==================== design 1
Fig. 1: design 1, met3 routing
The bar under the picture is 20 µm long. Cells faint in the background.
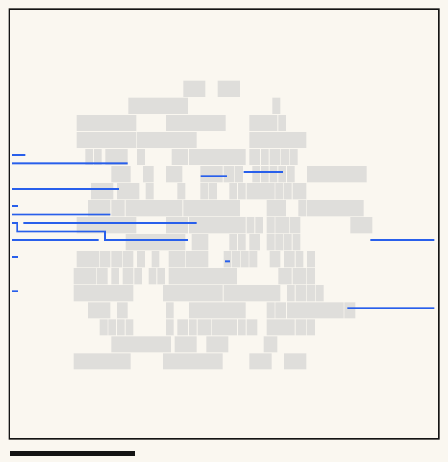

--- config.mk ---
export PLATFORM = sky130hd
export DESIGN_NAME = sram_access_controller
export DESIGN_NICKNAME = d
export VERILOG_FILES = /design/src/rtl/sram_ctrl_pkg.sv /design/src/rtl/sram_block_select.sv /design/src/rtl/sram_access_controller.sv
export SDC_FILE = /design/constraint.sdc
export NUM_CORES = 1
export LEC_CHECK = 0
export ABC_AREA = 1
export CAP_MARGIN = 20
export CORE_MARGIN = 10
export CORE_UTILIZATION = 43
export CTS_CLUSTER_DIAMETER = 60
export DETAILED_ROUTE_END_ITERATION = 12
export GPL_TIMING_DRIVEN = 0
export PLACE_DENSITY = 0.76
export SLEW_MARGIN = 25
export SYNTH_ARGS = -nofsm -noshare
export SYNTH_HDL_FRONTEND = slang
export SYNTH_SLANG_ARGS = --single-unit
--- constraint.sdc ---
create_clock -name Clock -period 2.4 [get_ports Clock]
set_input_delay 0.48 -clock Clock [delete_from_list [all_inputs] [get_ports Clock]]
set_output_delay 0.48 -clock Clock [all_outputs]
set_load 0.005 [all_outputs]
--- src/rtl/sram_ctrl_pkg.sv ---
// Shared types and constants for the 68k SRAM access controller.
// Holds the FSM state enum, block count and default wait-state count.
package sram_ctrl_pkg;

  localparam int NUM_BLOCKS          = 4;
  localparam int DEFAULT_WAIT_STATES = 2;

  typedef enum logic [2:0] {
    IDLE,
    SETUP,
    ACCESS,
    ACK,
    HOLD
  } state_e;

endpackage

--- src/rtl/sram_block_select.sv ---
// Decodes a 2-bit block index into an active-low one-hot chip enable.
// Ports: blk_i (index), en_i (enable), ce_l_o (all high when disabled).
module sram_block_select
  import sram_ctrl_pkg::*;
(
  input  logic [1:0]            blk_i,
  input  logic                  en_i,
  output logic [NUM_BLOCKS-1:0] ce_l_o
);

  always_comb begin
    ce_l_o = '1;
    if (en_i) ce_l_o[blk_i] = 1'b0;
  end

endmodule

--- src/rtl/sram_access_controller.sv ---
// 68k bus to 4x64KB SRAM controller; all outputs registered.
// Ports: 68k strobes/RW/Address in; SRAM CE/UB/LB/OE/WE and Dtack_L out.
module sram_access_controller
  import sram_ctrl_pkg::*;
#(
  parameter int WAIT_STATES = DEFAULT_WAIT_STATES
) (
  input  logic                  Clock,
  input  logic                  Reset_L,
  input  logic                  AS_L,
  input  logic                  UDS_L,
  input  logic                  LDS_L,
  input  logic                  RW,
  input  logic                  SRamSelect_H,
  input  logic [16:0]           Address,
  output logic [NUM_BLOCKS-1:0] SRam_CE_L,
  output logic                  SRam_UB_L,
  output logic                  SRam_LB_L,
  output logic                  SRam_OE_L,
  output logic                  SRam_WE_L,
  output logic                  Dtack_L
);

  state_e state_q, state_d;
  logic [3:0] cnt_q, cnt_d;
  logic [1:0] blk_q, blk_d;
  logic rw_q, rw_d;
  logic uds_q, uds_d;
  logic lds_q, lds_d;
  logic armed_q, armed_d;

  logic [NUM_BLOCKS-1:0] ce_q, ce_d;
  logic ub_q, ub_d;
  logic lb_q, lb_d;
  logic oe_q, oe_d;
  logic we_q, we_d;
  logic dtack_q, dtack_d;

  logic start;
  logic busy;
  logic unused_addr;

  assign unused_addr = ^Address[14:0];

  // armed: AS_L seen high since the last start or reset
  assign start = (state_q == IDLE) && !AS_L
              && SRamSelect_H && armed_q;

  always_comb begin
    state_d = state_q;
    cnt_d   = cnt_q;
    blk_d   = blk_q;
    rw_d    = rw_q;
    uds_d   = uds_q;
    lds_d   = lds_q;
    armed_d = AS_L ? 1'b1 : (start ? 1'b0 : armed_q);
    unique case (state_q)
      IDLE: begin
        if (start) begin
          state_d = SETUP;
          blk_d   = Address[16:15];
          rw_d    = RW;
          uds_d   = UDS_L;
          lds_d   = LDS_L;
        end
      end
      SETUP: begin
        if (AS_L) begin
          state_d = IDLE;
        end else begin
          state_d = ACCESS;
          cnt_d   = 4'(WAIT_STATES - 1);
        end
      end
      ACCESS: begin
        if (AS_L)             state_d = IDLE;
        else if (cnt_q == '0) state_d = ACK;
        else                  cnt_d   = cnt_q - 4'd1;
      end
      ACK:  state_d = HOLD;
      HOLD: if (AS_L) state_d = IDLE;
      default: state_d = IDLE;
    endcase
    if (state_d == IDLE) cnt_d = '0;
  end

  // Outputs are derived from the next state so they
  // appear on the same edge the FSM moves.
  assign busy = (state_d != IDLE);

  sram_block_select u_blk_sel (
    .blk_i  (blk_d),
    .en_i   (busy),
    .ce_l_o (ce_d)
  );

  always_comb begin
    ub_d    = busy ? uds_d : 1'b1;
    lb_d    = busy ? lds_d : 1'b1;
    oe_d    = !(busy && rw_d);
    we_d    = !((state_d == ACCESS) && !rw_d);
    dtack_d = !((state_d == ACK) || (state_d == HOLD));
  end

  always_ff @(posedge Clock or negedge Reset_L) begin
    if (!Reset_L) begin
      state_q <= IDLE;
      cnt_q   <= '0;
      blk_q   <= '0;
      rw_q    <= 1'b1;
      uds_q   <= 1'b1;
      lds_q   <= 1'b1;
      armed_q <= 1'b0;
      ce_q    <= '1;
      ub_q    <= 1'b1;
      lb_q    <= 1'b1;
      oe_q    <= 1'b1;
      we_q    <= 1'b1;
      dtack_q <= 1'b1;
    end else begin
      state_q <= state_d;
      cnt_q   <= cnt_d;
      blk_q   <= blk_d;
      rw_q    <= rw_d;
      uds_q   <= uds_d;
      lds_q   <= lds_d;
      armed_q <= armed_d;
      ce_q    <= ce_d;
      ub_q    <= ub_d;
      lb_q    <= lb_d;
      oe_q    <= oe_d;
      we_q    <= we_d;
      dtack_q <= dtack_d;
    end
  end

  assign SRam_CE_L = ce_q;
  assign SRam_UB_L = ub_q;
  assign SRam_LB_L = lb_q;
  assign SRam_OE_L = oe_q;
  assign SRam_WE_L = we_q;
  assign Dtack_L   = dtack_q;

endmodule

==================== design 2
==> config.mk <==
export PLATFORM = sky130hd
export DESIGN_NAME = dvi_timing_gen
export DESIGN_NICKNAME = d
export VERILOG_FILES = /design/src/rtl/dvi_pkg.sv /design/src/rtl/video_delay.sv /design/src/rtl/dvi_timing_gen.sv
export SDC_FILE = /design/constraint.sdc
export NUM_CORES = 1
export LEC_CHECK = 0
export CAP_MARGIN = 20
export CORE_ASPECT_RATIO = 1.5
export CORE_UTILIZATION = 45
export CTS_CLUSTER_SIZE = 16
export DETAILED_ROUTE_END_ITERATION = 16
export PLACE_DENSITY = 0.66
export SYNTH_ARGS = -nofsm -noshare
export SYNTH_HDL_FRONTEND = slang
export SYNTH_SLANG_ARGS = --single-unit
export TNS_END_PERCENT = 50
==> constraint.sdc <==
create_clock -name clk -period 2.2 [get_ports clk]
set_clock_uncertainty 0.2 [all_clocks]
set_input_delay 0.44 -clock clk [delete_from_list [all_inputs] [get_ports clk]]
set_output_delay 0.44 -clock clk [all_outputs]
set_load 0.02 [all_outputs]
==> src/rtl/dvi_pkg.sv <==
// Shared DVI raster definitions: timing descriptor, standard video modes and
// the four TMDS control-period code words.
package dvi_pkg;

    localparam int unsigned CNT_W     = 12;
    localparam int unsigned MAX_TOTAL = 4096;
    localparam int unsigned MAX_DLY   = 15;

    // One raster mode: horizontal/vertical segments in active, fp, sync, bp order.
    typedef struct packed {
        logic [CNT_W-1:0] h_active;
        logic [CNT_W-1:0] h_fp;
        logic [CNT_W-1:0] h_sync;
        logic [CNT_W-1:0] h_bp;
        logic [CNT_W-1:0] v_active;
        logic [CNT_W-1:0] v_fp;
        logic [CNT_W-1:0] v_sync;
        logic [CNT_W-1:0] v_bp;
        logic             hs_pol;
        logic             vs_pol;
    } timing_t;

    localparam timing_t TIMING_640X480_60 = '{
        h_active: 12'd640, h_fp: 12'd16, h_sync: 12'd96, h_bp: 12'd48,
        v_active: 12'd480, v_fp: 12'd10, v_sync: 12'd2,  v_bp: 12'd33,
        hs_pol:   1'b0,    vs_pol: 1'b0
    };

    localparam timing_t TIMING_1280X720_60 = '{
        h_active: 12'd1280, h_fp: 12'd110, h_sync: 12'd40, h_bp: 12'd220,
        v_active: 12'd720,  v_fp: 12'd5,   v_sync: 12'd5,  v_bp: 12'd20,
        hs_pol:   1'b1,     vs_pol: 1'b1
    };

    // TMDS control-period symbols, indexed by {c1, c0}.
    localparam logic [9:0] TMDS_CTRL_00 = 10'b1101010100;
    localparam logic [9:0] TMDS_CTRL_01 = 10'b0010101011;
    localparam logic [9:0] TMDS_CTRL_10 = 10'b0101010100;
    localparam logic [9:0] TMDS_CTRL_11 = 10'b1010101011;

    function automatic logic [9:0] tmds_ctrl_code(input logic [1:0] ctrl);
        logic [9:0] code;
        case (ctrl)
            2'b00:   code = TMDS_CTRL_00;
            2'b01:   code = TMDS_CTRL_01;
            2'b10:   code = TMDS_CTRL_10;
            default: code = TMDS_CTRL_11;
        endcase
        return code;
    endfunction

endpackage

==> src/rtl/video_delay.sv <==
// Fixed-depth shift register for video side-band signals.
// Every stage loads RST_VAL on reset; DEPTH=0 degenerates to a wire.
//  clk    in   clock
//  rst_n  in   asynchronous reset, active low
//  d      in   WIDTH  input sample
//  q      out  WIDTH  input delayed by DEPTH clocks
module video_delay #(
    parameter int unsigned      WIDTH   = 1,
    parameter int unsigned      DEPTH   = 1,
    parameter logic [WIDTH-1:0] RST_VAL = '0
) (
    input  logic             clk,
    input  logic             rst_n,
    input  logic [WIDTH-1:0] d,
    output logic [WIDTH-1:0] q
);

    if (DEPTH == 0) begin : g_wire
        logic unused_clk_rst;
        assign unused_clk_rst = clk ^ rst_n;
        assign q = d;
    end else begin : g_sr
        logic [WIDTH-1:0] stage [DEPTH];

        // stage[0] is the newest sample, stage[DEPTH-1] the output.
        always_ff @(posedge clk or negedge rst_n) begin
            if (!rst_n) begin
                for (int i = 0; i < DEPTH; i++) begin
                    stage[i] <= RST_VAL;
                end
            end else begin
                stage[0] <= d;
                for (int i = 1; i < DEPTH; i++) begin
                    stage[i] <= stage[i-1];
                end
            end
        end

        assign q = stage[DEPTH-1];
    end

endmodule

==> src/rtl/dvi_timing_gen.sv <==
// Raster timing source for a DVI transmitter. Emits pixel coordinates and a
// fetch request to the pixel source, and delays active/hsync/vsync by DLY
// clocks so they line up with the returned pixel data at the encoders.
//  clk       in   pixel clock
//  rst_n     in   asynchronous reset, active low
//  enable    in   run raster; low parks the generator at (0,0)
//  x_o       out  12  current column, valid with req_o
//  y_o       out  12  current line, valid with req_o
//  req_o     out  pixel fetch request (visible area)
//  sof_o     out  start-of-frame pulse at (0,0), request timebase
//  active_o  out  req_o delayed DLY clocks (encoder active)
//  hsync_o   out  physical hsync level, delayed DLY clocks
//  vsync_o   out  physical vsync level, delayed DLY clocks
//  ctrl_o    out  {vsync_o, hsync_o} for the blue-channel encoder
module dvi_timing_gen
    import dvi_pkg::*;
#(
    parameter int unsigned H_ACTIVE = 32'(TIMING_640X480_60.h_active),
    parameter int unsigned H_FP     = 32'(TIMING_640X480_60.h_fp),
    parameter int unsigned H_SYNC   = 32'(TIMING_640X480_60.h_sync),
    parameter int unsigned H_BP     = 32'(TIMING_640X480_60.h_bp),
    parameter int unsigned V_ACTIVE = 32'(TIMING_640X480_60.v_active),
    parameter int unsigned V_FP     = 32'(TIMING_640X480_60.v_fp),
    parameter int unsigned V_SYNC   = 32'(TIMING_640X480_60.v_sync),
    parameter int unsigned V_BP     = 32'(TIMING_640X480_60.v_bp),
    parameter logic        HS_POL   = TIMING_640X480_60.hs_pol,
    parameter logic        VS_POL   = TIMING_640X480_60.vs_pol,
    parameter int unsigned DLY      = 2
) (
    input  logic        clk,
    input  logic        rst_n,
    input  logic        enable,
    output logic [11:0] x_o,
    output logic [11:0] y_o,
    output logic        req_o,
    output logic        sof_o,
    output logic        active_o,
    output logic        hsync_o,
    output logic        vsync_o,
    output logic [1:0]  ctrl_o
);

    localparam int unsigned H_TOTAL  = H_ACTIVE + H_FP + H_SYNC + H_BP;
    localparam int unsigned V_TOTAL  = V_ACTIVE + V_FP + V_SYNC + V_BP;
    localparam int unsigned HS_START = H_ACTIVE + H_FP;
    localparam int unsigned HS_END   = HS_START + H_SYNC;
    localparam int unsigned VS_START = V_ACTIVE + V_FP;
    localparam int unsigned VS_END   = VS_START + V_SYNC;
    localparam int unsigned CMP_W    = CNT_W + 1;

    // Compare in CNT_W+1 bits so segment bounds of exactly 4096 stay exact.
    localparam logic [CMP_W-1:0] H_ACT_C   = CMP_W'(H_ACTIVE);
    localparam logic [CMP_W-1:0] V_ACT_C   = CMP_W'(V_ACTIVE);
    localparam logic [CMP_W-1:0] HS_STRT_C = CMP_W'(HS_START);
    localparam logic [CMP_W-1:0] HS_END_C  = CMP_W'(HS_END);
    localparam logic [CMP_W-1:0] VS_STRT_C = CMP_W'(VS_START);
    localparam logic [CMP_W-1:0] VS_END_C  = CMP_W'(VS_END);
    localparam logic [CNT_W-1:0] H_LAST    = CNT_W'(H_TOTAL - 1);
    localparam logic [CNT_W-1:0] V_LAST    = CNT_W'(V_TOTAL - 1);

    if (H_TOTAL > MAX_TOTAL || H_TOTAL == 0) begin : g_bad_h_total
        $error("dvi_timing_gen: H_TOTAL must be 1..4096");
    end
    if (V_TOTAL > MAX_TOTAL || V_TOTAL == 0) begin : g_bad_v_total
        $error("dvi_timing_gen: V_TOTAL must be 1..4096");
    end
    if (DLY > MAX_DLY) begin : g_bad_dly
        $error("dvi_timing_gen: DLY must be 0..15");
    end

    logic [CNT_W-1:0] hcnt;
    logic [CNT_W-1:0] vcnt;
    logic [CMP_W-1:0] hcnt_x;
    logic [CMP_W-1:0] vcnt_x;
    logic             h_last;
    logic             v_last;
    logic             vis;
    logic             hs_asrt;
    logic             vs_asrt;
    logic             hs_req;
    logic             vs_req;
    logic [2:0]       dly_q;

    assign hcnt_x  = {1'b0, hcnt};
    assign vcnt_x  = {1'b0, vcnt};
    assign h_last  = (hcnt == H_LAST);
    assign v_last  = (vcnt == V_LAST);
    assign vis     = (hcnt_x < H_ACT_C) && (vcnt_x < V_ACT_C);
    assign hs_asrt = (hcnt_x >= HS_STRT_C) && (hcnt_x < HS_END_C);
    assign vs_asrt = (vcnt_x >= VS_STRT_C) && (vcnt_x < VS_END_C);

    // Raster counters; vcnt only moves on the line wrap so vsync is whole lines.
    always_ff @(posedge clk or negedge rst_n) begin
        if (!rst_n) begin
            hcnt <= '0;
            vcnt <= '0;
        end else if (!enable) begin
            hcnt <= '0;
            vcnt <= '0;
        end else if (h_last) begin
            hcnt <= '0;
            vcnt <= v_last ? '0 : vcnt + CNT_W'(1);
        end else begin
            hcnt <= hcnt + CNT_W'(1);
        end
    end

    // Request stage: coordinates, fetch request and undelayed physical syncs.
    always_ff @(posedge clk or negedge rst_n) begin
        if (!rst_n) begin
            x_o    <= '0;
            y_o    <= '0;
            req_o  <= 1'b0;
            sof_o  <= 1'b0;
            hs_req <= ~HS_POL;
            vs_req <= ~VS_POL;
        end else if (!enable) begin
            x_o    <= '0;
            y_o    <= '0;
            req_o  <= 1'b0;
            sof_o  <= 1'b0;
            hs_req <= ~HS_POL;
            vs_req <= ~VS_POL;
        end else begin
            x_o    <= hcnt;
            y_o    <= vcnt;
            req_o  <= vis;
            sof_o  <= (hcnt == '0) && (vcnt == '0);
            hs_req <= hs_asrt ? HS_POL : ~HS_POL;
            vs_req <= vs_asrt ? VS_POL : ~VS_POL;
        end
    end

    // Align active/syncs with pixel data; keeps shifting while disabled so
    // in-flight cycles drain out before the line goes idle.
    video_delay #(
        .WIDTH   (3),
        .DEPTH   (DLY),
        .RST_VAL ({1'b0, ~VS_POL, ~HS_POL})
    ) u_delay (
        .clk   (clk),
        .rst_n (rst_n),
        .d     ({req_o, vs_req, hs_req}),
        .q     (dly_q)
    );

    assign active_o = dly_q[2];
    assign vsync_o  = dly_q[1];
    assign hsync_o  = dly_q[0];
    assign ctrl_o   = {dly_q[1], dly_q[0]};

endmodule

Fig. 2: design 1, zoomed window
The bar under the picture is 10 µm long. Window x 28 to 68, y 0 to 40 µm. Cells in grey, sequential cells in the stronger grey; small squares are vias.
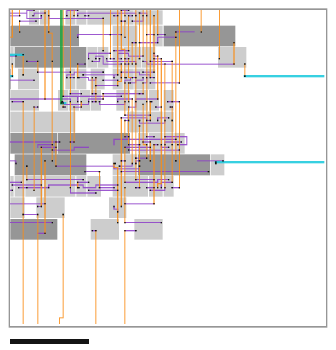
- orange: met2
- cyan: met3
- green: met4
- purple: met1
- most frequent: nand2_1 (14), inv_1 (10)
- cells with their middle in the window: 65
- netlist names of flops here include: state_q (3), cnt_q (2)
- sequential cells in the window: 8

Fig. 3: design 1, gate-type map
The bar under the picture is 20 µm long.
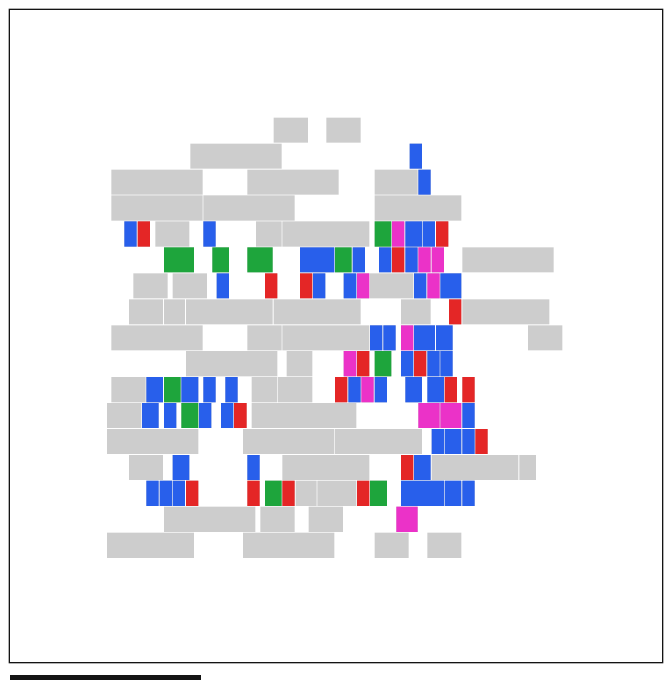
- green: inverting AOI/OAI gates (cells 10)
- red: inverters (cells 18)
- blue: NAND gates (cells 47)
- magenta: NOR gates (cells 11; where centre)

## Picture notes: Fig. 1
- longest straight run: 27.4 µm
- share of all routed wire: 8.0%
- wire length on this layer: 159 µm
- main direction: horizontal
- nets with wire on the layer: 13

==> changes_impl.md, design 1 <==
## Flow update

- Status: finished clean
- FF-to-FF path depth: 8
- Syn_nets: 140
- ANT nets after route: 0
- Port bufs: 17
- H-tree depth: 1
- Area growth, synth to finish: 25.1%
- FFs w/ async S/R, synth: 1.00
- Number of buffers created by CTS: 3
- Tool warnings: 42
- Worst vdd ir: 635 µV
- Clk pin slew, worst setup/hold paths: 0.12 ns
- Fp util: 0.455
- Pre-Repair DR Iteration Count: 4
- Ant. Diodes: 0
- Setup TNS: 0 ns
- R2R Path Start: cnt_q[0]
- Worst path required time: 1.92 ns
- Buf/Inv on CP: 1
- P_int: 0.882 mW
- Nets: 162
- Critical Path Source Type: flop
- Top cells excl fill/tap: nand2_1 (32), inv_1 (17), clkdlybuf4s50_1 (16)
- Adder share: 0.0249
- Comb power: 0.427 mW
- Reg power frac: 0.450
- Final hold viol count: 0
- Switch share: 0.312
[design 1: per-layer routing]
metal	vias to the layer above	share of wire	track usage
met5	-	0	0
met3	4	0.079	0.0473
li1	394	-	-
met4	0	0.012	0.0352
met2	15	0.51	0.192
met1	362	0.40	0.0852
[design 1: final cells by class]
cell class	count	area share
Buffer	1	0.00895
Clock buffer	3	0.0179
Clock inverter	1	0.0239
Inverter	18	0.0537
Multi-Input combinational cell	73	0.287
Sequential cell	22	0.449
Tap cell	28	0.0278
Timing Repair Buffer	17	0.131
[design 1: metrics by stage]
step / hold slack (ns) / setup WS, ns / utilization / power [mW] / area (µm²)
floorplan: 0.184 / 1.16 / - / 0.833 / 1010
global placement: 0.483 / 0.531 / 0.548 / 0.999 / 1210
detailed placement: 0.497 / 0.529 / 0.548 / 1.02 / 1210
CTS: 0.526 / 0.559 / 0.571 / 1.30 / 1260
global route: 0.136 / 0.516 / 0.569 / 1.38 / 1260
finish: 0.134 / 0.579 / 0.569 / 1.28 / 1260
[design 1: flip-flops by register name, indices dropped and copies added, names as in the netlist, 2 cells and up]
name and count:
SRam_CE_L 4, cnt_q 4, state_q 3, blk_q 2
Fig. 4: design 2, M1 wires
The bar under the picture is 20 µm long. Supply wires on this layer in grey.
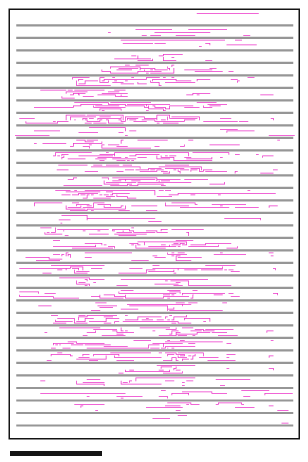
- longest straight run: 22.5 µm
- wire length on this layer: 2150 µm

==> changes_impl.md, design 2 <==
## Flow update

- H-tree depth: 3
- Setup TNS: 0 ns
- P_int: 1.70 mW
- Post-DP Area: 2950 µm²
- RSZ-0062 raised after global routing: false
- Clock power frac: 0.447
- Logic pwr share: 0.047
- Status: finished clean
- Port bufs: 33
- Commonest Layout Cell: dfrtp_1
- P_leak: 1.38 nW
- Met3 usage: 0.0500
- FF-to-FF setup slack: 0.14 ns
- Initial antenna violation count: 0
- Share of cells above drive strength 1: 0.157
- Post-synth top area share: 0.523
- Pins Over Slew Limit: 0
- Ant. Diodes: 0
- Slowest CP cell: clkdlybuf4s50_1
- Number of enable flip-flop cells: 0
- Crit path arrival time: 1.45 ns
- Vias in the first global route: 1608
- Longest Clk Path Bufs: 2
- WHS: 0.151 ns
- Setup slack after layout: 0.114 ns
- Met1 Track Usage GR: 0.233
- Reg-to-Reg End: vcnt[3]
- Iter 0 DRT Violations: 48
## design 2: what timing repair did
| action | CTS | global route |
|---|---|---|
| hold endpoints to repair | 52 | 0 |
| hold buffers | 1 | 0 |
| setup endpoints to repair | 0 | 0 |
## design 2: how the worst min path moves through the flow
stage | depth (start not counted) | startpoint | endpoint
2_1_floorplan | 0 | rst_n | hcnt[0]
3_3_place_gp | 0 | u_delay.g_sr.stage[5] | u_delay.q[2]
3_5_place_dp | 0 | u_delay.g_sr.stage[5] | u_delay.q[2]
4_1_cts | 0 | vs_req | u_delay.g_sr.stage[4]
5_1_grt | 0 | vs_req | u_delay.g_sr.stage[4]
6_report | 0 | u_delay.g_sr.stage[5] | u_delay.q[2]
## design 2: area by class of cell
type	instances	area, µm²	share of cell area
clock inverters	3	40.0	0.0127
well taps	68	85.1	0.0270
clock buffers	13	159	0.0504
multi-input cells	142	942	0.299
repair buffers	45	443	0.140
flip-flops and latches	58	1460	0.463
inverters	7	26.3	0.00833
## design 2: logic make-up after synthesis
family	after synthesis	synth area share
mux	4	0.0161
flops	58	0.586
fa+ha+maj	4	0.0201
simple gates	104	0.244
buf+inv	19	0.0357
compound gates	19	0.0593
xor+xnor	11	0.0387

==> screenshots <==
Routing congestion map.
panel A
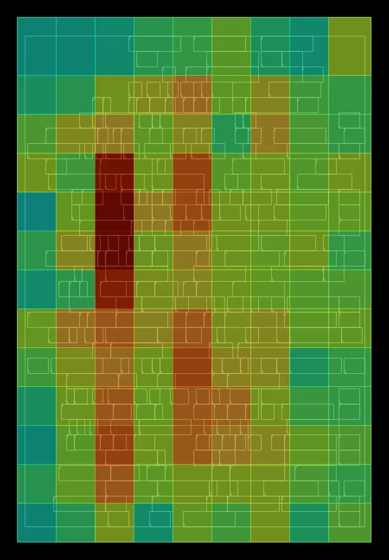
panel B
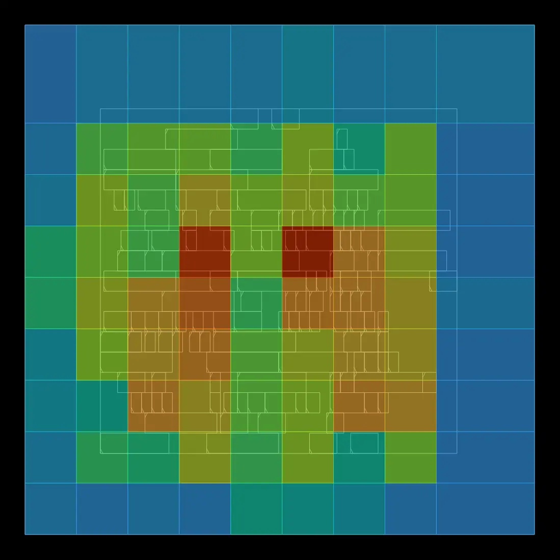
design 1 -> panel B
design 2 -> panel A
The one with the highest track usage is panel A.


==================== design 3
--- src/rtl/uart1_tx_port.sv ---
// UART1 transmit peripheral: register file, byte TX FIFO and an 8N1 serializer.
// state | meaning: IDLE = line idle, waiting for data; START = start bit; DATA = 8 data bits, LSB first; STOP = stop bit.
module uart1_tx_port #(
    parameter int N            = 32,
    parameter int FIFO_DEPTH   = 4,
    parameter int BAUD_DIV_RST = 868
) (
    input  logic         clk,
    input  logic         nRESET,
    input  logic         UART1,
    input  logic [11:0]  address,
    input  logic         read,
    input  logic         write,
    input  logic [N-1:0] wdata,
    output logic [N-1:0] rdata,
    output logic         tx,
    output logic         tx_busy
);
    localparam int PW = $clog2(FIFO_DEPTH);
    localparam int CW = PW + 1;
    localparam logic [9:0] A_TXDATA  = 10'h000;
    localparam logic [9:0] A_STATUS  = 10'h001;
    localparam logic [9:0] A_BAUDDIV = 10'h002;

    typedef enum logic [1:0] {S_IDLE, S_START, S_DATA, S_STOP} state_t;

    logic [7:0]    fifo_mem [FIFO_DEPTH];
    logic [PW-1:0] wr_ptr;
    logic [PW-1:0] rd_ptr;
    logic [CW-1:0] count;
    logic [15:0]   baud_div;
    logic [15:0]   div_act;
    logic [15:0]   baud_cnt;
    logic          overflow;
    state_t        state;
    logic [7:0]    shift;
    logic [2:0]    bit_cnt;

    logic          access_wr;
    logic          access_rd;
    logic          fifo_full;
    logic          fifo_empty;
    logic          push_req;
    logic          push;
    logic          pop;
    logic          baud_tick;
    logic [15:0]   div_wr;
    logic [3:0]    count_4;
    logic [N-1:0]  rd_mux;
    logic          unused_bits;

    assign unused_bits = ^{wdata[N-1:16], address[1:0]};

    assign access_wr  = UART1 & write;
    assign access_rd  = UART1 & read & ~write;
    assign fifo_full  = (count == CW'(FIFO_DEPTH));
    assign fifo_empty = (count == '0);
    assign push_req   = access_wr & (address[11:2] == A_TXDATA);
    assign baud_tick  = (baud_cnt == div_act - 16'd1);
    // A pop in the same cycle frees a slot, so a push into a full FIFO still lands.
    assign pop        = ((state == S_IDLE) | ((state == S_STOP) & baud_tick)) & ~fifo_empty;
    assign push       = push_req & (~fifo_full | pop);
    assign div_wr     = (wdata[15:0] < 16'd2) ? 16'd2 : wdata[15:0];
    assign count_4    = 4'(count);

    always_comb begin
        rd_mux = '0;
        case (address[11:2])
            A_STATUS:  rd_mux[7:0]  = {count_4, overflow, tx_busy, fifo_empty, fifo_full};
            A_BAUDDIV: rd_mux[15:0] = baud_div;
            default:   rd_mux       = '0;
        endcase
    end

    always_ff @(posedge clk or negedge nRESET) begin
        if (!nRESET) begin
            rdata    <= '0;
            baud_div <= 16'(BAUD_DIV_RST);
            overflow <= 1'b0;
        end else begin
            if (access_rd) begin
                rdata <= rd_mux;
            end
            if (access_wr && address[11:2] == A_BAUDDIV) begin
                baud_div <= div_wr;
            end
            if (access_wr && address[11:2] == A_STATUS) begin
                overflow <= 1'b0;
            end else if (push_req && fifo_full && !pop) begin
                overflow <= 1'b1;
            end
        end
    end

    always_ff @(posedge clk) begin
        if (push) begin
            fifo_mem[wr_ptr] <= wdata[7:0];
        end
    end

    always_ff @(posedge clk or negedge nRESET) begin
        if (!nRESET) begin
            wr_ptr <= '0;
            rd_ptr <= '0;
            count  <= '0;
        end else begin
            if (push) begin
                wr_ptr <= wr_ptr + PW'(1);
            end
            if (pop) begin
                rd_ptr <= rd_ptr + PW'(1);
            end
            case ({push, pop})
                2'b10:   count <= count + CW'(1);
                2'b01:   count <= count - CW'(1);
                default: count <= count;
            endcase
        end
    end

    // tx follows the state one cycle late, so every state period maps to exactly div line cycles.
    always_ff @(posedge clk or negedge nRESET) begin
        if (!nRESET) begin
            state    <= S_IDLE;
            shift    <= '0;
            bit_cnt  <= '0;
            baud_cnt <= '0;
            div_act  <= 16'(BAUD_DIV_RST);
            tx       <= 1'b1;
            tx_busy  <= 1'b0;
        end else begin
            tx_busy <= (state != S_IDLE) | ~fifo_empty;
            case (state)
                S_START: tx <= 1'b0;
                S_DATA:  tx <= shift[0];
                default: tx <= 1'b1;
            endcase

            if (state == S_IDLE || baud_tick) begin
                baud_cnt <= '0;
            end else begin
                baud_cnt <= baud_cnt + 16'd1;
            end

            if (pop) begin
                shift   <= fifo_mem[rd_ptr];
                div_act <= baud_div;
                state   <= S_START;
            end else if (baud_tick) begin
                case (state)
                    S_START: begin
                        bit_cnt <= '0;
                        state   <= S_DATA;
                    end
                    S_DATA: begin
                        shift   <= {1'b0, shift[7:1]};
                        bit_cnt <= bit_cnt + 3'd1;
                        if (bit_cnt == 3'd7) begin
                            state <= S_STOP;
                        end
                    end
                    S_STOP:  state <= S_IDLE;
                    default: state <= S_IDLE;
                endcase
            end
        end
    end
endmodule

--- config.mk ---
export PLATFORM = sky130hd
export DESIGN_NAME = uart1_tx_port
export DESIGN_NICKNAME = d
export VERILOG_FILES = /design/src/rtl/uart1_tx_port.sv
export SDC_FILE = /design/constraint.sdc
export NUM_CORES = 1
export LEC_CHECK = 0
export ABC_AREA = 1
export CELL_PAD_IN_SITES_DETAIL_PLACEMENT = 1
export CELL_PAD_IN_SITES_GLOBAL_PLACEMENT = 1
export CORE_ASPECT_RATIO = 2
export CORE_UTILIZATION = 45
export DETAILED_ROUTE_END_ITERATION = 8
export HOLD_SLACK_MARGIN = 0.05
export PLACE_DENSITY_LB_ADDON = 0.15
export SLEW_MARGIN = 20
export SYNTH_ARGS = -nofsm -noshare
export SYNTH_HDL_FRONTEND = slang
export SYNTH_SLANG_ARGS = --single-unit
--- constraint.sdc ---
create_clock -name clk -period 7.15 [get_ports clk]
set_clock_uncertainty 0.05 [all_clocks]
set_input_delay 1.43 -clock clk [delete_from_list [all_inputs] [get_ports clk]]
set_output_delay 1.43 -clock clk [all_outputs]
set_load 0.01 [all_outputs]
==================== design 4
==> config.mk <==
export PLATFORM = sky130hd
export DESIGN_NAME = dms_decoder_flat
export DESIGN_NICKNAME = d
export VERILOG_FILES = /design/src/rtl/dms_if.sv /design/src/rtl/dms_decoder.sv /design/src/flat_wrapper.sv
export SDC_FILE = /design/constraint.sdc
export NUM_CORES = 1
export LEC_CHECK = 0
export CAP_MARGIN = 20
export CELL_PAD_IN_SITES_DETAIL_PLACEMENT = 1
export CELL_PAD_IN_SITES_GLOBAL_PLACEMENT = 2
export CORE_UTILIZATION = 39
export CTS_CLUSTER_DIAMETER = 100
export CTS_CLUSTER_SIZE = 24
export DETAILED_ROUTE_END_ITERATION = 12
export HOLD_SLACK_MARGIN = 0.02
export PLACE_DENSITY_LB_ADDON = 0.1
export SLEW_MARGIN = 10
export SYNTH_ARGS = -nofsm -noshare
export SYNTH_HDL_FRONTEND = slang
export SYNTH_SLANG_ARGS = --single-unit
export TNS_END_PERCENT = 30
==> constraint.sdc <==
create_clock -name clk -period 3.5 [get_ports clk]
set_input_delay 0.7 -clock clk [delete_from_list [all_inputs] [get_ports clk]]
set_output_delay 0.7 -clock clk [all_outputs]
set_load 0.005 [all_outputs]
==> src/rtl/dms_if.sv <==
// dms_if: serial line in, decoded message and configuration status out
interface dms_if;
    logic str;
    logic mode;
    logic msg;
    logic msg_valid;
    logic frame;
    logic cfg_done;
    logic cfg_err;
    modport master (output str, mode, input msg, msg_valid, frame, cfg_done, cfg_err);
    modport slave (input str, mode, output msg, msg_valid, frame, cfg_done, cfg_err);
endinterface

==> src/rtl/dms_decoder.sv <==
// dms_decoder: serially configured duty-cycle symbol decoder with cycling XOR key and force-one mask
module dms_decoder #(
    parameter int N_W = 4,
    parameter int KEY_LOG2_MAX = 5,
    parameter int CNT_W = 16,
    parameter int MIN_SYM = 2
) (
    input  logic clk,
    input  logic reset,
    dms_if.slave bus
);
    localparam int KMAX = 2 ** KEY_LOG2_MAX;
    localparam int BC_W = $clog2((KMAX > N_W) ? KMAX : N_W) + 1;

    typedef enum logic [2:0] {IDLE, CFG_N, CFG_D, CFG_M, CFG_HOLD, DEC_SYNC, DEC_RUN} state_t;

    state_t                  state_q, state_d;
    logic [N_W-1:0]          n_q, n_d, n_nxt;
    logic [KMAX-1:0]         key_q, key_d, caps_q, caps_d;
    logic [BC_W-1:0]         bcnt_q, bcnt_d, last_cnt;
    logic [CNT_W-1:0]        ones_q, ones_d, zeros_q, zeros_d;
    logic [CNT_W:0]          sym_len;
    logic [KEY_LOG2_MAX-1:0] kidx_q, kidx_d, kmax_idx;
    logic [KEY_LOG2_MAX:0]   len_l;
    logic                    prev_q, prev_d, msg_q, msg_d, valid_q, valid_d, frame_q, frame_d;
    logic                    done_q, done_d, err_q, err_d;
    logic                    in_cfg, go_dec, cfg_abort, rise;

    assign len_l     = (KEY_LOG2_MAX + 1)'(1) << n_q;
    assign last_cnt  = BC_W'(len_l - 1'b1);
    assign kmax_idx  = KEY_LOG2_MAX'(len_l - 1'b1);
    assign n_nxt     = {n_q[N_W-2:0], bus.str};
    assign sym_len   = {1'b0, ones_q} + {1'b0, zeros_q};
    assign in_cfg    = state_q inside {CFG_N, CFG_D, CFG_M, CFG_HOLD};
    assign cfg_abort = !bus.mode && (state_q inside {CFG_N, CFG_D, CFG_M});
    assign go_dec    = !bus.mode && done_q && (state_q == IDLE || state_q == CFG_HOLD);
    assign rise      = !prev_q && bus.str;

    assign bus.msg       = msg_q;
    assign bus.msg_valid = valid_q;
    assign bus.frame     = frame_q;
    assign bus.cfg_done  = done_q;
    assign bus.cfg_err   = err_q;

    // next-state: config shifting, decode sync, symbol measurement and decryption
    always_comb begin
        state_d = state_q;
        n_d     = n_q;
        key_d   = key_q;
        caps_d  = caps_q;
        bcnt_d  = bcnt_q;
        ones_d  = ones_q;
        zeros_d = zeros_q;
        prev_d  = prev_q;
        kidx_d  = kidx_q;
        msg_d   = msg_q;
        valid_d = 1'b0;
        frame_d = 1'b0;
        done_d  = done_q;
        err_d   = err_q;
        if (bus.mode && !in_cfg) begin
            state_d = CFG_N;
            done_d  = 1'b0;
            err_d   = 1'b0;
            key_d   = '0;
            caps_d  = '0;
            n_d     = N_W'(bus.str);
            bcnt_d  = BC_W'(1);
        end else if (go_dec) begin
            state_d = DEC_SYNC;
            prev_d  = 1'b0;
            ones_d  = '0;
            zeros_d = '0;
            kidx_d  = kmax_idx;
        end else if (cfg_abort) begin
            state_d = IDLE;
            done_d  = 1'b0;
        end else begin
            case (state_q)
                CFG_N: begin
                    n_d    = n_nxt;
                    bcnt_d = bcnt_q + 1'b1;
                    if (bcnt_q == BC_W'(N_W - 1)) begin
                        bcnt_d  = '0;
                        err_d   = n_nxt > N_W'(KEY_LOG2_MAX);
                        state_d = (n_nxt > N_W'(KEY_LOG2_MAX)) ? IDLE : CFG_D;
                    end
                end
                CFG_D: begin
                    key_d   = {key_q[KMAX-2:0], bus.str};
                    bcnt_d  = (bcnt_q == last_cnt) ? '0 : bcnt_q + 1'b1;
                    state_d = (bcnt_q == last_cnt) ? CFG_M : CFG_D;
                end
                CFG_M: begin
                    caps_d  = {caps_q[KMAX-2:0], bus.str};
                    bcnt_d  = (bcnt_q == last_cnt) ? '0 : bcnt_q + 1'b1;
                    done_d  = bcnt_q == last_cnt;
                    state_d = (bcnt_q == last_cnt) ? CFG_HOLD : CFG_M;
                end
                DEC_SYNC: begin
                    prev_d = bus.str;
                    if (rise) begin
                        state_d = DEC_RUN;
                        ones_d  = CNT_W'(1);
                        zeros_d = '0;
                    end
                end
                DEC_RUN: begin
                    prev_d = bus.str;
                    if (rise) begin
                        ones_d  = CNT_W'(1);
                        zeros_d = '0;
                        if (sym_len >= (CNT_W + 1)'(MIN_SYM)) begin
                            msg_d   = ((ones_q >= zeros_q) ^ key_q[kidx_q]) | caps_q[kidx_q];
                            valid_d = 1'b1;
                            frame_d = kidx_q == '0;
                            kidx_d  = (kidx_q == '0) ? kmax_idx : kidx_q - 1'b1;
                        end
                    end else if (bus.str) begin
                        ones_d = (ones_q == '1) ? ones_q : ones_q + 1'b1;
                    end else begin
                        zeros_d = (zeros_q == '1) ? zeros_q : zeros_q + 1'b1;
                    end
                end
                default: ;
            endcase
        end
    end

    // state and output registers with synchronous reset
    always_ff @(posedge clk) begin
        if (reset) begin
            state_q <= IDLE;
            n_q     <= '0;
            key_q   <= '0;
            caps_q  <= '0;
            bcnt_q  <= '0;
            ones_q  <= '0;
            zeros_q <= '0;
            prev_q  <= 1'b0;
            kidx_q  <= '0;
            msg_q   <= 1'b0;
            valid_q <= 1'b0;
            frame_q <= 1'b0;
            done_q  <= 1'b0;
            err_q   <= 1'b0;
        end else begin
            state_q <= state_d;
            n_q     <= n_d;
            key_q   <= key_d;
            caps_q  <= caps_d;
            bcnt_q  <= bcnt_d;
            ones_q  <= ones_d;
            zeros_q <= zeros_d;
            prev_q  <= prev_d;
            kidx_q  <= kidx_d;
            msg_q   <= msg_d;
            valid_q <= valid_d;
            frame_q <= frame_d;
            done_q  <= done_d;
            err_q   <= err_d;
        end
    end
endmodule
==> src/flat_wrapper.sv <==
// flat-port wrapper written by rule: the top's interface ports become plain ports
module dms_decoder_flat 
#(
    parameter int N_W = 4,
    parameter int KEY_LOG2_MAX = 5,
    parameter int CNT_W = 16,
    parameter int MIN_SYM = 2
)
  (clk, reset, bus_str, bus_mode, bus_msg, bus_msg_valid, bus_frame, bus_cfg_done, bus_cfg_err);
  dms_if bus_i ();
  input  logic clk;
  input  logic reset;
  input wire logic [$bits(bus_i.str)-1:0] bus_str;
  input wire logic [$bits(bus_i.mode)-1:0] bus_mode;
  output wire logic [$bits(bus_i.msg)-1:0] bus_msg;
  output wire logic [$bits(bus_i.msg_valid)-1:0] bus_msg_valid;
  output wire logic [$bits(bus_i.frame)-1:0] bus_frame;
  output wire logic [$bits(bus_i.cfg_done)-1:0] bus_cfg_done;
  output wire logic [$bits(bus_i.cfg_err)-1:0] bus_cfg_err;
  assign bus_i.str = bus_str;
  assign bus_i.mode = bus_mode;
  assign bus_msg = bus_i.msg;
  assign bus_msg_valid = bus_i.msg_valid;
  assign bus_frame = bus_i.frame;
  assign bus_cfg_done = bus_i.cfg_done;
  assign bus_cfg_err = bus_i.cfg_err;
  dms_decoder #(.N_W(N_W), .KEY_LOG2_MAX(KEY_LOG2_MAX), .CNT_W(CNT_W), .MIN_SYM(MIN_SYM)) u_core (.clk(clk), .reset(reset), .bus(bus_i));
endmodule
==================== design 5
<file path="src/rtl/usb_rx_if.sv">
// usb_rx_if: FT245 read port and chunk/row buffer write port of usb_rx_sequencer.
interface usb_rx_if;
    logic        rxf_n;
    logic [7:0]  data_bus;
    logic        rd_n;
    logic [31:0] chunk_data;
    logic [3:0]  chunk_data_addr;
    logic        chunk_data_write_enable;
    logic [3:0]  row_data_row_addr;
    logic [1:0]  row_data_panel_addr;
    logic        frame_done;
    logic        frame_error;
    modport master (
        input  rxf_n, data_bus,
        output rd_n, chunk_data, chunk_data_addr, chunk_data_write_enable,
               row_data_row_addr, row_data_panel_addr, frame_done, frame_error
    );
    modport slave (
        output rxf_n, data_bus,
        input  rd_n, chunk_data, chunk_data_addr, chunk_data_write_enable,
               row_data_row_addr, row_data_panel_addr, frame_done, frame_error
    );
endinterface

</file>
<file path="src/rtl/usb_rx_sequencer.sv">
// usb_rx_sequencer: FT245 read strobe timing plus row-packet parser into 32-bit chunk writes.
// Define USB_RX_TIMEOUT_EN to abort packets that stall for TIMEOUT_CYCLES between bytes.
module usb_rx_sequencer #(
    parameter int unsigned RD_LOW_CYCLES  = 4,
    parameter int unsigned RD_HIGH_CYCLES = 4,
    parameter int unsigned TIMEOUT_CYCLES = 65535,
    parameter logic [7:0]  SYNC_BYTE      = 8'hE5
) (
    input  logic     clk,
    input  logic     reset_n,
    usb_rx_if.master bus
);
    typedef enum logic [1:0] {IDLE, STROBE, RECOVER} byte_state_t;
    typedef enum logic [1:0] {HUNT_SYNC, GET_ADDR, GET_PAYLOAD} parse_state_t;
    byte_state_t  bstate, bstate_nx;
    parse_state_t pstate, pstate_nx;
    logic [3:0]   cnt;
    logic         cnt_last, cap, timeout, addr_ok;
    logic [1:0]   bcnt;
    logic [3:0]   widx;
    logic [23:0]  word;
    assign cnt_last = cnt == (bstate == STROBE ? 4'(RD_LOW_CYCLES - 1) : 4'(RD_HIGH_CYCLES - 1));
    assign cap      = bstate == STROBE && cnt_last;
    assign addr_ok  = bus.data_bus[1:0] == 2'b00;
    always_comb begin
        bstate_nx = bstate;
        case (bstate)
            IDLE:    if (!bus.rxf_n) bstate_nx = STROBE;
            STROBE:  if (cnt_last) bstate_nx = RECOVER;
            default: if (cnt_last) bstate_nx = IDLE;
        endcase
    end
    // rd_n is registered off the next state so reset forces it high without a clock
    always_ff @(posedge clk or negedge reset_n)
        if (!reset_n) begin
            bstate   <= IDLE;
            cnt      <= '0;
            bus.rd_n <= 1'b1;
        end else begin
            bstate   <= bstate_nx;
            cnt      <= bstate_nx != bstate ? 4'd0 : cnt + 4'd1;
            bus.rd_n <= bstate_nx != STROBE;
        end
    always_comb begin
        pstate_nx = pstate;
        if (timeout) pstate_nx = HUNT_SYNC;
        else if (cap)
            case (pstate)
                HUNT_SYNC: if (bus.data_bus == SYNC_BYTE) pstate_nx = GET_ADDR;
                GET_ADDR:  pstate_nx = addr_ok ? GET_PAYLOAD : HUNT_SYNC;
                default:   if (bcnt == 2'd3 && widx == 4'd15) pstate_nx = HUNT_SYNC;
            endcase
    end
    always_ff @(posedge clk or negedge reset_n)
        if (!reset_n) begin
            pstate                      <= HUNT_SYNC;
            bcnt                        <= '0;
            widx                        <= '0;
            word                        <= '0;
            bus.chunk_data              <= '0;
            bus.chunk_data_addr         <= '0;
            bus.chunk_data_write_enable <= 1'b0;
            bus.row_data_row_addr       <= '0;
            bus.row_data_panel_addr     <= '0;
            bus.frame_done              <= 1'b0;
            bus.frame_error             <= 1'b0;
        end else begin
            pstate                      <= pstate_nx;
            bus.chunk_data_write_enable <= 1'b0;
            bus.frame_done              <= 1'b0;
            bus.frame_error             <= timeout || (cap && pstate == GET_ADDR && !addr_ok);
            if (cap && pstate == GET_ADDR && addr_ok) begin
                bus.row_data_panel_addr <= bus.data_bus[7:6];
                bus.row_data_row_addr   <= bus.data_bus[5:2];
                bcnt                    <= '0;
                widx                    <= '0;
            end
            if (cap && pstate == GET_PAYLOAD) begin
                bcnt <= bcnt + 2'd1;
                word <= {word[15:0], bus.data_bus};
                if (bcnt == 2'd3) begin
                    bus.chunk_data              <= {word, bus.data_bus};
                    bus.chunk_data_addr         <= widx;
                    bus.chunk_data_write_enable <= 1'b1;
                    bus.frame_done              <= widx == 4'd15;
                    widx                        <= widx + 4'd1;
                end
            end
        end
`ifdef USB_RX_TIMEOUT_EN
    logic [15:0] tcnt;
    assign timeout = !cap && pstate != HUNT_SYNC && tcnt == 16'(TIMEOUT_CYCLES);
    always_ff @(posedge clk or negedge reset_n)
        if (!reset_n) tcnt <= '0;
        else tcnt <= (cap || pstate_nx == HUNT_SYNC) ? 16'd0 : tcnt + 16'd1;
`else
    assign timeout = 1'b0 & (TIMEOUT_CYCLES != 0);
`endif
endmodule
</file>
<file path="src/flat_wrapper.sv">
// flat-port wrapper written by rule: the top's interface ports become plain ports
module usb_rx_sequencer_flat 
#(
    parameter int unsigned RD_LOW_CYCLES  = 4,
    parameter int unsigned RD_HIGH_CYCLES = 4,
    parameter int unsigned TIMEOUT_CYCLES = 65535,
    parameter logic [7:0]  SYNC_BYTE      = 8'hE5
)
  (clk, reset_n, bus_rxf_n, bus_data_bus, bus_rd_n, bus_chunk_data, bus_chunk_data_addr, bus_chunk_data_write_enable, bus_row_data_row_addr, bus_row_data_panel_addr, bus_frame_done, bus_frame_error);
  usb_rx_if bus_i ();
  input  logic clk;
  input  logic reset_n;
  input wire logic [$bits(bus_i.rxf_n)-1:0] bus_rxf_n;
  input wire logic [$bits(bus_i.data_bus)-1:0] bus_data_bus;
  output wire logic [$bits(bus_i.rd_n)-1:0] bus_rd_n;
  output wire logic [$bits(bus_i.chunk_data)-1:0] bus_chunk_data;
  output wire logic [$bits(bus_i.chunk_data_addr)-1:0] bus_chunk_data_addr;
  output wire logic [$bits(bus_i.chunk_data_write_enable)-1:0] bus_chunk_data_write_enable;
  output wire logic [$bits(bus_i.row_data_row_addr)-1:0] bus_row_data_row_addr;
  output wire logic [$bits(bus_i.row_data_panel_addr)-1:0] bus_row_data_panel_addr;
  output wire logic [$bits(bus_i.frame_done)-1:0] bus_frame_done;
  output wire logic [$bits(bus_i.frame_error)-1:0] bus_frame_error;
  assign bus_i.rxf_n = bus_rxf_n;
  assign bus_i.data_bus = bus_data_bus;
  assign bus_rd_n = bus_i.rd_n;
  assign bus_chunk_data = bus_i.chunk_data;
  assign bus_chunk_data_addr = bus_i.chunk_data_addr;
  assign bus_chunk_data_write_enable = bus_i.chunk_data_write_enable;
  assign bus_row_data_row_addr = bus_i.row_data_row_addr;
  assign bus_row_data_panel_addr = bus_i.row_data_panel_addr;
  assign bus_frame_done = bus_i.frame_done;
  assign bus_frame_error = bus_i.frame_error;
  usb_rx_sequencer #(.RD_LOW_CYCLES(RD_LOW_CYCLES), .RD_HIGH_CYCLES(RD_HIGH_CYCLES), .TIMEOUT_CYCLES(TIMEOUT_CYCLES), .SYNC_BYTE(SYNC_BYTE)) u_core (.clk(clk), .reset_n(reset_n), .bus(bus_i));
endmodule
</file>
<file path="config.mk">
export PLATFORM = sky130hd
export DESIGN_NAME = usb_rx_sequencer_flat
export DESIGN_NICKNAME = d
export VERILOG_FILES = /design/src/rtl/usb_rx_if.sv /design/src/rtl/usb_rx_sequencer.sv /design/src/flat_wrapper.sv
export SDC_FILE = /design/constraint.sdc
export NUM_CORES = 1
export LEC_CHECK = 0
export CAP_MARGIN = 20
export CORE_MARGIN = 5
export CORE_UTILIZATION = 52
export CTS_BUF_LIST = sky130_fd_sc_hd__clkbuf_4 sky130_fd_sc_hd__clkbuf_8 sky130_fd_sc_hd__clkbuf_16
export DETAILED_ROUTE_END_ITERATION = 12
export GPL_TIMING_DRIVEN = 0
export HOLD_SLACK_MARGIN = 0.08
export MAX_ROUTING_LAYER = met4
export PLACE_DENSITY = 0.86
export SYNTH_ARGS = -nofsm -noshare
export SYNTH_HDL_FRONTEND = slang
export SYNTH_SLANG_ARGS = --single-unit
</file>
<file path="constraint.sdc">
create_clock -name clk -period 2.4 [get_ports clk]
set_input_delay 0.48 -clock clk [delete_from_list [all_inputs] [get_ports clk]]
set_output_delay 0.48 -clock clk [all_outputs]
set_load 0.01 [all_outputs]
</file>
Fig. 5: design 3, routing congestion map
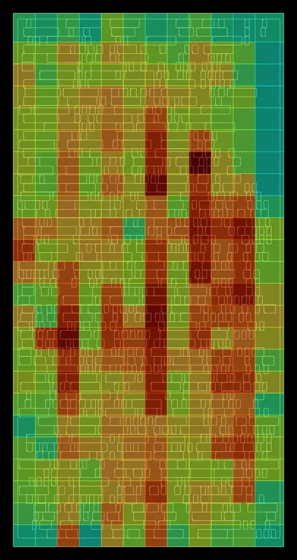
Total GRT Usage: 0.257
GRT met2 Usage: 0.484
Most Crowded Layer GR: met2

==> changes_impl.md, design 3 <==
## Flow update

- Area growth, synth to finish: 18.3%
- Commonest flop: dfrtp_1
- P_leak: 3.37 nW
- Critical Path Source Type: primary input
- Remaining global-route overflow: 0
- Rel. slew slack: 0.412
- Simple Share, Synth: 0.264
- Cell Area, Synth: 6180 µm²
- Drt total wl: 16800 µm
- Num rows: 60
- R2R Path Start: div_act[0]
- Ant. Diodes: 0
- Clock Tree Root: clkbuf_16
- Number of enable flip-flop cells: 32
- Vias per inst: 5.28
- Comb power: 0.692 mW
- Slowest CP cell: nor2_1
- Yosys stat area: 6180 µm²
- Status: finished clean
- Buf/Inv on CP: 2
- Fmax achieved: 0.258 GHz
- Hold depth: 2
- Power per cell area: 331 nW/µm²
- Syn avg cell area: 8.49 µm²
- Cell Type Count: 38
- Adder share: 0.0275
- Clock network power: 0.861 mW
- Post-DP Area: 6710 µm²
- Setup TNS: 0 ns
- Die Area: 14200 µm²
- Max cap viols: 0
- CP Class: in2reg
- Worst path required time: 7.14 ns
- Sw power: 0.884 mW
- Fin cells: 946
- Most frequent CP cell: nor2_1
- Avg WL per Cell: 17.8 µm
- Commonest cells in the netlist: nand2_1 (182), inv_1 (95), dfrtp_1 (76)
- Reg power frac: 0.359
- Commonest Layout Cell: nand2_1
- Tool warnings: 50
- Placer Congestion: 0.894
- Detail Placement HPWL: 12500 µm
- AND-OR/OR-AND share of the synthesized area: 0.0751
==> design 3: layout make-up <==
cell class              instances  area (µm²)  share of cell area
flip-flops and latches        119        3150               0.431
well taps                     155         194              0.0265
repair buffers                 49         485              0.0664
clock inverters                15         169              0.0231
inverters                      97         364              0.0498
clock buffers                  17         425              0.0582
multi-input cells             494        2520               0.345
==> design 3: layer usage <==
layer  vias up  GRT usage  part of all wire
li1       2435          -                 -
met1      2462      0.281              0.38
met2        64      0.484              0.57
met3        32     0.0237             0.012
met4         0      0.135             0.040
met5         -          0                 0
==> design 3: worst max path at each step <==
| stage | start | to | slack, ns | cells after the start |
|---|---|---|---|---|
| CTS | address[5] | fifo_mem[2][3] | 3.26 | 8 |
| finish | address[5] | fifo_mem[2][5] | 3.28 | 8 |
| floorplan | address[5] | fifo_mem[0][0] | 3.97 | 7 |
| detailed placement | address[5] | fifo_mem[2][0] | 2.86 | 8 |
| global route | address[5] | fifo_mem[3][5] | 3.03 | 8 |
| global placement | address[5] | fifo_mem[3][0] | 2.92 | 8 |
==> design 3: worst min-delay path, delay by kind of cell (launching register included) <==
family             cells  cell delay (ns)
and+or+nand+nor        1             0.05
AOI/OAI and AO/OA      1             0.06
DFF                    1             0.34
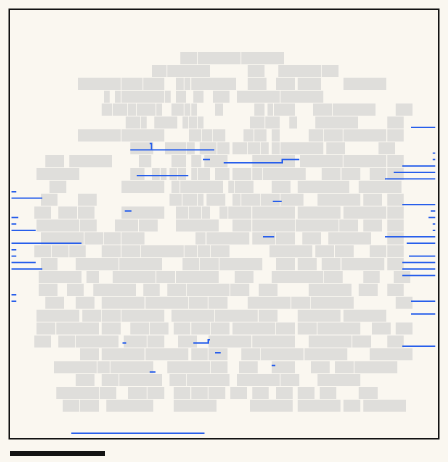
Fig. 6. Met3 routing (design 5).
The bar under the picture is 20 µm long. Cells faint in the background.
- share of all routed wire: 3.4%
- wire length on this layer: 225 µm
- main direction: horizontal
- nets with wire on the layer: 38
- longest straight run: 27.8 µm

Fig. 7: design 5, routing congestion map
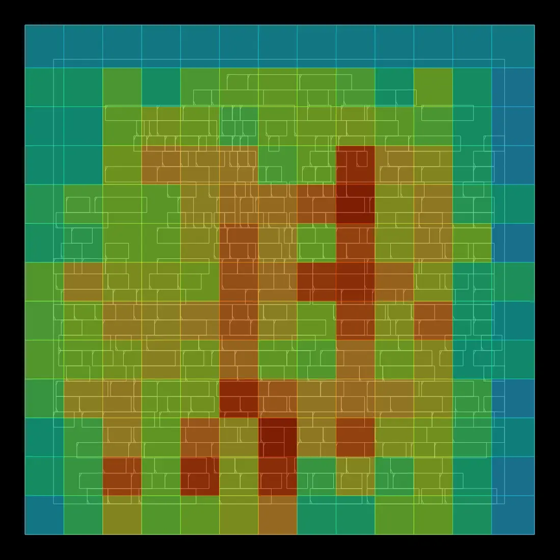
met1 Track Usage GR: 0.241
Avg WL per Cell: 17.9 µm

==> changes_impl.md, design 5 <==
## Flow update

- Iter 0 DRT Violations: 99
- Clock power frac: 0.380
- Status: finished clean
- Sw power: 0.723 mW
- Yosys stat area: 3360 µm²
- R2R Path Start: u_core.cnt[0]
- CP Capture Type: flop
- Post-Synth XOR/XNOR Area: 0.00521
- Post-route minimum period: 1.98 ns
- Top non-seq family: multiplexers
- Ys cells: 224
- Share of cells above drive strength 1: 0.332
- Max cap viols: 0
- P_int: 2.27 mW
- Final Skew: 0.00885 ns
- Logic share of the area: 0.271
- Vias per inst: 5.46
- Hold_buf cts: 1
- Final hold viol count: 0
- Maximum number of pins on one net before global-route repair: 66
- Cell Area, Synth: 3360 µm²
- Post-cts resize count: 0
- Worst min path class: reg2reg
- Reg power frac: 0.513
- Post-synthesis mux area share: 0.224
- Fp util: 0.533
- Hold_sp: u_core.cnt[0]
- Slowest CP cell: nor3_2
- Clk pin slew, worst setup/hold paths: 0.09 ns
- Post-synth seq share: 0.626
- Post-DP Area: 4040 µm²
- WHS: 0.468 ns
- Pre-Repair DR Iteration Count: 4
- Final routed DRC violation total: 0
- # clk buffers: 11
- Adder share: 0.0112
- Number of enable flip-flop cells: 0
- Comb power: 0.321 mW
- Die height: 90.4 µm
- Buf/Inv on CP: 1
- Worst slew pin tran: 0.393 ns
- Max layer used: met4
- Commonest flop: dfrtp_1
- CP Class: reg2reg
- Drt total wl: 6730 µm
- Remaining global-route overflow: 0
- Syn Inst Count: 224
design 5: cells by family after synthesis:
family,Yosys count
DFF,84
and+or+nand+nor,38
AOI/OAI and AO/OA,17
xor gates and xnor gates,2
muxes,67
buffers and inverters,13
adders and majority gates,3
design 5: routing by layer:
layer / GRT usage / up-vias
li1: - / 943
met1: 0.241 / 1045
met2: 0.276 / 52
met3: 0.0325 / 8
met4: 0.0868 / 0
met5: - / -
design 5: Yosys cell counts (2+ instances only):
cell type	count	area share
ha_1	3	0.011
a21oi_1	6	0.0089
buf_4	6	0.013
o21ai_0	2	0.0030
nor2_1	8	0.0089
mux2_2	64	0.21
mux2_1	3	0.010
nand3_1	2	0.0030
nand2_1	5	0.0056
nor3_1	3	0.0045
nand4_1	2	0.0037
buf_2	2	0.0030
buf_6	3	0.010
inv_1	2	0.0022
dfrtp_1	83	0.62
a21o_1	3	0.0067
design 5: final timing paths:
path,endpoint,cells after the start
setup / recovery,u_core.bus.chunk_data[26],5
hold / removal,u_core.cnt[0],1
setup reg to reg,u_core.bus.chunk_data[26],5
hold reg to reg,u_core.cnt[0],1
max in group asynchronous,u_core.bus.rd_n,3
min in group asynchronous,u_core.bus.chunk_data[13],2
Fig. 8: design 4, gate-type map
The bar under the picture is 50 µm long.
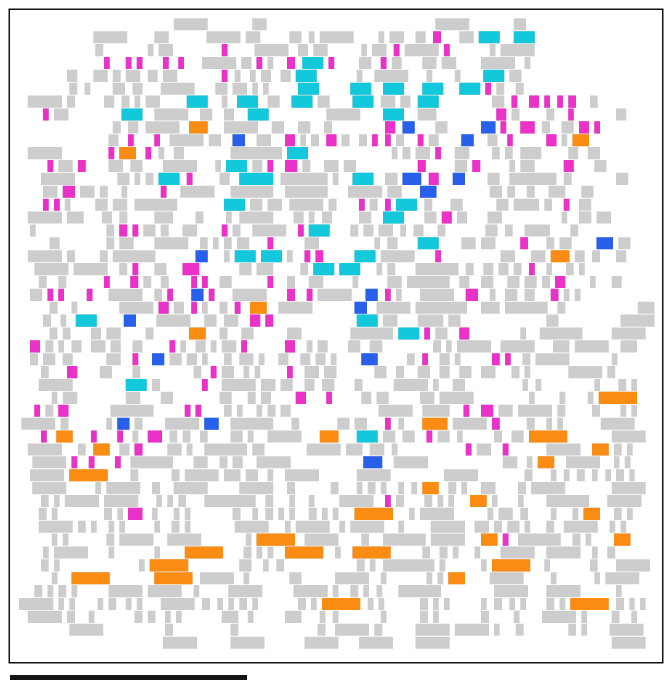
- orange: multiplexers (cells 32)
- blue: AND-OR and OR-AND gates (cells 18)
- magenta: NOR gates (cells 128)
- cyan: adder and majority cells (cells 38)

Fig. 9: design 4, zoomed window
The bar under the picture is 10 µm long. Window x 83 to 123, y 14 to 54 µm. Cells in grey, sequential cells in the stronger grey; small squares are vias.
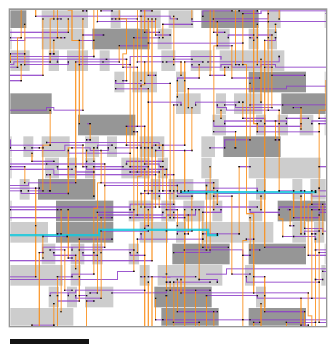
- orange: met2
- purple: met1
- cyan: met3
- most frequent: nand2_1 (23), dfxtp_1 (16), a21oi_1 (11)
- netlist names of flops here include: u_core.key_q (15), u_core.kidx_q (1)
- sequential cells in the window: 16
- cells with their middle in the window: 88

==> changes_impl.md, design 4 <==
## Flow update

- Iter 0 DRT Violations: 397
- P_leak: 2.94 nW
- Synth area leader: dfxtp_1
- H-tree depth: 4
- Design area: 8310 µm²
- Share of cells above drive strength 1: 0.111
- Number of enable flip-flop cells: 0
- Fin util: 0.461
- Syn avg cell area: 7.90 µm²
- Tool warnings: 42
- Hold depth: 2
- Non-clk buf share: 0.0500
- Status: finished clean
- IO Count: 9
- Logic pwr share: 0.035
- Simple Share, Synth: 0.243
design 4: cell usage in the layout (no fill, tap or decap), drive strengths merged, types with 4 or more instances in the layout:
| cell | instances |
|---|---|
| clkdlybuf4s50 | 8 |
| clkinv | 4 |
| mux4 | 14 |
| nand2 | 162 |
| inv | 38 |
| bufinv | 4 |
| or3 | 7 |
| a2111oi | 6 |
| mux2i | 14 |
| o21a | 6 |
| dfxtp | 120 |
| xnor2 | 25 |
| nor2 | 85 |
| and2 | 4 |
| o211ai | 8 |
| a221oi | 8 |
| nor4 | 6 |
| a21oi | 109 |
| nand2b | 12 |
| clkbuf | 20 |
| buf | 43 |
| ha | 37 |
| o21bai | 5 |
| o31ai | 5 |
| a31oi | 5 |
| nand3 | 25 |
| mux2 | 4 |
| nand4 | 14 |
| o21ai | 24 |
| a21o | 5 |
| nor3b | 4 |
| nor3 | 17 |
| a211oi | 7 |
| and3 | 12 |
| nor2b | 13 |
| xor2 | 13 |
design 4: per-layer routing:
metal	vias up	wire length, µm	GRT usage
li1	3232	-	-
met1	3330	11300	0.358
met2	98	9980	0.383
met3	19	792	0.0423
met4	0	267	0.0684
met5	-	0	0

==================== design 6
Fig. 10: design 6, gate-type map
The bar under the picture is 20 µm long.
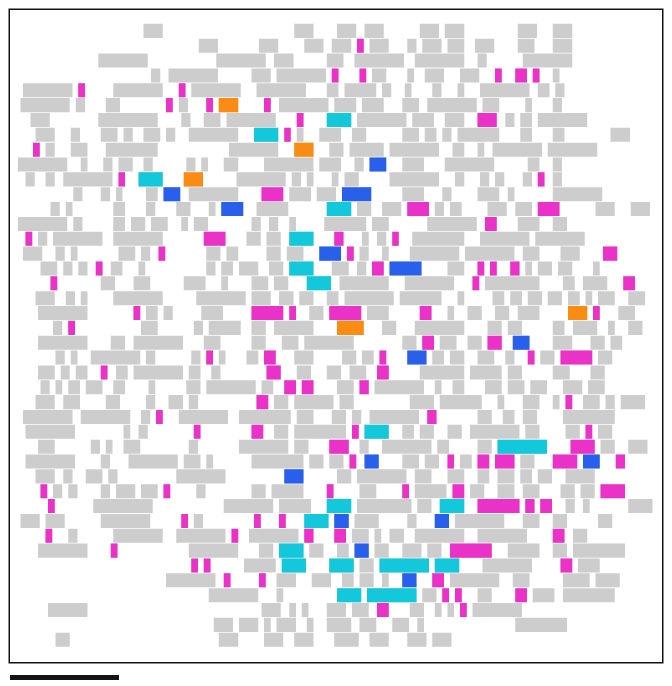

[src/rtl/wrap_mon_pkg.sv]
// Shared definitions for the wrap-counter monitor.
//   wm_state_t : monitor FSM state, encoded as reported on the `state` port
//   SAT_STEP   : increment applied by the saturating counters
package wrap_mon_pkg;

    typedef enum logic [1:0] {
        IDLE  = 2'd0,
        ARMED = 2'd1,
        TRACK = 2'd2,
        FAULT = 2'd3
    } wm_state_t;

    localparam int SAT_STEP = 1;

endpackage

[src/rtl/sat_counter.sv]
// Saturating up-counter with synchronous clear and load.
// Priority: clr, then load, then inc. The counter holds at all-ones.
//   clk, rst_n : clock and asynchronous active-low reset
//   clr        : synchronous clear to zero
//   load       : load load_val
//   inc        : increment by one, saturating
//   count      : current value
module sat_counter
    import wrap_mon_pkg::*;
#(
    parameter int WIDTH = 16
) (
    input  logic             clk,
    input  logic             rst_n,
    input  logic             clr,
    input  logic             load,
    input  logic [WIDTH-1:0] load_val,
    input  logic             inc,
    output logic [WIDTH-1:0] count
);

    logic [WIDTH-1:0] count_reg;
    logic [WIDTH-1:0] count_next;

    always_comb begin
        count_next = count_reg;
        if (clr) begin
            count_next = '0;
        end else if (load) begin
            count_next = load_val;
        end else if (inc && (count_reg != '1)) begin
            count_next = count_reg + WIDTH'(SAT_STEP);
        end
    end

    always_ff @(posedge clk or negedge rst_n) begin
        if (!rst_n) begin
            count_reg <= '0;
        end else begin
            count_reg <= count_next;
        end
    end

    assign count = count_reg;

endmodule

[src/rtl/cycle_wrap_monitor.sv]
// Runtime checker and statistics source for a selector-gated wrap counter.
// Samples the counter's c/n outputs plus its advance strobe, flags every wrap,
// counts wraps, measures the clock period between wraps and latches sticky
// faults for c > n and for steps that break the advance rule.
//   clk, rst_n   : clock, asynchronous active-low reset
//   adv          : upstream advance strobe (selector)
//   c_in, n_in   : upstream counter value and limit
//   clr          : synchronous clear of statistics, faults and samples
//   wrap_pulse   : registered one-cycle wrap indication
//   wrap_count   : saturating wrap count
//   last_period  : clocks between the two most recent wraps (saturating)
//   period_valid : last_period holds a real measurement
//   viol         : sticky c_in > n_in
//   step_err     : sticky illegal step
//   state        : FSM state (IDLE/ARMED/TRACK/FAULT)
module cycle_wrap_monitor
    import wrap_mon_pkg::*;
#(
    parameter int W  = 11,
    parameter int CW = 16,
    parameter int PW = 16
) (
    input  logic          clk,
    input  logic          rst_n,
    input  logic          adv,
    input  logic [W-1:0]  c_in,
    input  logic [W-1:0]  n_in,
    input  logic          clr,
    output logic          wrap_pulse,
    output logic [CW-1:0] wrap_count,
    output logic [PW-1:0] last_period,
    output logic          period_valid,
    output logic          viol,
    output logic          step_err,
    output logic [1:0]    state
);

    wm_state_t state_reg;
    wm_state_t state_next;

    // Previous-cycle sample of the upstream counter
    logic          adv_q;
    logic [W-1:0]  c_q;
    logic [W-1:0]  n_q;
    logic          sample_valid_reg;

    logic          wrap_pulse_reg;
    logic [PW-1:0] last_period_reg;
    logic          period_valid_reg;
    logic          viol_reg;
    logic          step_err_reg;

    logic [W-1:0]  c_expect;
    logic          wrap_det;
    logic          step_bad;
    logic          range_bad;
    logic          fault_new;
    logic          counting;

    logic [PW-1:0] period_cnt;
    logic [PW-1:0] period_inc;

    // Value c_in must take given the previous sample
    always_comb begin
        c_expect = c_q;
        if (adv_q) begin
            c_expect = (c_q == n_q) ? W'(1) : c_q + W'(1);
        end
    end

    // adv_q is cleared whenever the sample is invalidated, so a wrap can
    // never be inferred from a stale sample.
    assign wrap_det  = adv_q && (c_q == n_q) && (c_in == W'(1));
    assign step_bad  = sample_valid_reg && (c_in != c_expect);
    assign range_bad = (c_in > n_in);
    assign fault_new = step_bad || range_bad;
    assign counting  = (state_reg == ARMED) || (state_reg == TRACK);

    always_comb begin
        state_next = state_reg;
        case (state_reg)
            IDLE: begin
                if (fault_new) begin
                    state_next = FAULT;
                end else if (adv) begin
                    state_next = ARMED;
                end
            end
            ARMED: begin
                if (fault_new) begin
                    state_next = FAULT;
                end else if (wrap_det) begin
                    state_next = TRACK;
                end
            end
            TRACK: begin
                if (fault_new) begin
                    state_next = FAULT;
                end
            end
            FAULT: begin
                state_next = FAULT;
            end
            default: begin
                state_next = IDLE;
            end
        endcase
        if (clr) begin
            state_next = IDLE;
        end
    end

    always_ff @(posedge clk or negedge rst_n) begin
        if (!rst_n) begin
            state_reg <= IDLE;
        end else begin
            state_reg <= state_next;
        end
    end

    // First wrap (ARMED) only establishes the time base; later wraps count up.
    sat_counter #(.WIDTH(CW)) u_wrap_count (
        .clk      (clk),
        .rst_n    (rst_n),
        .clr      (clr),
        .load     ((state_reg == ARMED) && wrap_det),
        .load_val (CW'(1)),
        .inc      ((state_reg == TRACK) && wrap_det),
        .count    (wrap_count)
    );

    // Zeroed on the wrap edge, counts every other edge while tracking.
    sat_counter #(.WIDTH(PW)) u_period_cnt (
        .clk      (clk),
        .rst_n    (rst_n),
        .clr      (clr),
        .load     (counting && wrap_det),
        .load_val ('0),
        .inc      (counting && !wrap_det),
        .count    (period_cnt)
    );

    // The wrap edge itself completes the period, hence the +1.
    assign period_inc = (period_cnt == '1) ? period_cnt : period_cnt + PW'(SAT_STEP);

    always_ff @(posedge clk or negedge rst_n) begin
        if (!rst_n) begin
            adv_q            <= 1'b0;
            c_q              <= '0;
            n_q              <= '0;
            sample_valid_reg <= 1'b0;
            wrap_pulse_reg   <= 1'b0;
            last_period_reg  <= '0;
            period_valid_reg <= 1'b0;
            viol_reg         <= 1'b0;
            step_err_reg     <= 1'b0;
        end else if (clr) begin
            adv_q            <= 1'b0;
            c_q              <= '0;
            n_q              <= '0;
            sample_valid_reg <= 1'b0;
            wrap_pulse_reg   <= 1'b0;
            last_period_reg  <= '0;
            period_valid_reg <= 1'b0;
            viol_reg         <= 1'b0;
            step_err_reg     <= 1'b0;
        end else begin
            adv_q            <= adv;
            c_q              <= c_in;
            n_q              <= n_in;
            sample_valid_reg <= 1'b1;
            wrap_pulse_reg   <= wrap_det;
            if ((state_reg == TRACK) && wrap_det) begin
                last_period_reg  <= period_inc;
                period_valid_reg <= 1'b1;
            end
            viol_reg     <= viol_reg | range_bad;
            step_err_reg <= step_err_reg | step_bad;
        end
    end

    assign wrap_pulse   = wrap_pulse_reg;
    assign last_period  = last_period_reg;
    assign period_valid = period_valid_reg;
    assign viol         = viol_reg;
    assign step_err     = step_err_reg;
    assign state        = state_reg;

endmodule

[config.mk]
export PLATFORM = sky130hd
export DESIGN_NAME = cycle_wrap_monitor
export DESIGN_NICKNAME = d
export VERILOG_FILES = /design/src/rtl/wrap_mon_pkg.sv /design/src/rtl/sat_counter.sv /design/src/rtl/cycle_wrap_monitor.sv
export SDC_FILE = /design/constraint.sdc
export NUM_CORES = 1
export LEC_CHECK = 0
export CAP_MARGIN = 40
export CELL_PAD_IN_SITES_DETAIL_PLACEMENT = 1
export CELL_PAD_IN_SITES_GLOBAL_PLACEMENT = 2
export CORE_UTILIZATION = 34
export CTS_CLUSTER_DIAMETER = 30
export CTS_CLUSTER_SIZE = 25
export DETAILED_ROUTE_END_ITERATION = 8
export PLACE_DENSITY = 0.8
export REMOVE_ABC_BUFFERS = 1
export SETUP_SLACK_MARGIN = 0.5
export SYNTH_ARGS = -nofsm -noshare
export SYNTH_HDL_FRONTEND = slang
export SYNTH_SLANG_ARGS = --single-unit
[constraint.sdc]
create_clock -name clk -period 2.82 [get_ports clk]
set_input_delay 0.564 -clock clk [delete_from_list [all_inputs] [get_ports clk]]
set_output_delay 0.564 -clock clk [all_outputs]
set_load 0.01 [all_outputs]
==================== design 7
File: config.mk
export PLATFORM = sky130hd
export DESIGN_NAME = instr_fetch_unit
export DESIGN_NICKNAME = d
export VERILOG_FILES = /design/src/rtl/instr_fetch_unit.sv
export SDC_FILE = /design/constraint.sdc
export NUM_CORES = 1
export LEC_CHECK = 0
export ABC_AREA = 1
export CAP_MARGIN = 20
export CELL_PAD_IN_SITES_DETAIL_PLACEMENT = 2
export CELL_PAD_IN_SITES_GLOBAL_PLACEMENT = 2
export CORE_MARGIN = 2
export CORE_UTILIZATION = 35
export DETAILED_ROUTE_END_ITERATION = 8
export PLACE_DENSITY = 0.93
export SLEW_MARGIN = 15
export SYNTH_ARGS = -nofsm -noshare
export SYNTH_HDL_FRONTEND = slang
export SYNTH_SLANG_ARGS = --single-unit
File: constraint.sdc
create_clock -name clock -period 7.3 [get_ports clock]
set_input_delay 1.095 -clock clock [delete_from_list [all_inputs] [get_ports clock]]
set_output_delay 1.095 -clock clock [all_outputs]
set_load 0.05 [all_outputs]
File: src/rtl/instr_fetch_unit.sv
`default_nettype none
// ============================================================================
// Module      : instr_fetch_unit
// Description : Instruction fetch with a 2-entry {pc, instr} queue and
//               branch redirect. The optional fetch_count port and counter
//               are built only when IFU_PERF_CNT_EN is defined.
// Revision    : 1.0 - initial release
// ============================================================================
module instr_fetch_unit #(
  parameter int            N        = 32,
  parameter int            AW       = 32,
  parameter logic [AW-1:0] RESET_PC = '0
) (
  input  logic          clock,
  input  logic          reset,
  output logic          imem_req,
  output logic [AW-1:0] imem_addr,
  input  logic [N-1:0]  imem_rdata,
  input  logic          redirect_valid,
  input  logic [AW-1:0] redirect_pc,
  output logic          out_valid,
  output logic [N-1:0]  out_instr,
  output logic [AW-1:0] out_pc,
  input  logic          out_ready
`ifdef IFU_PERF_CNT_EN
  ,
  output logic [31:0]   fetch_count
`endif
);

  localparam logic [1:0] S_BOOT  = 2'd0;
  localparam logic [1:0] S_FETCH = 2'd1;
  localparam logic [1:0] S_HOLD  = 2'd2;

  localparam logic [AW-1:0] c_pc_step = AW'(4);

  logic [1:0]    r_state;
  logic [1:0]    w_state_next;
  logic [AW-1:0] r_pc;
  logic          r_inflight;
  logic [AW-1:0] r_inflight_pc;
  logic [AW-1:0] r_q_pc    [2];
  logic [N-1:0]  r_q_instr [2];
  logic          r_head;
  logic [1:0]    r_occ;

  logic          w_pop;
  logic          w_push;
  logic          w_room;
  logic          w_tail;

  // Raw pop (before reset gating); reset overrides every update anyway.
  assign w_pop  = (r_occ != 2'd0) & out_ready;
  assign w_room = (({1'b0, r_occ} + {2'b00, r_inflight}) - {2'b00, w_pop}) < 3'd2;
  // A response arriving in a redirect cycle belongs to the abandoned path.
  assign w_push = r_inflight & ~redirect_valid;
  assign w_tail = r_head ^ r_occ[0];

  // ---------------------------------------------------------------- state reg
  always_ff @(posedge clock) begin
    if (reset) begin
      r_state <= S_BOOT;
    end else begin
      r_state <= w_state_next;
    end
  end

  // ---------------------------------------------------------------- next state
  always_comb begin
    w_state_next = r_state;
    case (r_state)
      S_BOOT:          w_state_next = S_FETCH;
      S_FETCH, S_HOLD: w_state_next = (redirect_valid | w_room) ? S_FETCH : S_HOLD;
      default:         w_state_next = S_BOOT;
    endcase
  end

  // ---------------------------------------------------------------- outputs
  always_comb begin
    imem_req  = 1'b0;
    imem_addr = r_pc;
    if (reset) begin
      imem_addr = RESET_PC;
    end else if (r_state != S_BOOT) begin
      imem_req = redirect_valid | w_room;
      if (redirect_valid) begin
        imem_addr = redirect_pc;
      end
    end
    out_valid = ~reset & (r_occ != 2'd0);
    out_pc    = out_valid ? r_q_pc[r_head]    : '0;
    out_instr = out_valid ? r_q_instr[r_head] : '0;
  end

  // ---------------------------------------------------------------- pc / inflight
  always_ff @(posedge clock) begin
    if (reset) begin
      r_pc       <= RESET_PC;
      r_inflight <= 1'b0;
    end else begin
      if (redirect_valid) begin
        // In BOOT no request goes out, so the target itself is fetched next.
        r_pc <= (r_state == S_BOOT) ? redirect_pc : redirect_pc + c_pc_step;
      end else if (imem_req) begin
        r_pc <= r_pc + c_pc_step;
      end
      r_inflight <= imem_req;
    end
  end

  always_ff @(posedge clock) begin
    r_inflight_pc <= imem_addr;
  end

  // ---------------------------------------------------------------- queue
  always_ff @(posedge clock) begin
    if (reset || redirect_valid) begin
      r_occ  <= 2'd0;
      r_head <= 1'b0;
    end else begin
      r_occ <= (r_occ + {1'b0, w_push}) - {1'b0, w_pop};
      if (w_pop) begin
        r_head <= ~r_head;
      end
    end
  end

  // Occupancy is at most 1 whenever a push lands, so the tail slot is free.
  always_ff @(posedge clock) begin
    if (w_push) begin
      r_q_pc[w_tail]    <= r_inflight_pc;
      r_q_instr[w_tail] <= imem_rdata;
    end
  end

`ifdef IFU_PERF_CNT_EN
  logic [31:0] r_fetch_count;

  always_ff @(posedge clock) begin
    if (reset) begin
      r_fetch_count <= '0;
    end else if (w_pop && !redirect_valid) begin
      r_fetch_count <= r_fetch_count + 32'd1;
    end
  end

  assign fetch_count = reset ? '0 : r_fetch_count;
`endif

endmodule
`default_nettype wire

==================== design 8
File: src/rtl/uart_rx.sv
// ---------------------------------------------------------------------------
// uart_rx -- oversampling UART receiver, 8N1 (8E1 when UART_RX_PARITY_EN is
// defined).
//
// The asynchronous rx_pin is brought into the clk domain through a 2-flop
// synchroniser. A history flop behind it detects the falling edge of a start
// bit. The start bit is confirmed at its midpoint, which rejects short glitches.
// Every later bit is then sampled one full bit time after the previous sample,
// so each sample falls mid-bit. A completed byte is offered on a valid/ready
// handshake.
//
// Optional feature macro:
//   UART_RX_PARITY_EN  adds an even-parity bit between the data and the stop
//                      bit. A parity mismatch is reported as a frame error.
//
// Parameters:
//   clk_fre     system clock frequency in MHz
//   baud_rate   line rate in bit/s
//
// Ports:
//   clk            in   system clock; all logic is on the rising edge
//   rst            in   synchronous, active-high reset
//   rx_pin         in   asynchronous serial input, idles high
//   rx_data        out  received byte; the line carries it LSB first
//   rx_data_valid  out  rx_data holds a byte that has not been consumed
//   rx_data_ready  in   consumer takes the byte when high while valid is high
//   rx_frame_err   out  1-clk pulse: bad stop bit (or bad parity)
//   rx_overrun     out  1-clk pulse: a new byte replaced an unconsumed one
// ---------------------------------------------------------------------------
module uart_rx #(
    parameter int clk_fre   = 100,
    parameter int baud_rate = 9600
) (
    input  logic       clk,
    input  logic       rst,
    input  logic       rx_pin,
    output logic [7:0] rx_data,
    output logic       rx_data_valid,
    input  logic       rx_data_ready,
    output logic       rx_frame_err,
    output logic       rx_overrun
);

    // Clocks per bit. The product is formed in 64 bits so that fast clocks
    // cannot overflow it.
    localparam int CYCLE = int'((64'(clk_fre) * 64'd1000000) / 64'(baud_rate));
    localparam int CNT_W = (CYCLE > 2) ? $clog2(CYCLE) : 1;

    localparam logic [CNT_W-1:0] HALF_LAST = CNT_W'(CYCLE / 2 - 1);
    localparam logic [CNT_W-1:0] BIT_LAST  = CNT_W'(CYCLE - 1);

    typedef enum logic [2:0] {
        S_IDLE,
        S_START,
        S_DATA,
`ifdef UART_RX_PARITY_EN
        S_PARITY,
`endif
        S_STOP,
        S_WAIT_HI
    } state_t;

    // Input synchroniser and edge history
    logic             sync1_q;
    logic             sync2_q;
    logic             hist_q;

    // Frame sequencing
    state_t           state_q;
    logic [CNT_W-1:0] cycle_cnt_q;
    logic [2:0]       bit_cnt_q;
    logic [7:0]       shreg_q;
    logic [7:0]       shreg_d;

    // Registered outputs
    logic [7:0]       data_q;
    logic             valid_q;
    logic             frame_err_q;
    logic             overrun_q;

`ifdef UART_RX_PARITY_EN
    logic             par_err_q;
`endif

    logic             fall_edge;
    logic             bit_end;
    logic             accept;
    logic             stop_ok;

    assign fall_edge = hist_q & ~sync2_q;
    assign bit_end   = (cycle_cnt_q == BIT_LAST);
    assign accept    = valid_q & rx_data_ready;

`ifdef UART_RX_PARITY_EN
    // A high stop bit is still rejected when the parity check has failed.
    assign stop_ok = sync2_q & ~par_err_q;
`else
    assign stop_ok = sync2_q;
`endif

    // Shift register with the current mid-bit sample written into its slot.
    always_comb begin
        // NOTE: default first so every path assigns shreg_d; otherwise a latch is inferred.
        shreg_d            = shreg_q;
        shreg_d[bit_cnt_q] = sync2_q;
    end

    always_ff @(posedge clk) begin
        // NOTE: non-blocking assignments throughout, so every flop samples the pre-edge values.
        if (rst) begin
            sync1_q     <= 1'b1;
            sync2_q     <= 1'b1;
            hist_q      <= 1'b1;
            state_q     <= S_IDLE;
            cycle_cnt_q <= '0;
            bit_cnt_q   <= '0;
            // NOTE: the shift register is reset as well. It is only 8 flops,
            // and the reset keeps its contents deterministic in simulation.
            shreg_q     <= '0;
            data_q      <= '0;
            valid_q     <= 1'b0;
            frame_err_q <= 1'b0;
            overrun_q   <= 1'b0;
`ifdef UART_RX_PARITY_EN
            par_err_q   <= 1'b0;
`endif
        end else begin
            sync1_q     <= rx_pin;
            sync2_q     <= sync1_q;
            hist_q      <= sync2_q;

            frame_err_q <= 1'b0;
            overrun_q   <= 1'b0;

            // Consumption. A byte that completes in the same cycle overrides
            // this clear further down.
            if (accept) begin
                valid_q <= 1'b0;
            end

            case (state_q)
                S_IDLE: begin
                    if (fall_edge) begin
                        state_q     <= S_START;
                        cycle_cnt_q <= '0;
                    end
                end

                S_START: begin
                    if (cycle_cnt_q == HALF_LAST) begin
                        cycle_cnt_q <= '0;
                        bit_cnt_q   <= '0;
                        // A line that is high again at mid start bit was a glitch.
                        state_q     <= sync2_q ? S_IDLE : S_DATA;
                    end else begin
                        cycle_cnt_q <= cycle_cnt_q + CNT_W'(1);
                    end
                end

                S_DATA: begin
                    if (bit_end) begin
                        cycle_cnt_q <= '0;
                        shreg_q     <= shreg_d;
                        if (bit_cnt_q == 3'd7) begin
`ifdef UART_RX_PARITY_EN
                            state_q <= S_PARITY;
`else
                            state_q <= S_STOP;
`endif
                        end else begin
                            bit_cnt_q <= bit_cnt_q + 3'd1;
                        end
                    end else begin
                        cycle_cnt_q <= cycle_cnt_q + CNT_W'(1);
                    end
                end

`ifdef UART_RX_PARITY_EN
                S_PARITY: begin
                    if (bit_end) begin
                        cycle_cnt_q <= '0;
                        // Even parity: data and parity bit together hold an even number of ones.
                        par_err_q   <= ^{shreg_q, sync2_q};
                        state_q     <= S_STOP;
                    end else begin
                        cycle_cnt_q <= cycle_cnt_q + CNT_W'(1);
                    end
                end
`endif

                S_STOP: begin
                    if (bit_end) begin
                        cycle_cnt_q <= '0;
                        if (stop_ok) begin
                            data_q    <= shreg_q;
                            valid_q   <= 1'b1;
                            // Simultaneous consumption makes room, so that case is not an overrun.
                            overrun_q <= valid_q & ~rx_data_ready;
                        end else begin
                            frame_err_q <= 1'b1;
                        end
                        // A stop bit that is still low may be a break. Wait for
                        // the line to rise before arming the start detector again.
                        state_q <= sync2_q ? S_IDLE : S_WAIT_HI;
                    end else begin
                        cycle_cnt_q <= cycle_cnt_q + CNT_W'(1);
                    end
                end

                S_WAIT_HI: begin
                    if (sync2_q) begin
                        state_q     <= S_IDLE;
                        cycle_cnt_q <= '0;
                    end
                end

                default: begin
                    state_q     <= S_IDLE;
                    cycle_cnt_q <= '0;
                end
            endcase
        end
    end

    assign rx_data       = data_q;
    assign rx_data_valid = valid_q;
    assign rx_frame_err  = frame_err_q;
    assign rx_overrun    = overrun_q;

endmodule
File: config.mk
export PLATFORM = sky130hd
export DESIGN_NAME = uart_rx
export DESIGN_NICKNAME = d
export VERILOG_FILES = /design/src/rtl/uart_rx.sv
export SDC_FILE = /design/constraint.sdc
export NUM_CORES = 1
export LEC_CHECK = 0
export CORE_MARGIN = 8
export CORE_UTILIZATION = 50
export CTS_CLUSTER_SIZE = 30
export DETAILED_ROUTE_END_ITERATION = 8
export PLACE_DENSITY = 0.76
export SLEW_MARGIN = 10
export SYNTH_ARGS = -nofsm -noshare
export SYNTH_HDL_FRONTEND = slang
export SYNTH_SLANG_ARGS = --single-unit
export TNS_END_PERCENT = 30
File: constraint.sdc
create_clock -name clk -period 2.1 [get_ports clk]
set_clock_uncertainty 0.05 [all_clocks]
set_input_delay 0.21 -clock clk [delete_from_list [all_inputs] [get_ports clk]]
set_output_delay 0.21 -clock clk [all_outputs]
set_load 0.02 [all_outputs]
Fig. 11: design 7, zoomed window
The bar under the picture is 10 µm long. Window x 107 to 147, y 22 to 62 µm. Cells in grey, sequential cells in the stronger grey; small squares are vias.
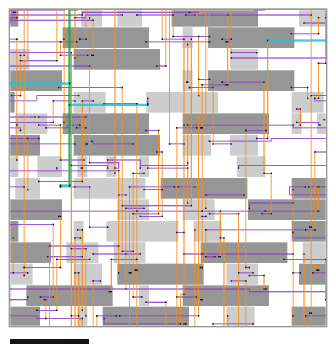
- orange: met2
- cyan: met3
- purple: met1
- green: met4
- most frequent: edfxtp_1 (17), mux2_2 (9), clkdlybuf4s50_1 (8)
- cells with their middle in the window: 54
- sequential cells in the window: 18
- netlist names of flops here include: r_q_instr (10), r_q_pc (7)

Fig. 12: design 7, met3 routing
The bar under the picture is 50 µm long. Cells faint in the background.
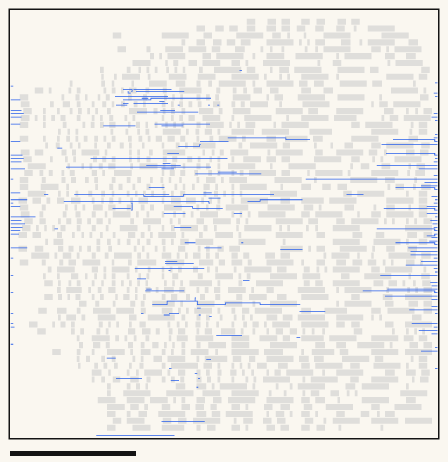
- nets with wire on the layer: 143
- wire length on this layer: 1460 µm

==> changes_impl.md, design 7 <==
## Flow update

- Num rows: 60
- Hold_buf cts: 0
- Power per cell area: 213 nW/µm²
- Cell Type Count: 43
- Area growth, synth to finish: 27.0%
- Design area: 12100 µm²
- Fin util: 0.451
- Commonest Layout Cell: nand2_1
- Crit path cell chain: clkdlybuf4s50_1, buf_4, nand2_1, clkinv_1, a21oi_1, clkdlybuf4s50_1
- Vias in the first global route: 8701
- Post-synthesis mux area share: 0.0755
- Longest Clk Path Bufs: 2
- Remaining global-route overflow: 0
- Met3 usage: 0.0371
- Largest registers: r_q_instr: 64 flops, r_q_pc: 64 flops
- Die height: 169 µm
- Number of enable flip-flop cells: 128
- Die Area: 28600 µm²
- RSZ-0062 raised after global routing: false
- Worst min path class: reg2reg
- IO Count: 166
- Buf/Inv on CP: 4
- Worst slew pin tran: 0.970 ns
- Cycle use final: 0.752
- Nets: 1242
- Sw power: 0.758 mW
- Most frequent CP cell: clkdlybuf4s50_1
- Rel. slew slack: 0.351
- Crit-path leading delay family: buffers and inverters
- Clk pin slew, worst setup/hold paths: 0.08 ns
- Iter 0 DRT Violations: 454
- Syn avg cell area: 9.45 µm²
- FFs w/ async S/R, synth: 0
- Place WS: 1.84 ns
- Top Consumer: sequential cells
- Met2 wire len: 17000 µm
- H-tree depth: 4
- Top cells excl fill/tap: nand2_1 (197), clkdlybuf4s50_1 (165), inv_1 (148)
- Status: finished clean
- Pre-Repair DR Iteration Count: 5
- Yosys stat area: 9550 µm²
- Post-route minimum period: 5.49 ns
- Top non-seq family: simple AND/OR/NAND/NOR gates
- Max cap viols: 0
- Fin cells: 1521
- Synthesized registers: 199
- Slowest CP cell: clkdlybuf4s50_1
- Initial antenna violation count: 0
- Tool warnings: 27
-- design 7: path summary, 6_finish.rpt --
kind                      from             to  slack (ns)  cells after the start
max             redirect_valid  imem_addr[14]        1.81                      6
min          r_inflight_pc[15]  r_q_pc[0][15]        0.44                      0
max reg2reg           r_occ[1]       r_pc[22]        3.59                     13
min reg2reg  r_inflight_pc[15]  r_q_pc[0][15]        0.44                      0
-- design 7: cell usage after synthesis, types with 7 or more instances --
cell | count | area [µm²]
buf_1 | 8 | 30.0
dfxtp_1 | 71 | 1420
inv_1 | 148 | 556
mux2_2 | 64 | 721
edfxtp_1 | 128 | 3840
nor3_1 | 7 | 35.0
nand2_2 | 8 | 50.1
nor2_1 | 69 | 259
buf_2 | 12 | 60.1
nand3_1 | 55 | 275
nand4_1 | 11 | 68.8
o21ai_0 | 65 | 325
clkbuf_1 | 13 | 48.8
a21oi_1 | 64 | 320
nor2_4 | 11 | 124
nand2_1 | 197 | 739
xor2_1 | 18 | 158
-- design 7: layout make-up --
class	instances	share of cell area
clock buffers	17	0.0351
clock inverters	14	0.0122
inverters	154	0.0477
multi-input cells	620	0.293
flip-flops and latches	199	0.434
well taps	341	0.0352
repair buffers	176	0.143
Fig. 13: design 6, routing congestion map
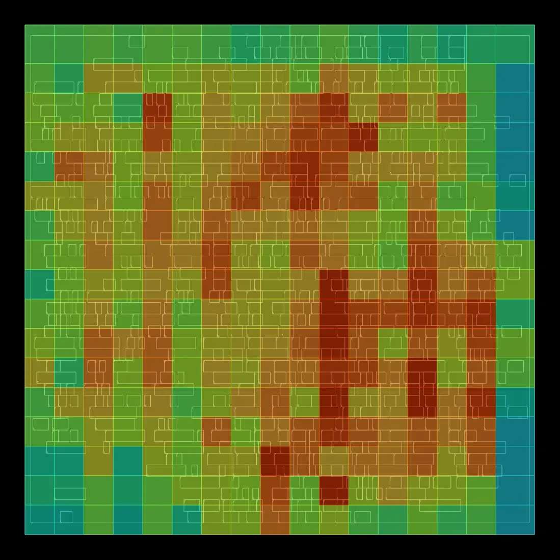
fin util: 0.518
met3 usage: 0.0388
Total GRT Usage: 0.225
GRT met2 Usage: 0.398
Most Crowded Layer GR: met2

## Picture notes: Fig. 10
- blue: AND-OR and OR-AND gates (cells 15)
- magenta: NOR gates (cells 103; where widely spread)
- orange: multiplexers (cells 5)
- cyan: adder and majority cells (cells 19)

==> changes_impl.md, design 6 <==
## Flow update

- Status: finished clean
- Global-route wire length before repair: 24900 µm
- Drt total wl: 15900 µm
- FFs w/ async S/R, synth: 1.00
- Crit-path leading delay family: simple AND/OR/NAND/NOR gates
- Post-route minimum period: 2.71 ns
- Cycle use final: 0.962
- Ant. Diodes: 0
- TritonCTS clock tree: built
- Max incr delay on CP: 0.58 ns
- Top cells by area: dfrtp_1 (42%), o21ai_0 (5.1%), nor2_1 (5.1%)
- FF+latch area: 1960 µm²
- Area growth, synth to finish: 47.3%
- Nets: 696
- RSZ-0062 raised after global routing: true
- Non-clk buf share: 0.203
- Nonclk buf count: 153
- Syn avg cell area: 9.25 µm²
- Adder share: 0.0507
- Die height: 119 µm
- P_leak: 3.03 nW
- Clk pin slew, worst setup/hold paths: 0.06 ns
- Iter 0 DRT Violations: 201
-- design 6: synthesized netlist by cell type, types with 2 or more instances --
cell type and n:
a311oi_1 2, nor4_1 8, a22oi_1 2, nand3_2 2, or3_1 8, a31oi_1 3
and3_1 13, buf_6 3, nand2_1 29, xnor2_1 22, nand4_1 15, nor3_2 2
or4_1 2, o31ai_1 4, mux2i_1 5, nor2_1 64, xor2_2 2, xor2_1 16
ha_1 19, nand3_1 23, nor3b_1 3, buf_2 6, o211ai_1 2, nor4_4 2
clkbuf_1 11, o21ai_0 48, and4_1 3, inv_1 23, nor2b_1 13, and2_1 4
dfrtp_1 78, nor3_1 11, buf_1 2, a211oi_1 2, nand2b_1 3, o21a_1 4
a21oi_1 13
-- design 6: repair_timing --
action	in CTS	in global routing
gates resized	85	44
gates cloned	3	1
setup endpoints to repair	40	52
buffers inserted	25	9
pin swaps	32	21
-- design 6: worst min path at each step --
stage,to,slack [ns]
after floorplan,adv_q,0.27
after global placement,viol,0.49
after detailed placement,viol,0.49
after CTS,last_period[7],0.26
after global routing,last_period[7],0.28
final,last_period[7],0.23
Fig. 14: design 8, gate-type map
The bar under the picture is 20 µm long.
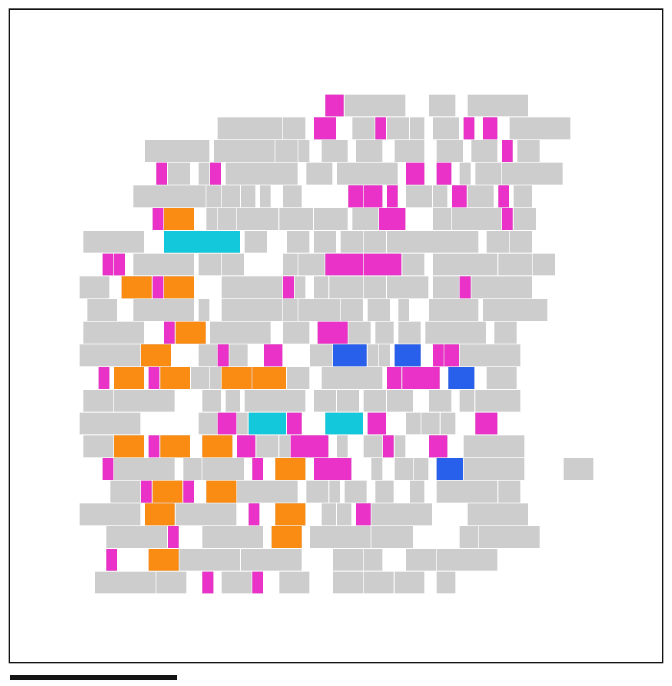
- magenta: NOR gates (cells 55)
- orange: multiplexers (cells 19)
- cyan: adder and majority cells (cells 3)
- blue: AND-OR and OR-AND gates (cells 4)

==> changes_impl.md, design 8 <==
## Flow update

- Status: complete, but fails checks
- Failing checks: negative setup slack
- Slowest CP cell: or4_4
- Final setup viols: 1
- Post-Synth XOR/XNOR Area: 0.0409
- Cycle use final: 1.02
- Number of enable flip-flop cells: 0
- Clock Tree Root: clkbuf_8
- Detail Placement HPWL: 2860 µm
- Switch share: 0.216
- Setup slack after layout: -0.0416 ns
- Yosys stat area: 1930 µm²
- Met3 WL: 144 µm
- Commonest flop: dfxtp_1
- Logic pwr share: 0.071
- Port bufs: 14
- Clock power frac: 0.402
- FF+latch area: 853 µm²
- FFs w/ async S/R, synth: 0
- Share of cells above drive strength 1: 0.248
- Area growth, synth to finish: 31.2%
- Hold_buf cts: 0
- Syn Inst Count: 211
- Adder share: 0.0195
- Die Width: 78.1 µm
- R2R Path Start: cycle_cnt_q[10]
- Fill cells: 309
- Cell Type Count: 46
- Max cap viols: 0
- Post-synthesis mux area share: 0.0994
- Seq pwr: 0.808 mW
- Longest Clk Path Bufs: 2
- M1 WL: 2010 µm
- Ys cells: 211
- IO Count: 15
==> design 8: routing by layer <==
metal / GRT usage / vias to the layer above
met4: 0.0519 / 0
met5: 0 / -
met1: 0.177 / 782
met2: 0.225 / 33
li1: - / 850
met3: 0.0410 / 4
==> design 8: final cells by class <==
cell class,instances,area share
multi-input combinational,154,0.433
sequential,42,0.338
timing repair buffer,44,0.154
clock buffer,7,0.0302
tap,48,0.0238
clock inverter,1,0.0119
inverter,6,0.00891
==> design 8: sequential cells by signal, summed over array words and instances (netlist names) <==
signal         flops
rx_data_valid      1
rx_data            8
cycle_cnt_q       14
rx_frame_err       1
hist_q             1
bit_cnt_q          3
state_q            3
shreg_q            8
stop_ok            1
rx_overrun         1
sync1_q            1
==> design 8: stage by stage <==
step / instance area (µm²) / total power, mW / worst slack, ns
finish: 2530 / 1.53 / -0.0416
global route: 2530 / 1.59 / -0.105
CTS: 2480 / 1.54 / -0.0548
detailed placement: 2370 / 0.929 / -0.0630
global placement: 2370 / 0.928 / -0.0168
floorplan: 1950 / 0.884 / -0.103

==================== design 9
Fig. 15: design 9, routing congestion map
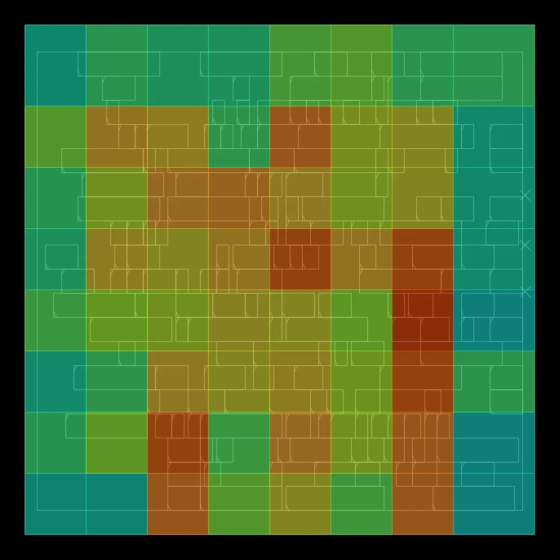

===== config.mk =====
export PLATFORM = sky130hd
export DESIGN_NAME = div_4bits
export DESIGN_NICKNAME = d
export VERILOG_FILES = /design/src/rtl/div_4bits.sv
export SDC_FILE = /design/constraint.sdc
export NUM_CORES = 1
export LEC_CHECK = 0
export CAP_MARGIN = 20
export CORE_MARGIN = 1
export CORE_UTILIZATION = 45
export CTS_BUF_LIST = sky130_fd_sc_hd__clkbuf_8
export CTS_CLUSTER_DIAMETER = 40
export CTS_CLUSTER_SIZE = 24
export DETAILED_ROUTE_END_ITERATION = 7
export GPL_TIMING_DRIVEN = 0
export PLACE_DENSITY = 0.69
export SETUP_SLACK_MARGIN = 0.2
export SYNTH_ARGS = -nofsm -noshare
export SYNTH_HDL_FRONTEND = slang
export SYNTH_SLANG_ARGS = --single-unit

===== constraint.sdc =====
create_clock -name clk -period 4.9 [get_ports clk]
set_input_delay 0.49 -clock clk [delete_from_list [all_inputs] [get_ports clk]]
set_output_delay 0.49 -clock clk [all_outputs]
set_load 0.05 [all_outputs]

===== src/rtl/div_4bits.sv =====
// div_4bits: sequential 4-bit unsigned restoring divider, one subtract/restore step per clock.
// A zero divisor completes immediately with q=4'hF, r=a and the dz flag set.
module div_4bits (
    input  logic       clk,
    input  logic       rst_n,
    input  logic       start,
    input  logic [3:0] a,
    input  logic [3:0] b,
    output logic [3:0] q,
    output logic [3:0] r,
    output logic       busy,
    output logic       done,
    output logic       dz
);
    typedef enum logic {IDLE, CALC} state_t;

    state_t     state_q, state_d;
    logic [3:0] dvd_q, dvd_d, dvs_q, dvs_d, rem_q, rem_d, quo_q, quo_d;
    logic [3:0] q_q, q_d, r_q, r_d;
    logic [1:0] cnt_q, cnt_d;
    logic       done_q, done_d, dz_q, dz_d;
    logic [4:0] p, diff;
    logic       ge;
    logic [3:0] rem_nx, quo_nx;

    // Five-bit trial subtraction so a partial remainder with its top bit shifted out is not lost
    assign p      = {rem_q, dvd_q[3]};
    assign diff   = p - {1'b0, dvs_q};
    assign ge     = p >= {1'b0, dvs_q};
    assign rem_nx = ge ? diff[3:0] : p[3:0];
    assign quo_nx = {quo_q[2:0], ge};

    always_comb begin
        state_d = state_q;
        dvd_d   = dvd_q;
        dvs_d   = dvs_q;
        rem_d   = rem_q;
        quo_d   = quo_q;
        cnt_d   = cnt_q;
        q_d     = q_q;
        r_d     = r_q;
        dz_d    = dz_q;
        done_d  = 1'b0;
        if (state_q == IDLE) begin
            if (start && b != 4'd0) begin
                state_d = CALC;
                dvd_d   = a;
                dvs_d   = b;
                rem_d   = 4'd0;
                quo_d   = 4'd0;
                cnt_d   = 2'd0;
            end else if (start) begin
                q_d    = 4'hF;
                r_d    = a;
                dz_d   = 1'b1;
                done_d = 1'b1;
            end
        end else begin
            dvd_d = {dvd_q[2:0], 1'b0};
            rem_d = rem_nx;
            quo_d = quo_nx;
            cnt_d = cnt_q + 2'd1;
            if (cnt_q == 2'd3) begin
                state_d = IDLE;
                q_d     = quo_nx;
                r_d     = rem_nx;
                dz_d    = 1'b0;
                done_d  = 1'b1;
            end
        end
    end

    always_ff @(posedge clk or negedge rst_n) begin
        if (!rst_n) begin
            state_q <= IDLE;
            dvd_q   <= 4'd0;
            dvs_q   <= 4'd0;
            rem_q   <= 4'd0;
            quo_q   <= 4'd0;
            cnt_q   <= 2'd0;
            q_q     <= 4'd0;
            r_q     <= 4'd0;
            done_q  <= 1'b0;
            dz_q    <= 1'b0;
        end else begin
            state_q <= state_d;
            dvd_q   <= dvd_d;
            dvs_q   <= dvs_d;
            rem_q   <= rem_d;
            quo_q   <= quo_d;
            cnt_q   <= cnt_d;
            q_q     <= q_d;
            r_q     <= r_d;
            done_q  <= done_d;
            dz_q    <= dz_d;
        end
    end

    assign q    = q_q;
    assign r    = r_q;
    assign busy = state_q == CALC;
    assign done = done_q;
    assign dz   = dz_q;
endmodule


==================== design 10
<file path="src/rtl/sat_counter.sv">
// Saturating up-counter with synchronous clear; clear wins over increment.
module sat_counter #(
   parameter int W = 16
) (
   input  logic         clock,
   input  logic         rst,
   input  logic         inc,
   input  logic         clr,
   output logic [W-1:0] q
);

   localparam logic [W-1:0] ONE = W'(1);

   logic [W-1:0] q_q;
   logic [W-1:0] q_d;

   always_comb begin
      q_d = q_q;
      if (clr) begin
         q_d = '0;
      end else if (inc && (q_q != '1)) begin
         q_d = q_q + ONE;
      end
   end

   always_ff @(posedge clock) begin
      if (!rst) begin
         q_q <= '0;
      end else begin
         q_q <= q_d;
      end
   end

   assign q = q_q;

endmodule

</file>
<file path="config.mk">
export PLATFORM = sky130hd
export DESIGN_NAME = sat_counter
export DESIGN_NICKNAME = d
export VERILOG_FILES = /design/src/rtl/sat_counter.sv
export SDC_FILE = /design/constraint.sdc
export NUM_CORES = 1
export LEC_CHECK = 0
export CAP_MARGIN = 10
export CORE_MARGIN = 2
export CORE_UTILIZATION = 43
export DETAILED_ROUTE_END_ITERATION = 16
export PLACE_DENSITY = 0.73
export SETUP_SLACK_MARGIN = 0.1
export SLEW_MARGIN = 40
export SYNTH_ARGS = -nofsm -noshare
export SYNTH_HDL_FRONTEND = slang
export SYNTH_SLANG_ARGS = --single-unit
</file>
<file path="constraint.sdc">
create_clock -name clock -period 1.5 [get_ports clock]
set_input_delay 0.45 -clock clock [delete_from_list [all_inputs] [get_ports clock]]
set_output_delay 0.45 -clock clock [all_outputs]
set_load 0.01 [all_outputs]
</file>
==================== design 11
<file path="src/rtl/stopwatch_bcd_lap.sv">
// stopwatch_bcd_lap: BCD stopwatch (MM:SS.cc) with start/pause/resume, clear, overflow
// handling, accelerated "quick" mode and optional lap freeze.
//
// Optional feature macro: LAP_EN (defined = lap capture/freeze; undefined = lap ignored).
//
// Ports:
//   clk          system clock
//   reset_n      asynchronous active-low reset
//   start_stop   debounced level, rising edge toggles run/pause
//   clear        debounced level, rising edge zeroes the time and returns to idle
//   lap          debounced level, rising edge captures/releases lap (LAP_EN only)
//   quick        level, prescaler terminal divided by QUICK_MUL
//   min_10..cs_1 displayed BCD digits
//   running      high in RUN state
//   overflow     sticky terminal-count flag (WRAP=0)
//   lap_active   display is showing the frozen lap value
module stopwatch_bcd_lap #(
  parameter int unsigned CLK_HZ    = 100000000,
  parameter int unsigned TICK_HZ   = 100,
  parameter int unsigned QUICK_MUL = 100,
  parameter int unsigned MIN_MAX   = 99,
  parameter int unsigned WRAP      = 0
) (
  input  logic       clk,
  input  logic       reset_n,
  input  logic       start_stop,
  input  logic       clear,
  input  logic       lap,
  input  logic       quick,
  output logic [3:0] min_10,
  output logic [3:0] min_1,
  output logic [3:0] sec_10,
  output logic [3:0] sec_1,
  output logic [3:0] cs_10,
  output logic [3:0] cs_1,
  output logic       running,
  output logic       overflow,
  output logic       lap_active
);

  localparam int unsigned DivN = CLK_HZ / TICK_HZ - 1;
  localparam int unsigned DivQ = CLK_HZ / (TICK_HZ * QUICK_MUL) - 1;
  localparam int unsigned PW   = (DivN > 0) ? $clog2(DivN + 1) : 1;

  localparam logic [PW-1:0] DivNV    = DivN[PW-1:0];
  localparam logic [PW-1:0] DivQV    = DivQ[PW-1:0];
  localparam logic [3:0]    MinTens  = 4'(MIN_MAX / 10);
  localparam logic [3:0]    MinOnes  = 4'(MIN_MAX % 10);

  typedef enum logic [1:0] {StIdle, StRun, StPause, StOvf} state_e;

  state_e        state_q, state_d;
  logic [PW-1:0] presc_q, presc_d;
  logic [3:0]    min_10_q, min_10_d, min_1_q, min_1_d;
  logic [3:0]    sec_10_q, sec_10_d, sec_1_q, sec_1_d;
  logic [3:0]    cs_10_q, cs_10_d, cs_1_q, cs_1_d;
  logic          running_q, running_d;
  logic          overflow_q, overflow_d;
  logic          ss_prev_q, clr_prev_q;

  logic          ss_edge, clr_edge, tick, terminal;
  logic [PW-1:0] div_term;
  logic [23:0]   live;

  assign ss_edge  = start_stop & ~ss_prev_q;
  assign clr_edge = clear & ~clr_prev_q;
  assign div_term = quick ? DivQV : DivNV;
  assign live     = {min_10_q, min_1_q, sec_10_q, sec_1_q, cs_10_q, cs_1_q};
  assign terminal = (min_10_q == MinTens) && (min_1_q == MinOnes) && (sec_10_q == 4'd5) &&
                    (sec_1_q == 4'd9) && (cs_10_q == 4'd9) && (cs_1_q == 4'd9);

`ifdef LAP_EN
  logic        lap_prev_q;
  logic        lap_active_q, lap_active_d;
  logic [23:0] lap_val_q, lap_val_d;
  logic        lap_edge;

  assign lap_edge = lap & ~lap_prev_q;
`else
  logic unused_lap;
  assign unused_lap = lap;
`endif

  always_comb begin
    state_d    = state_q;
    presc_d    = presc_q;
    min_10_d   = min_10_q;
    min_1_d    = min_1_q;
    sec_10_d   = sec_10_q;
    sec_1_d    = sec_1_q;
    cs_10_d    = cs_10_q;
    cs_1_d     = cs_1_q;
    overflow_d = overflow_q;
    tick       = 1'b0;
`ifdef LAP_EN
    lap_active_d = lap_active_q;
    lap_val_d    = lap_val_q;
`endif

    // Prescaler; ">=" also catches a quick switch that leaves the count above the new terminal.
    if (state_q == StRun) begin
      if (presc_q >= div_term) begin
        presc_d = '0;
        tick    = (presc_q == div_term);
      end else begin
        presc_d = presc_q + PW'(1);
      end
    end

    if (tick) begin
      if (terminal) begin
        if (WRAP != 0) begin
          {min_10_d, min_1_d, sec_10_d, sec_1_d, cs_10_d, cs_1_d} = '0;
        end else begin
          overflow_d = 1'b1;
          state_d    = StOvf;
        end
      end else if (cs_1_q != 4'd9) begin
        cs_1_d = cs_1_q + 4'd1;
      end else begin
        cs_1_d = 4'd0;
        if (cs_10_q != 4'd9) begin
          cs_10_d = cs_10_q + 4'd1;
        end else begin
          cs_10_d = 4'd0;
          if (sec_1_q != 4'd9) begin
            sec_1_d = sec_1_q + 4'd1;
          end else begin
            sec_1_d = 4'd0;
            if (sec_10_q != 4'd5) begin
              sec_10_d = sec_10_q + 4'd1;
            end else begin
              sec_10_d = 4'd0;
              if (min_1_q != 4'd9) begin
                min_1_d = min_1_q + 4'd1;
              end else begin
                min_1_d  = 4'd0;
                min_10_d = min_10_q + 4'd1;
              end
            end
          end
        end
      end
    end

    // Tick has already been applied; a terminal tick into OVF wins over a pause request.
    if (ss_edge) begin
      unique case (state_q)
        StIdle:  state_d = StRun;
        StRun:   if (state_d != StOvf) state_d = StPause;
        StPause: state_d = StRun;
        default: ;
      endcase
    end

`ifdef LAP_EN
    if (lap_edge) begin
      if (lap_active_q && (state_q == StRun || state_q == StPause)) begin
        lap_active_d = 1'b0;
      end else if (!lap_active_q && state_q == StRun) begin
        lap_val_d    = {min_10_d, min_1_d, sec_10_d, sec_1_d, cs_10_d, cs_1_d};
        lap_active_d = 1'b1;
      end
    end
`endif

    if (clr_edge) begin
      state_d    = StIdle;
      presc_d    = '0;
      overflow_d = 1'b0;
      {min_10_d, min_1_d, sec_10_d, sec_1_d, cs_10_d, cs_1_d} = '0;
`ifdef LAP_EN
      lap_active_d = 1'b0;
`endif
    end

    running_d = (state_d == StRun);
  end

  always_ff @(posedge clk or negedge reset_n) begin
    if (!reset_n) begin
      state_q    <= StIdle;
      presc_q    <= '0;
      min_10_q   <= '0;
      min_1_q    <= '0;
      sec_10_q   <= '0;
      sec_1_q    <= '0;
      cs_10_q    <= '0;
      cs_1_q     <= '0;
      running_q  <= 1'b0;
      overflow_q <= 1'b0;
      ss_prev_q  <= 1'b0;
      clr_prev_q <= 1'b0;
    end else begin
      state_q    <= state_d;
      presc_q    <= presc_d;
      min_10_q   <= min_10_d;
      min_1_q    <= min_1_d;
      sec_10_q   <= sec_10_d;
      sec_1_q    <= sec_1_d;
      cs_10_q    <= cs_10_d;
      cs_1_q     <= cs_1_d;
      running_q  <= running_d;
      overflow_q <= overflow_d;
      ss_prev_q  <= start_stop;
      clr_prev_q <= clear;
    end
  end

`ifdef LAP_EN
  always_ff @(posedge clk or negedge reset_n) begin
    if (!reset_n) begin
      lap_prev_q   <= 1'b0;
      lap_active_q <= 1'b0;
      lap_val_q    <= '0;
    end else begin
      lap_prev_q   <= lap;
      lap_active_q <= lap_active_d;
      lap_val_q    <= lap_val_d;
    end
  end

  assign {min_10, min_1, sec_10, sec_1, cs_10, cs_1} = lap_active_q ? lap_val_q : live;
  assign lap_active = lap_active_q;
`else
  assign {min_10, min_1, sec_10, sec_1, cs_10, cs_1} = live;
  assign lap_active = 1'b0;
`endif

  assign running  = running_q;
  assign overflow = overflow_q;

endmodule

</file>
<file path="config.mk">
export PLATFORM = sky130hd
export DESIGN_NAME = stopwatch_bcd_lap
export DESIGN_NICKNAME = d
export VERILOG_FILES = /design/src/rtl/stopwatch_bcd_lap.sv
export SDC_FILE = /design/constraint.sdc
export NUM_CORES = 1
export LEC_CHECK = 0
export CORE_MARGIN = 3
export CORE_UTILIZATION = 32
export CTS_BUF_LIST = sky130_fd_sc_hd__clkbuf_8
export DETAILED_ROUTE_END_ITERATION = 8
export PLACE_DENSITY_LB_ADDON = 0.2
export SYNTH_ARGS = -nofsm -noshare
export SYNTH_HDL_FRONTEND = slang
export SYNTH_SLANG_ARGS = --single-unit
</file>
<file path="constraint.sdc">
create_clock -name clk -period 4.6 [get_ports clk]
set_clock_uncertainty 0.1 [all_clocks]
set_input_delay 0.92 -clock clk [delete_from_list [all_inputs] [get_ports clk]]
set_output_delay 0.92 -clock clk [all_outputs]
set_load 0.005 [all_outputs]
</file>
Fig. 16: design 9, met3 routing
The bar under the picture is 20 µm long. Cells faint in the background.
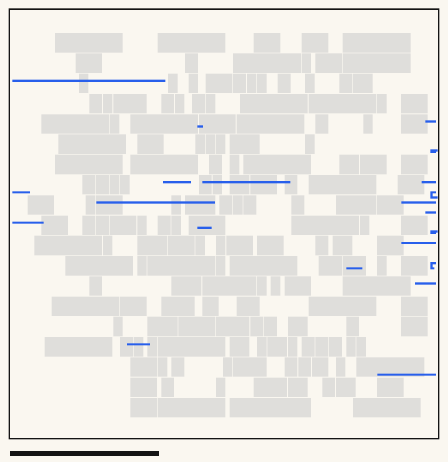
- longest straight run: 20.2 µm
- nets with wire on the layer: 19

## Picture notes: Fig. 15
fin util: 0.608
GRT met2 Usage: 0.294
Most Crowded Layer GR: met2

==> changes_impl.md, design 9 <==
## Flow update

- Final routed DRC violation total: 3
- IO Count: 22
- Top non-seq family: simple AND/OR/NAND/NOR gates
- FFs w/ async S/R, synth: 1.00
- P_leak: 0.795 nW
- AND-OR/OR-AND share of the synthesized area: 0.130
- Post-cts resize count: 0
- Synth warn: 0
- H-tree depth: 1
- Crit path max fanout: 6
- Max cap viols: 0
- Nets: 186
- Hold_buf cts: 0
- Met3 usage: 0.0272
- Status: complete, but fails checks
- Setup slack after layout: 2.67 ns
- Setup TNS: 0 ns
- Failing checks: design-rule violations
- Synthesized registers: 28
- Commonest Layout Cell: dfrtp_1
-- design 9: power breakdown --
group          leakage (nW)  switching (mW)  internal, mW
Combinational         0.415           0.436         0.287
Sequential            0.344          0.0641         0.337
Clock                0.0357          0.0711         0.109
Total                 0.795           0.572         0.733
-- design 9: final timing paths --
| path | start | to | slack, ns |
|---|---|---|---|
| setup / recovery | b[1] | r[0] | 2.67 |
| min in group asynchronous | rst_n | rem_q[3] | 0.65 |
| hold reg to reg | dz | dz | 0.50 |
| hold / removal | dz | dz | 0.50 |
| max in group asynchronous | rst_n | quo_q[1] | 3.70 |
| setup reg to reg | dvd_q[3] | r[0] | 2.89 |
-- design 9: critical path: stages --
cell and delay [ns]:
clkdlybuf4s50_1 0.42, or4_4 0.59, or3b_4 0.45, nand2_4 0.12, mux2i_1 0.21, o21ai_0 0.10
-- design 9: cell type report --
cell class / count / area [µm²]
buffer: 5 / 21.3
clock buffer: 3 / 41.3
sequential: 28 / 701
inverter: 7 / 26.3
multi-input combinational: 102 / 636
timing repair buffer: 22 / 225
clock inverter: 1 / 30.0
fill: 247 / 1110
tap: 31 / 38.8
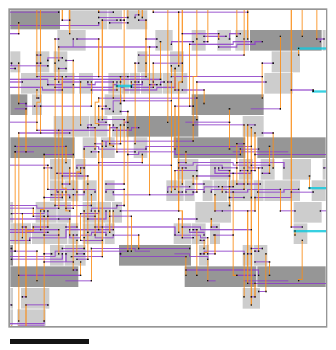
Fig. 17. Zoomed window (design 11).
The bar under the picture is 10 µm long. Window x 58 to 98, y 6 to 46 µm. Cells in grey, sequential cells in the stronger grey; small squares are vias.
- orange: met2
- cyan: met3
- purple: met1
- most frequent: nand3_1 (11), dfrtp_1 (11), a21oi_1 (8)
- netlist names of flops here include: cs_1 (4), cs_10 (3), sec_1 (2)
- sequential cells in the window: 11
- cells with their middle in the window: 85

==> changes_impl.md, design 11 <==
## Flow update

- Status: finished clean
- Comb power: 0.112 mW
- Number of buffers created by CTS: 5
- Hold_buf cts: 0
- Area growth, synth to finish: 17.2%
- Fp util: 0.331
- Detail Placement HPWL: 5000 µm
- CP Depth: 9
- FF-to-FF setup slack: 1.67 ns
- ANT nets after route: 0
- Synth area leader: dfrtp_1
- Ys cells: 332
- Logic pwr share: 0.120
- Critical Path Source Type: primary input
- P_leak: 1.50 nW
- Slowest CP cell: clkdlybuf4s50_1
- Hold_sp: overflow
- Switch share: 0.269
- Clock Tree Root: clkbuf_8
- M1 WL: 3450 µm
- RSZ-0062 raised after global routing: false
- Post-synth top area share: 0.405
- Cycle use final: 0.848
- Clock network power: 0.340 mW
- Crit path max fanout: 8
- Die height: 104 µm
- Commonest cells in the netlist: dfrtp_1 (50), nor2_1 (33), nand2_1 (31)
- Max layer used: met4
- Yosys stat area: 3090 µm²
- Crit path from: quick
-- design 11: final cells by class --
cell class,count,area [µm²]
clock inverter,2,38.8
sequential,50,1250
timing repair buffer,33,318
tap,129,161
multi-input combinational,260,1740
clock buffer,6,82.6
fill,945,5700
inverter,10,37.5
-- design 11: registers in the layout, indices dropped and copies added (netlist names) --
name        count
overflow        1
sec_1           4
cs_1            4
sec_10          4
clr_prev_q      1
min_1           4
running         1
cs_10           4
state_q         2
presc_q        20
min_10          4
ss_prev_q       1
-- design 11: through the flow --
step,setup slack [ns],power [mW],hold WS [ns]
floorplan,1.50,0.566,0.385
global placement,0.380,0.602,0.393
detailed placement,0.326,0.604,0.389
CTS,0.653,0.948,0.412
global route,0.486,0.983,0.462
finish,0.698,0.935,0.402
-- design 11: kinds of logic after synthesis --
group                    after synthesis  synth area share
AND/OR/NAND/NOR                      156             0.286
AND-OR/OR-AND                         64             0.135
flip-flops                            50             0.405
adder cells (fa/ha/maj)               23            0.0931
buffers and inverters                 22            0.0348
XOR/XNOR                              15            0.0425
other                                  1           0.00121
multiplexers                           1           0.00324
Fig. 18: design 10, supply network
Pins as bars on the die edge.
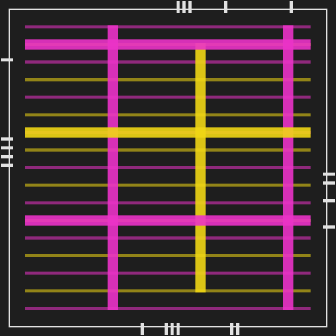
- yellow: VDD
- magenta: VSS
- signal pins: 20
- met1 rails: 17
- met4 straps: 3
- met5 straps: 3
- rows: 16

==> changes_impl.md, design 10 <==
## Flow update

- Die Width: 48.8 µm
- Longest Clk Path Bufs: 2
- Hold depth: 1
- Avg WL per Cell: 15.1 µm
- Cycle use final: 0.989
- Clock power frac: 0.340
- Cell Area, Synth: 865 µm²
- FF+latch area: 370 µm²
- TritonCTS clock tree: built
- Yosys stat area: 865 µm²
- Place WS: -0.483 ns
- Placer Congestion: 0.848
- Top cells excl fill/tap: buf_4 (29), dfxtp_4 (12), nor2_1 (10)
- Synthesized registers: 16
- Max cap viols: 0
- Vias: 953
- Switch share: 0.235
- Initial antenna violation count: 0
- Final setup viols: 0
- Synth warn: 0
- Power per cell area: 466 nW/µm²
- Global-route wire length before repair: 3830 µm
- Post-DP Area: 1280 µm²
- FF-to-FF path depth: 6
- Crit-path leading delay family: flip-flops
- Comb gates: 72
- P_leak: 0.642 nW
- Critical Path Source Type: flop
- Clock network power: 0.243 mW
- Ys cells: 91
- Syn_nets: 96
- Iter 0 DRT Violations: 25
- Setup TNS: 0 ns
- Status: finished clean
- Seq_cells: 16
- R2R Path Start: q[1]
- Fp util: 0.450
==> design 10: metal layers <==
metal	vias to the layer above	wire length, µm	global-route usage
li1	472	-	-
met1	454	1130	0.243
met2	23	1370	0.372
met3	4	96	0.0399
met4	0	38	0.0714
met5	-	0	0
==> design 10: cell usage after synthesis, types with 2 or more instances <==
| cell type | count | area, µm² |
|---|---|---|
| dfxtp_1 | 16 | 320 |
| nor2_1 | 10 | 37.5 |
| nand2_1 | 5 | 18.8 |
| a21oi_1 | 4 | 20.0 |
| nand3_1 | 4 | 20.0 |
| o21ai_0 | 4 | 20.0 |
| and2_1 | 3 | 18.8 |
| nor4_1 | 3 | 18.8 |
| xor2_1 | 3 | 26.3 |
| and4_2 | 2 | 20.0 |
| inv_1 | 2 | 7.51 |
| nand2b_1 | 2 | 12.5 |
| nand4_1 | 2 | 12.5 |
| nand4_4 | 2 | 42.5 |
| o311ai_0 | 2 | 17.5 |
| o31ai_1 | 2 | 15.0 |
| o41ai_1 | 2 | 17.5 |
| or3_1 | 2 | 12.5 |
| or4_1 | 2 | 15.0 |


==> layout pictures side by side <==
M1 wires.
shot_01.png
The bar under the picture is 20 µm long. Supply wires on this layer in grey.
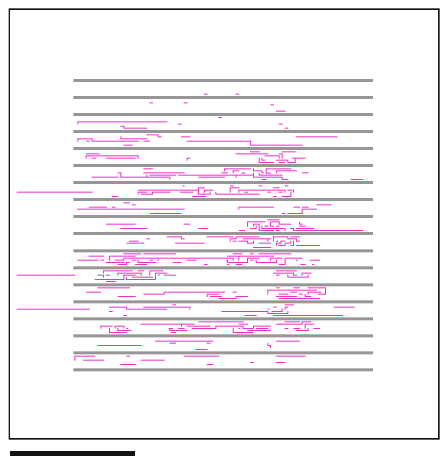
shot_02.png
The bar under the picture is 10 µm long. Supply wires on this layer in grey.
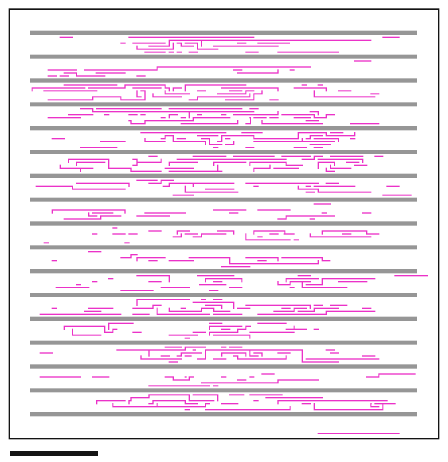
shot_03.png
The bar under the picture is 20 µm long. Supply wires on this layer in grey.
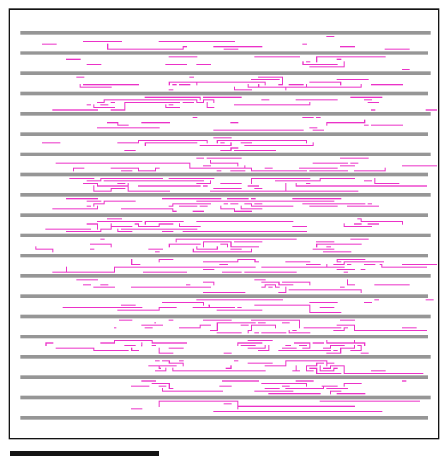
shot_04.png
The bar under the picture is 50 µm long. Supply wires on this layer in grey.
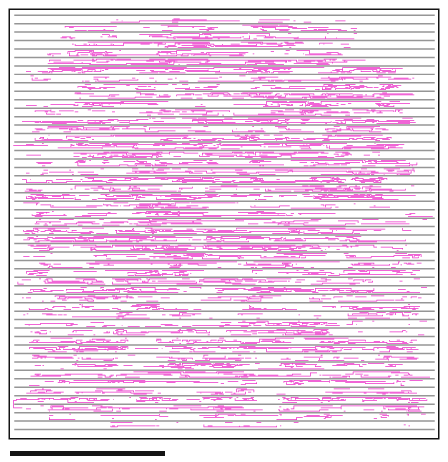
shot_05.png
The bar under the picture is 20 µm long. Supply wires on this layer in grey.
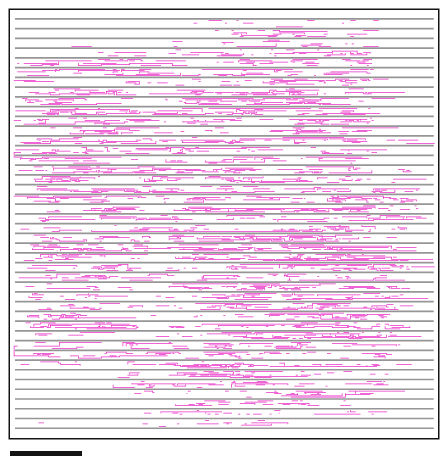
shot_06.png
The bar under the picture is 20 µm long. Supply wires on this layer in grey.
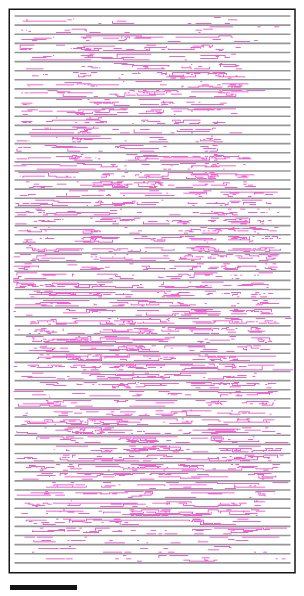
design 4: shot_04.png
design 9: shot_03.png
design 3: shot_06.png
design 10: shot_02.png
design 6: shot_05.png
design 1: shot_01.png
Of these, smallest die: shot_02.png
Of these, largest die: shot_04.png


==> screenshots <==
Zoomed window.
(a)
The bar under the picture is 10 µm long. Window x 44 to 84, y 22 to 62 µm. Cells in grey, sequential cells in the stronger grey; small squares are vias.
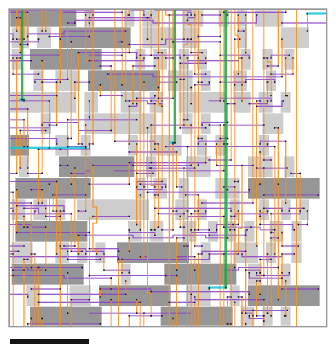
(b)
The bar under the picture is 10 µm long. Window x 70 to 110, y 10 to 50 µm. Cells in grey, sequential cells in the stronger grey; small squares are vias.
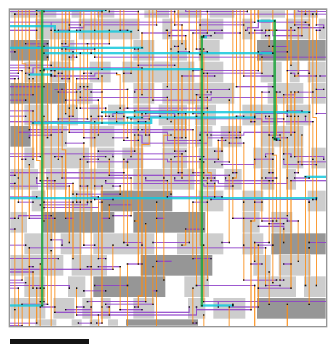
(c)
The bar under the picture is 10 µm long. Window x 48 to 88, y 3 to 43 µm. Cells in grey, sequential cells in the stronger grey; small squares are vias.
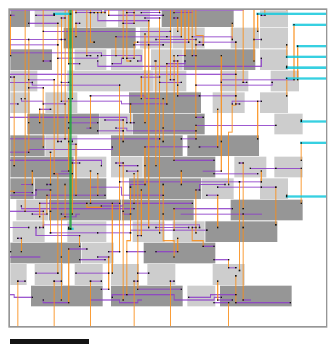
(d)
The bar under the picture is 10 µm long. Window x 23 to 63, y 3 to 43 µm. Cells in grey, sequential cells in the stronger grey; small squares are vias.
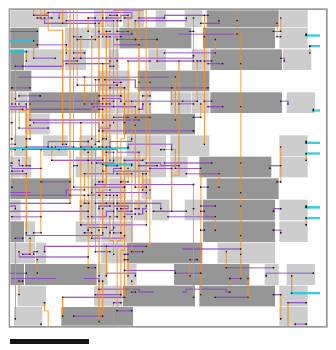
(e)
The bar under the picture is 10 µm long. Window x 38 to 78, y 0 to 40 µm. Cells in grey, sequential cells in the stronger grey; small squares are vias.
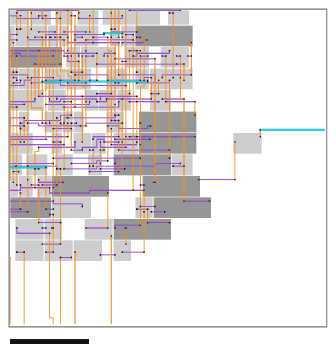
- design 8 = (e)
- design 6 = (b)
- design 5 = (c)
- design 2 = (d)
- design 3 = (a)

No activity file was given, so power comes from the tool's default toggle rates.
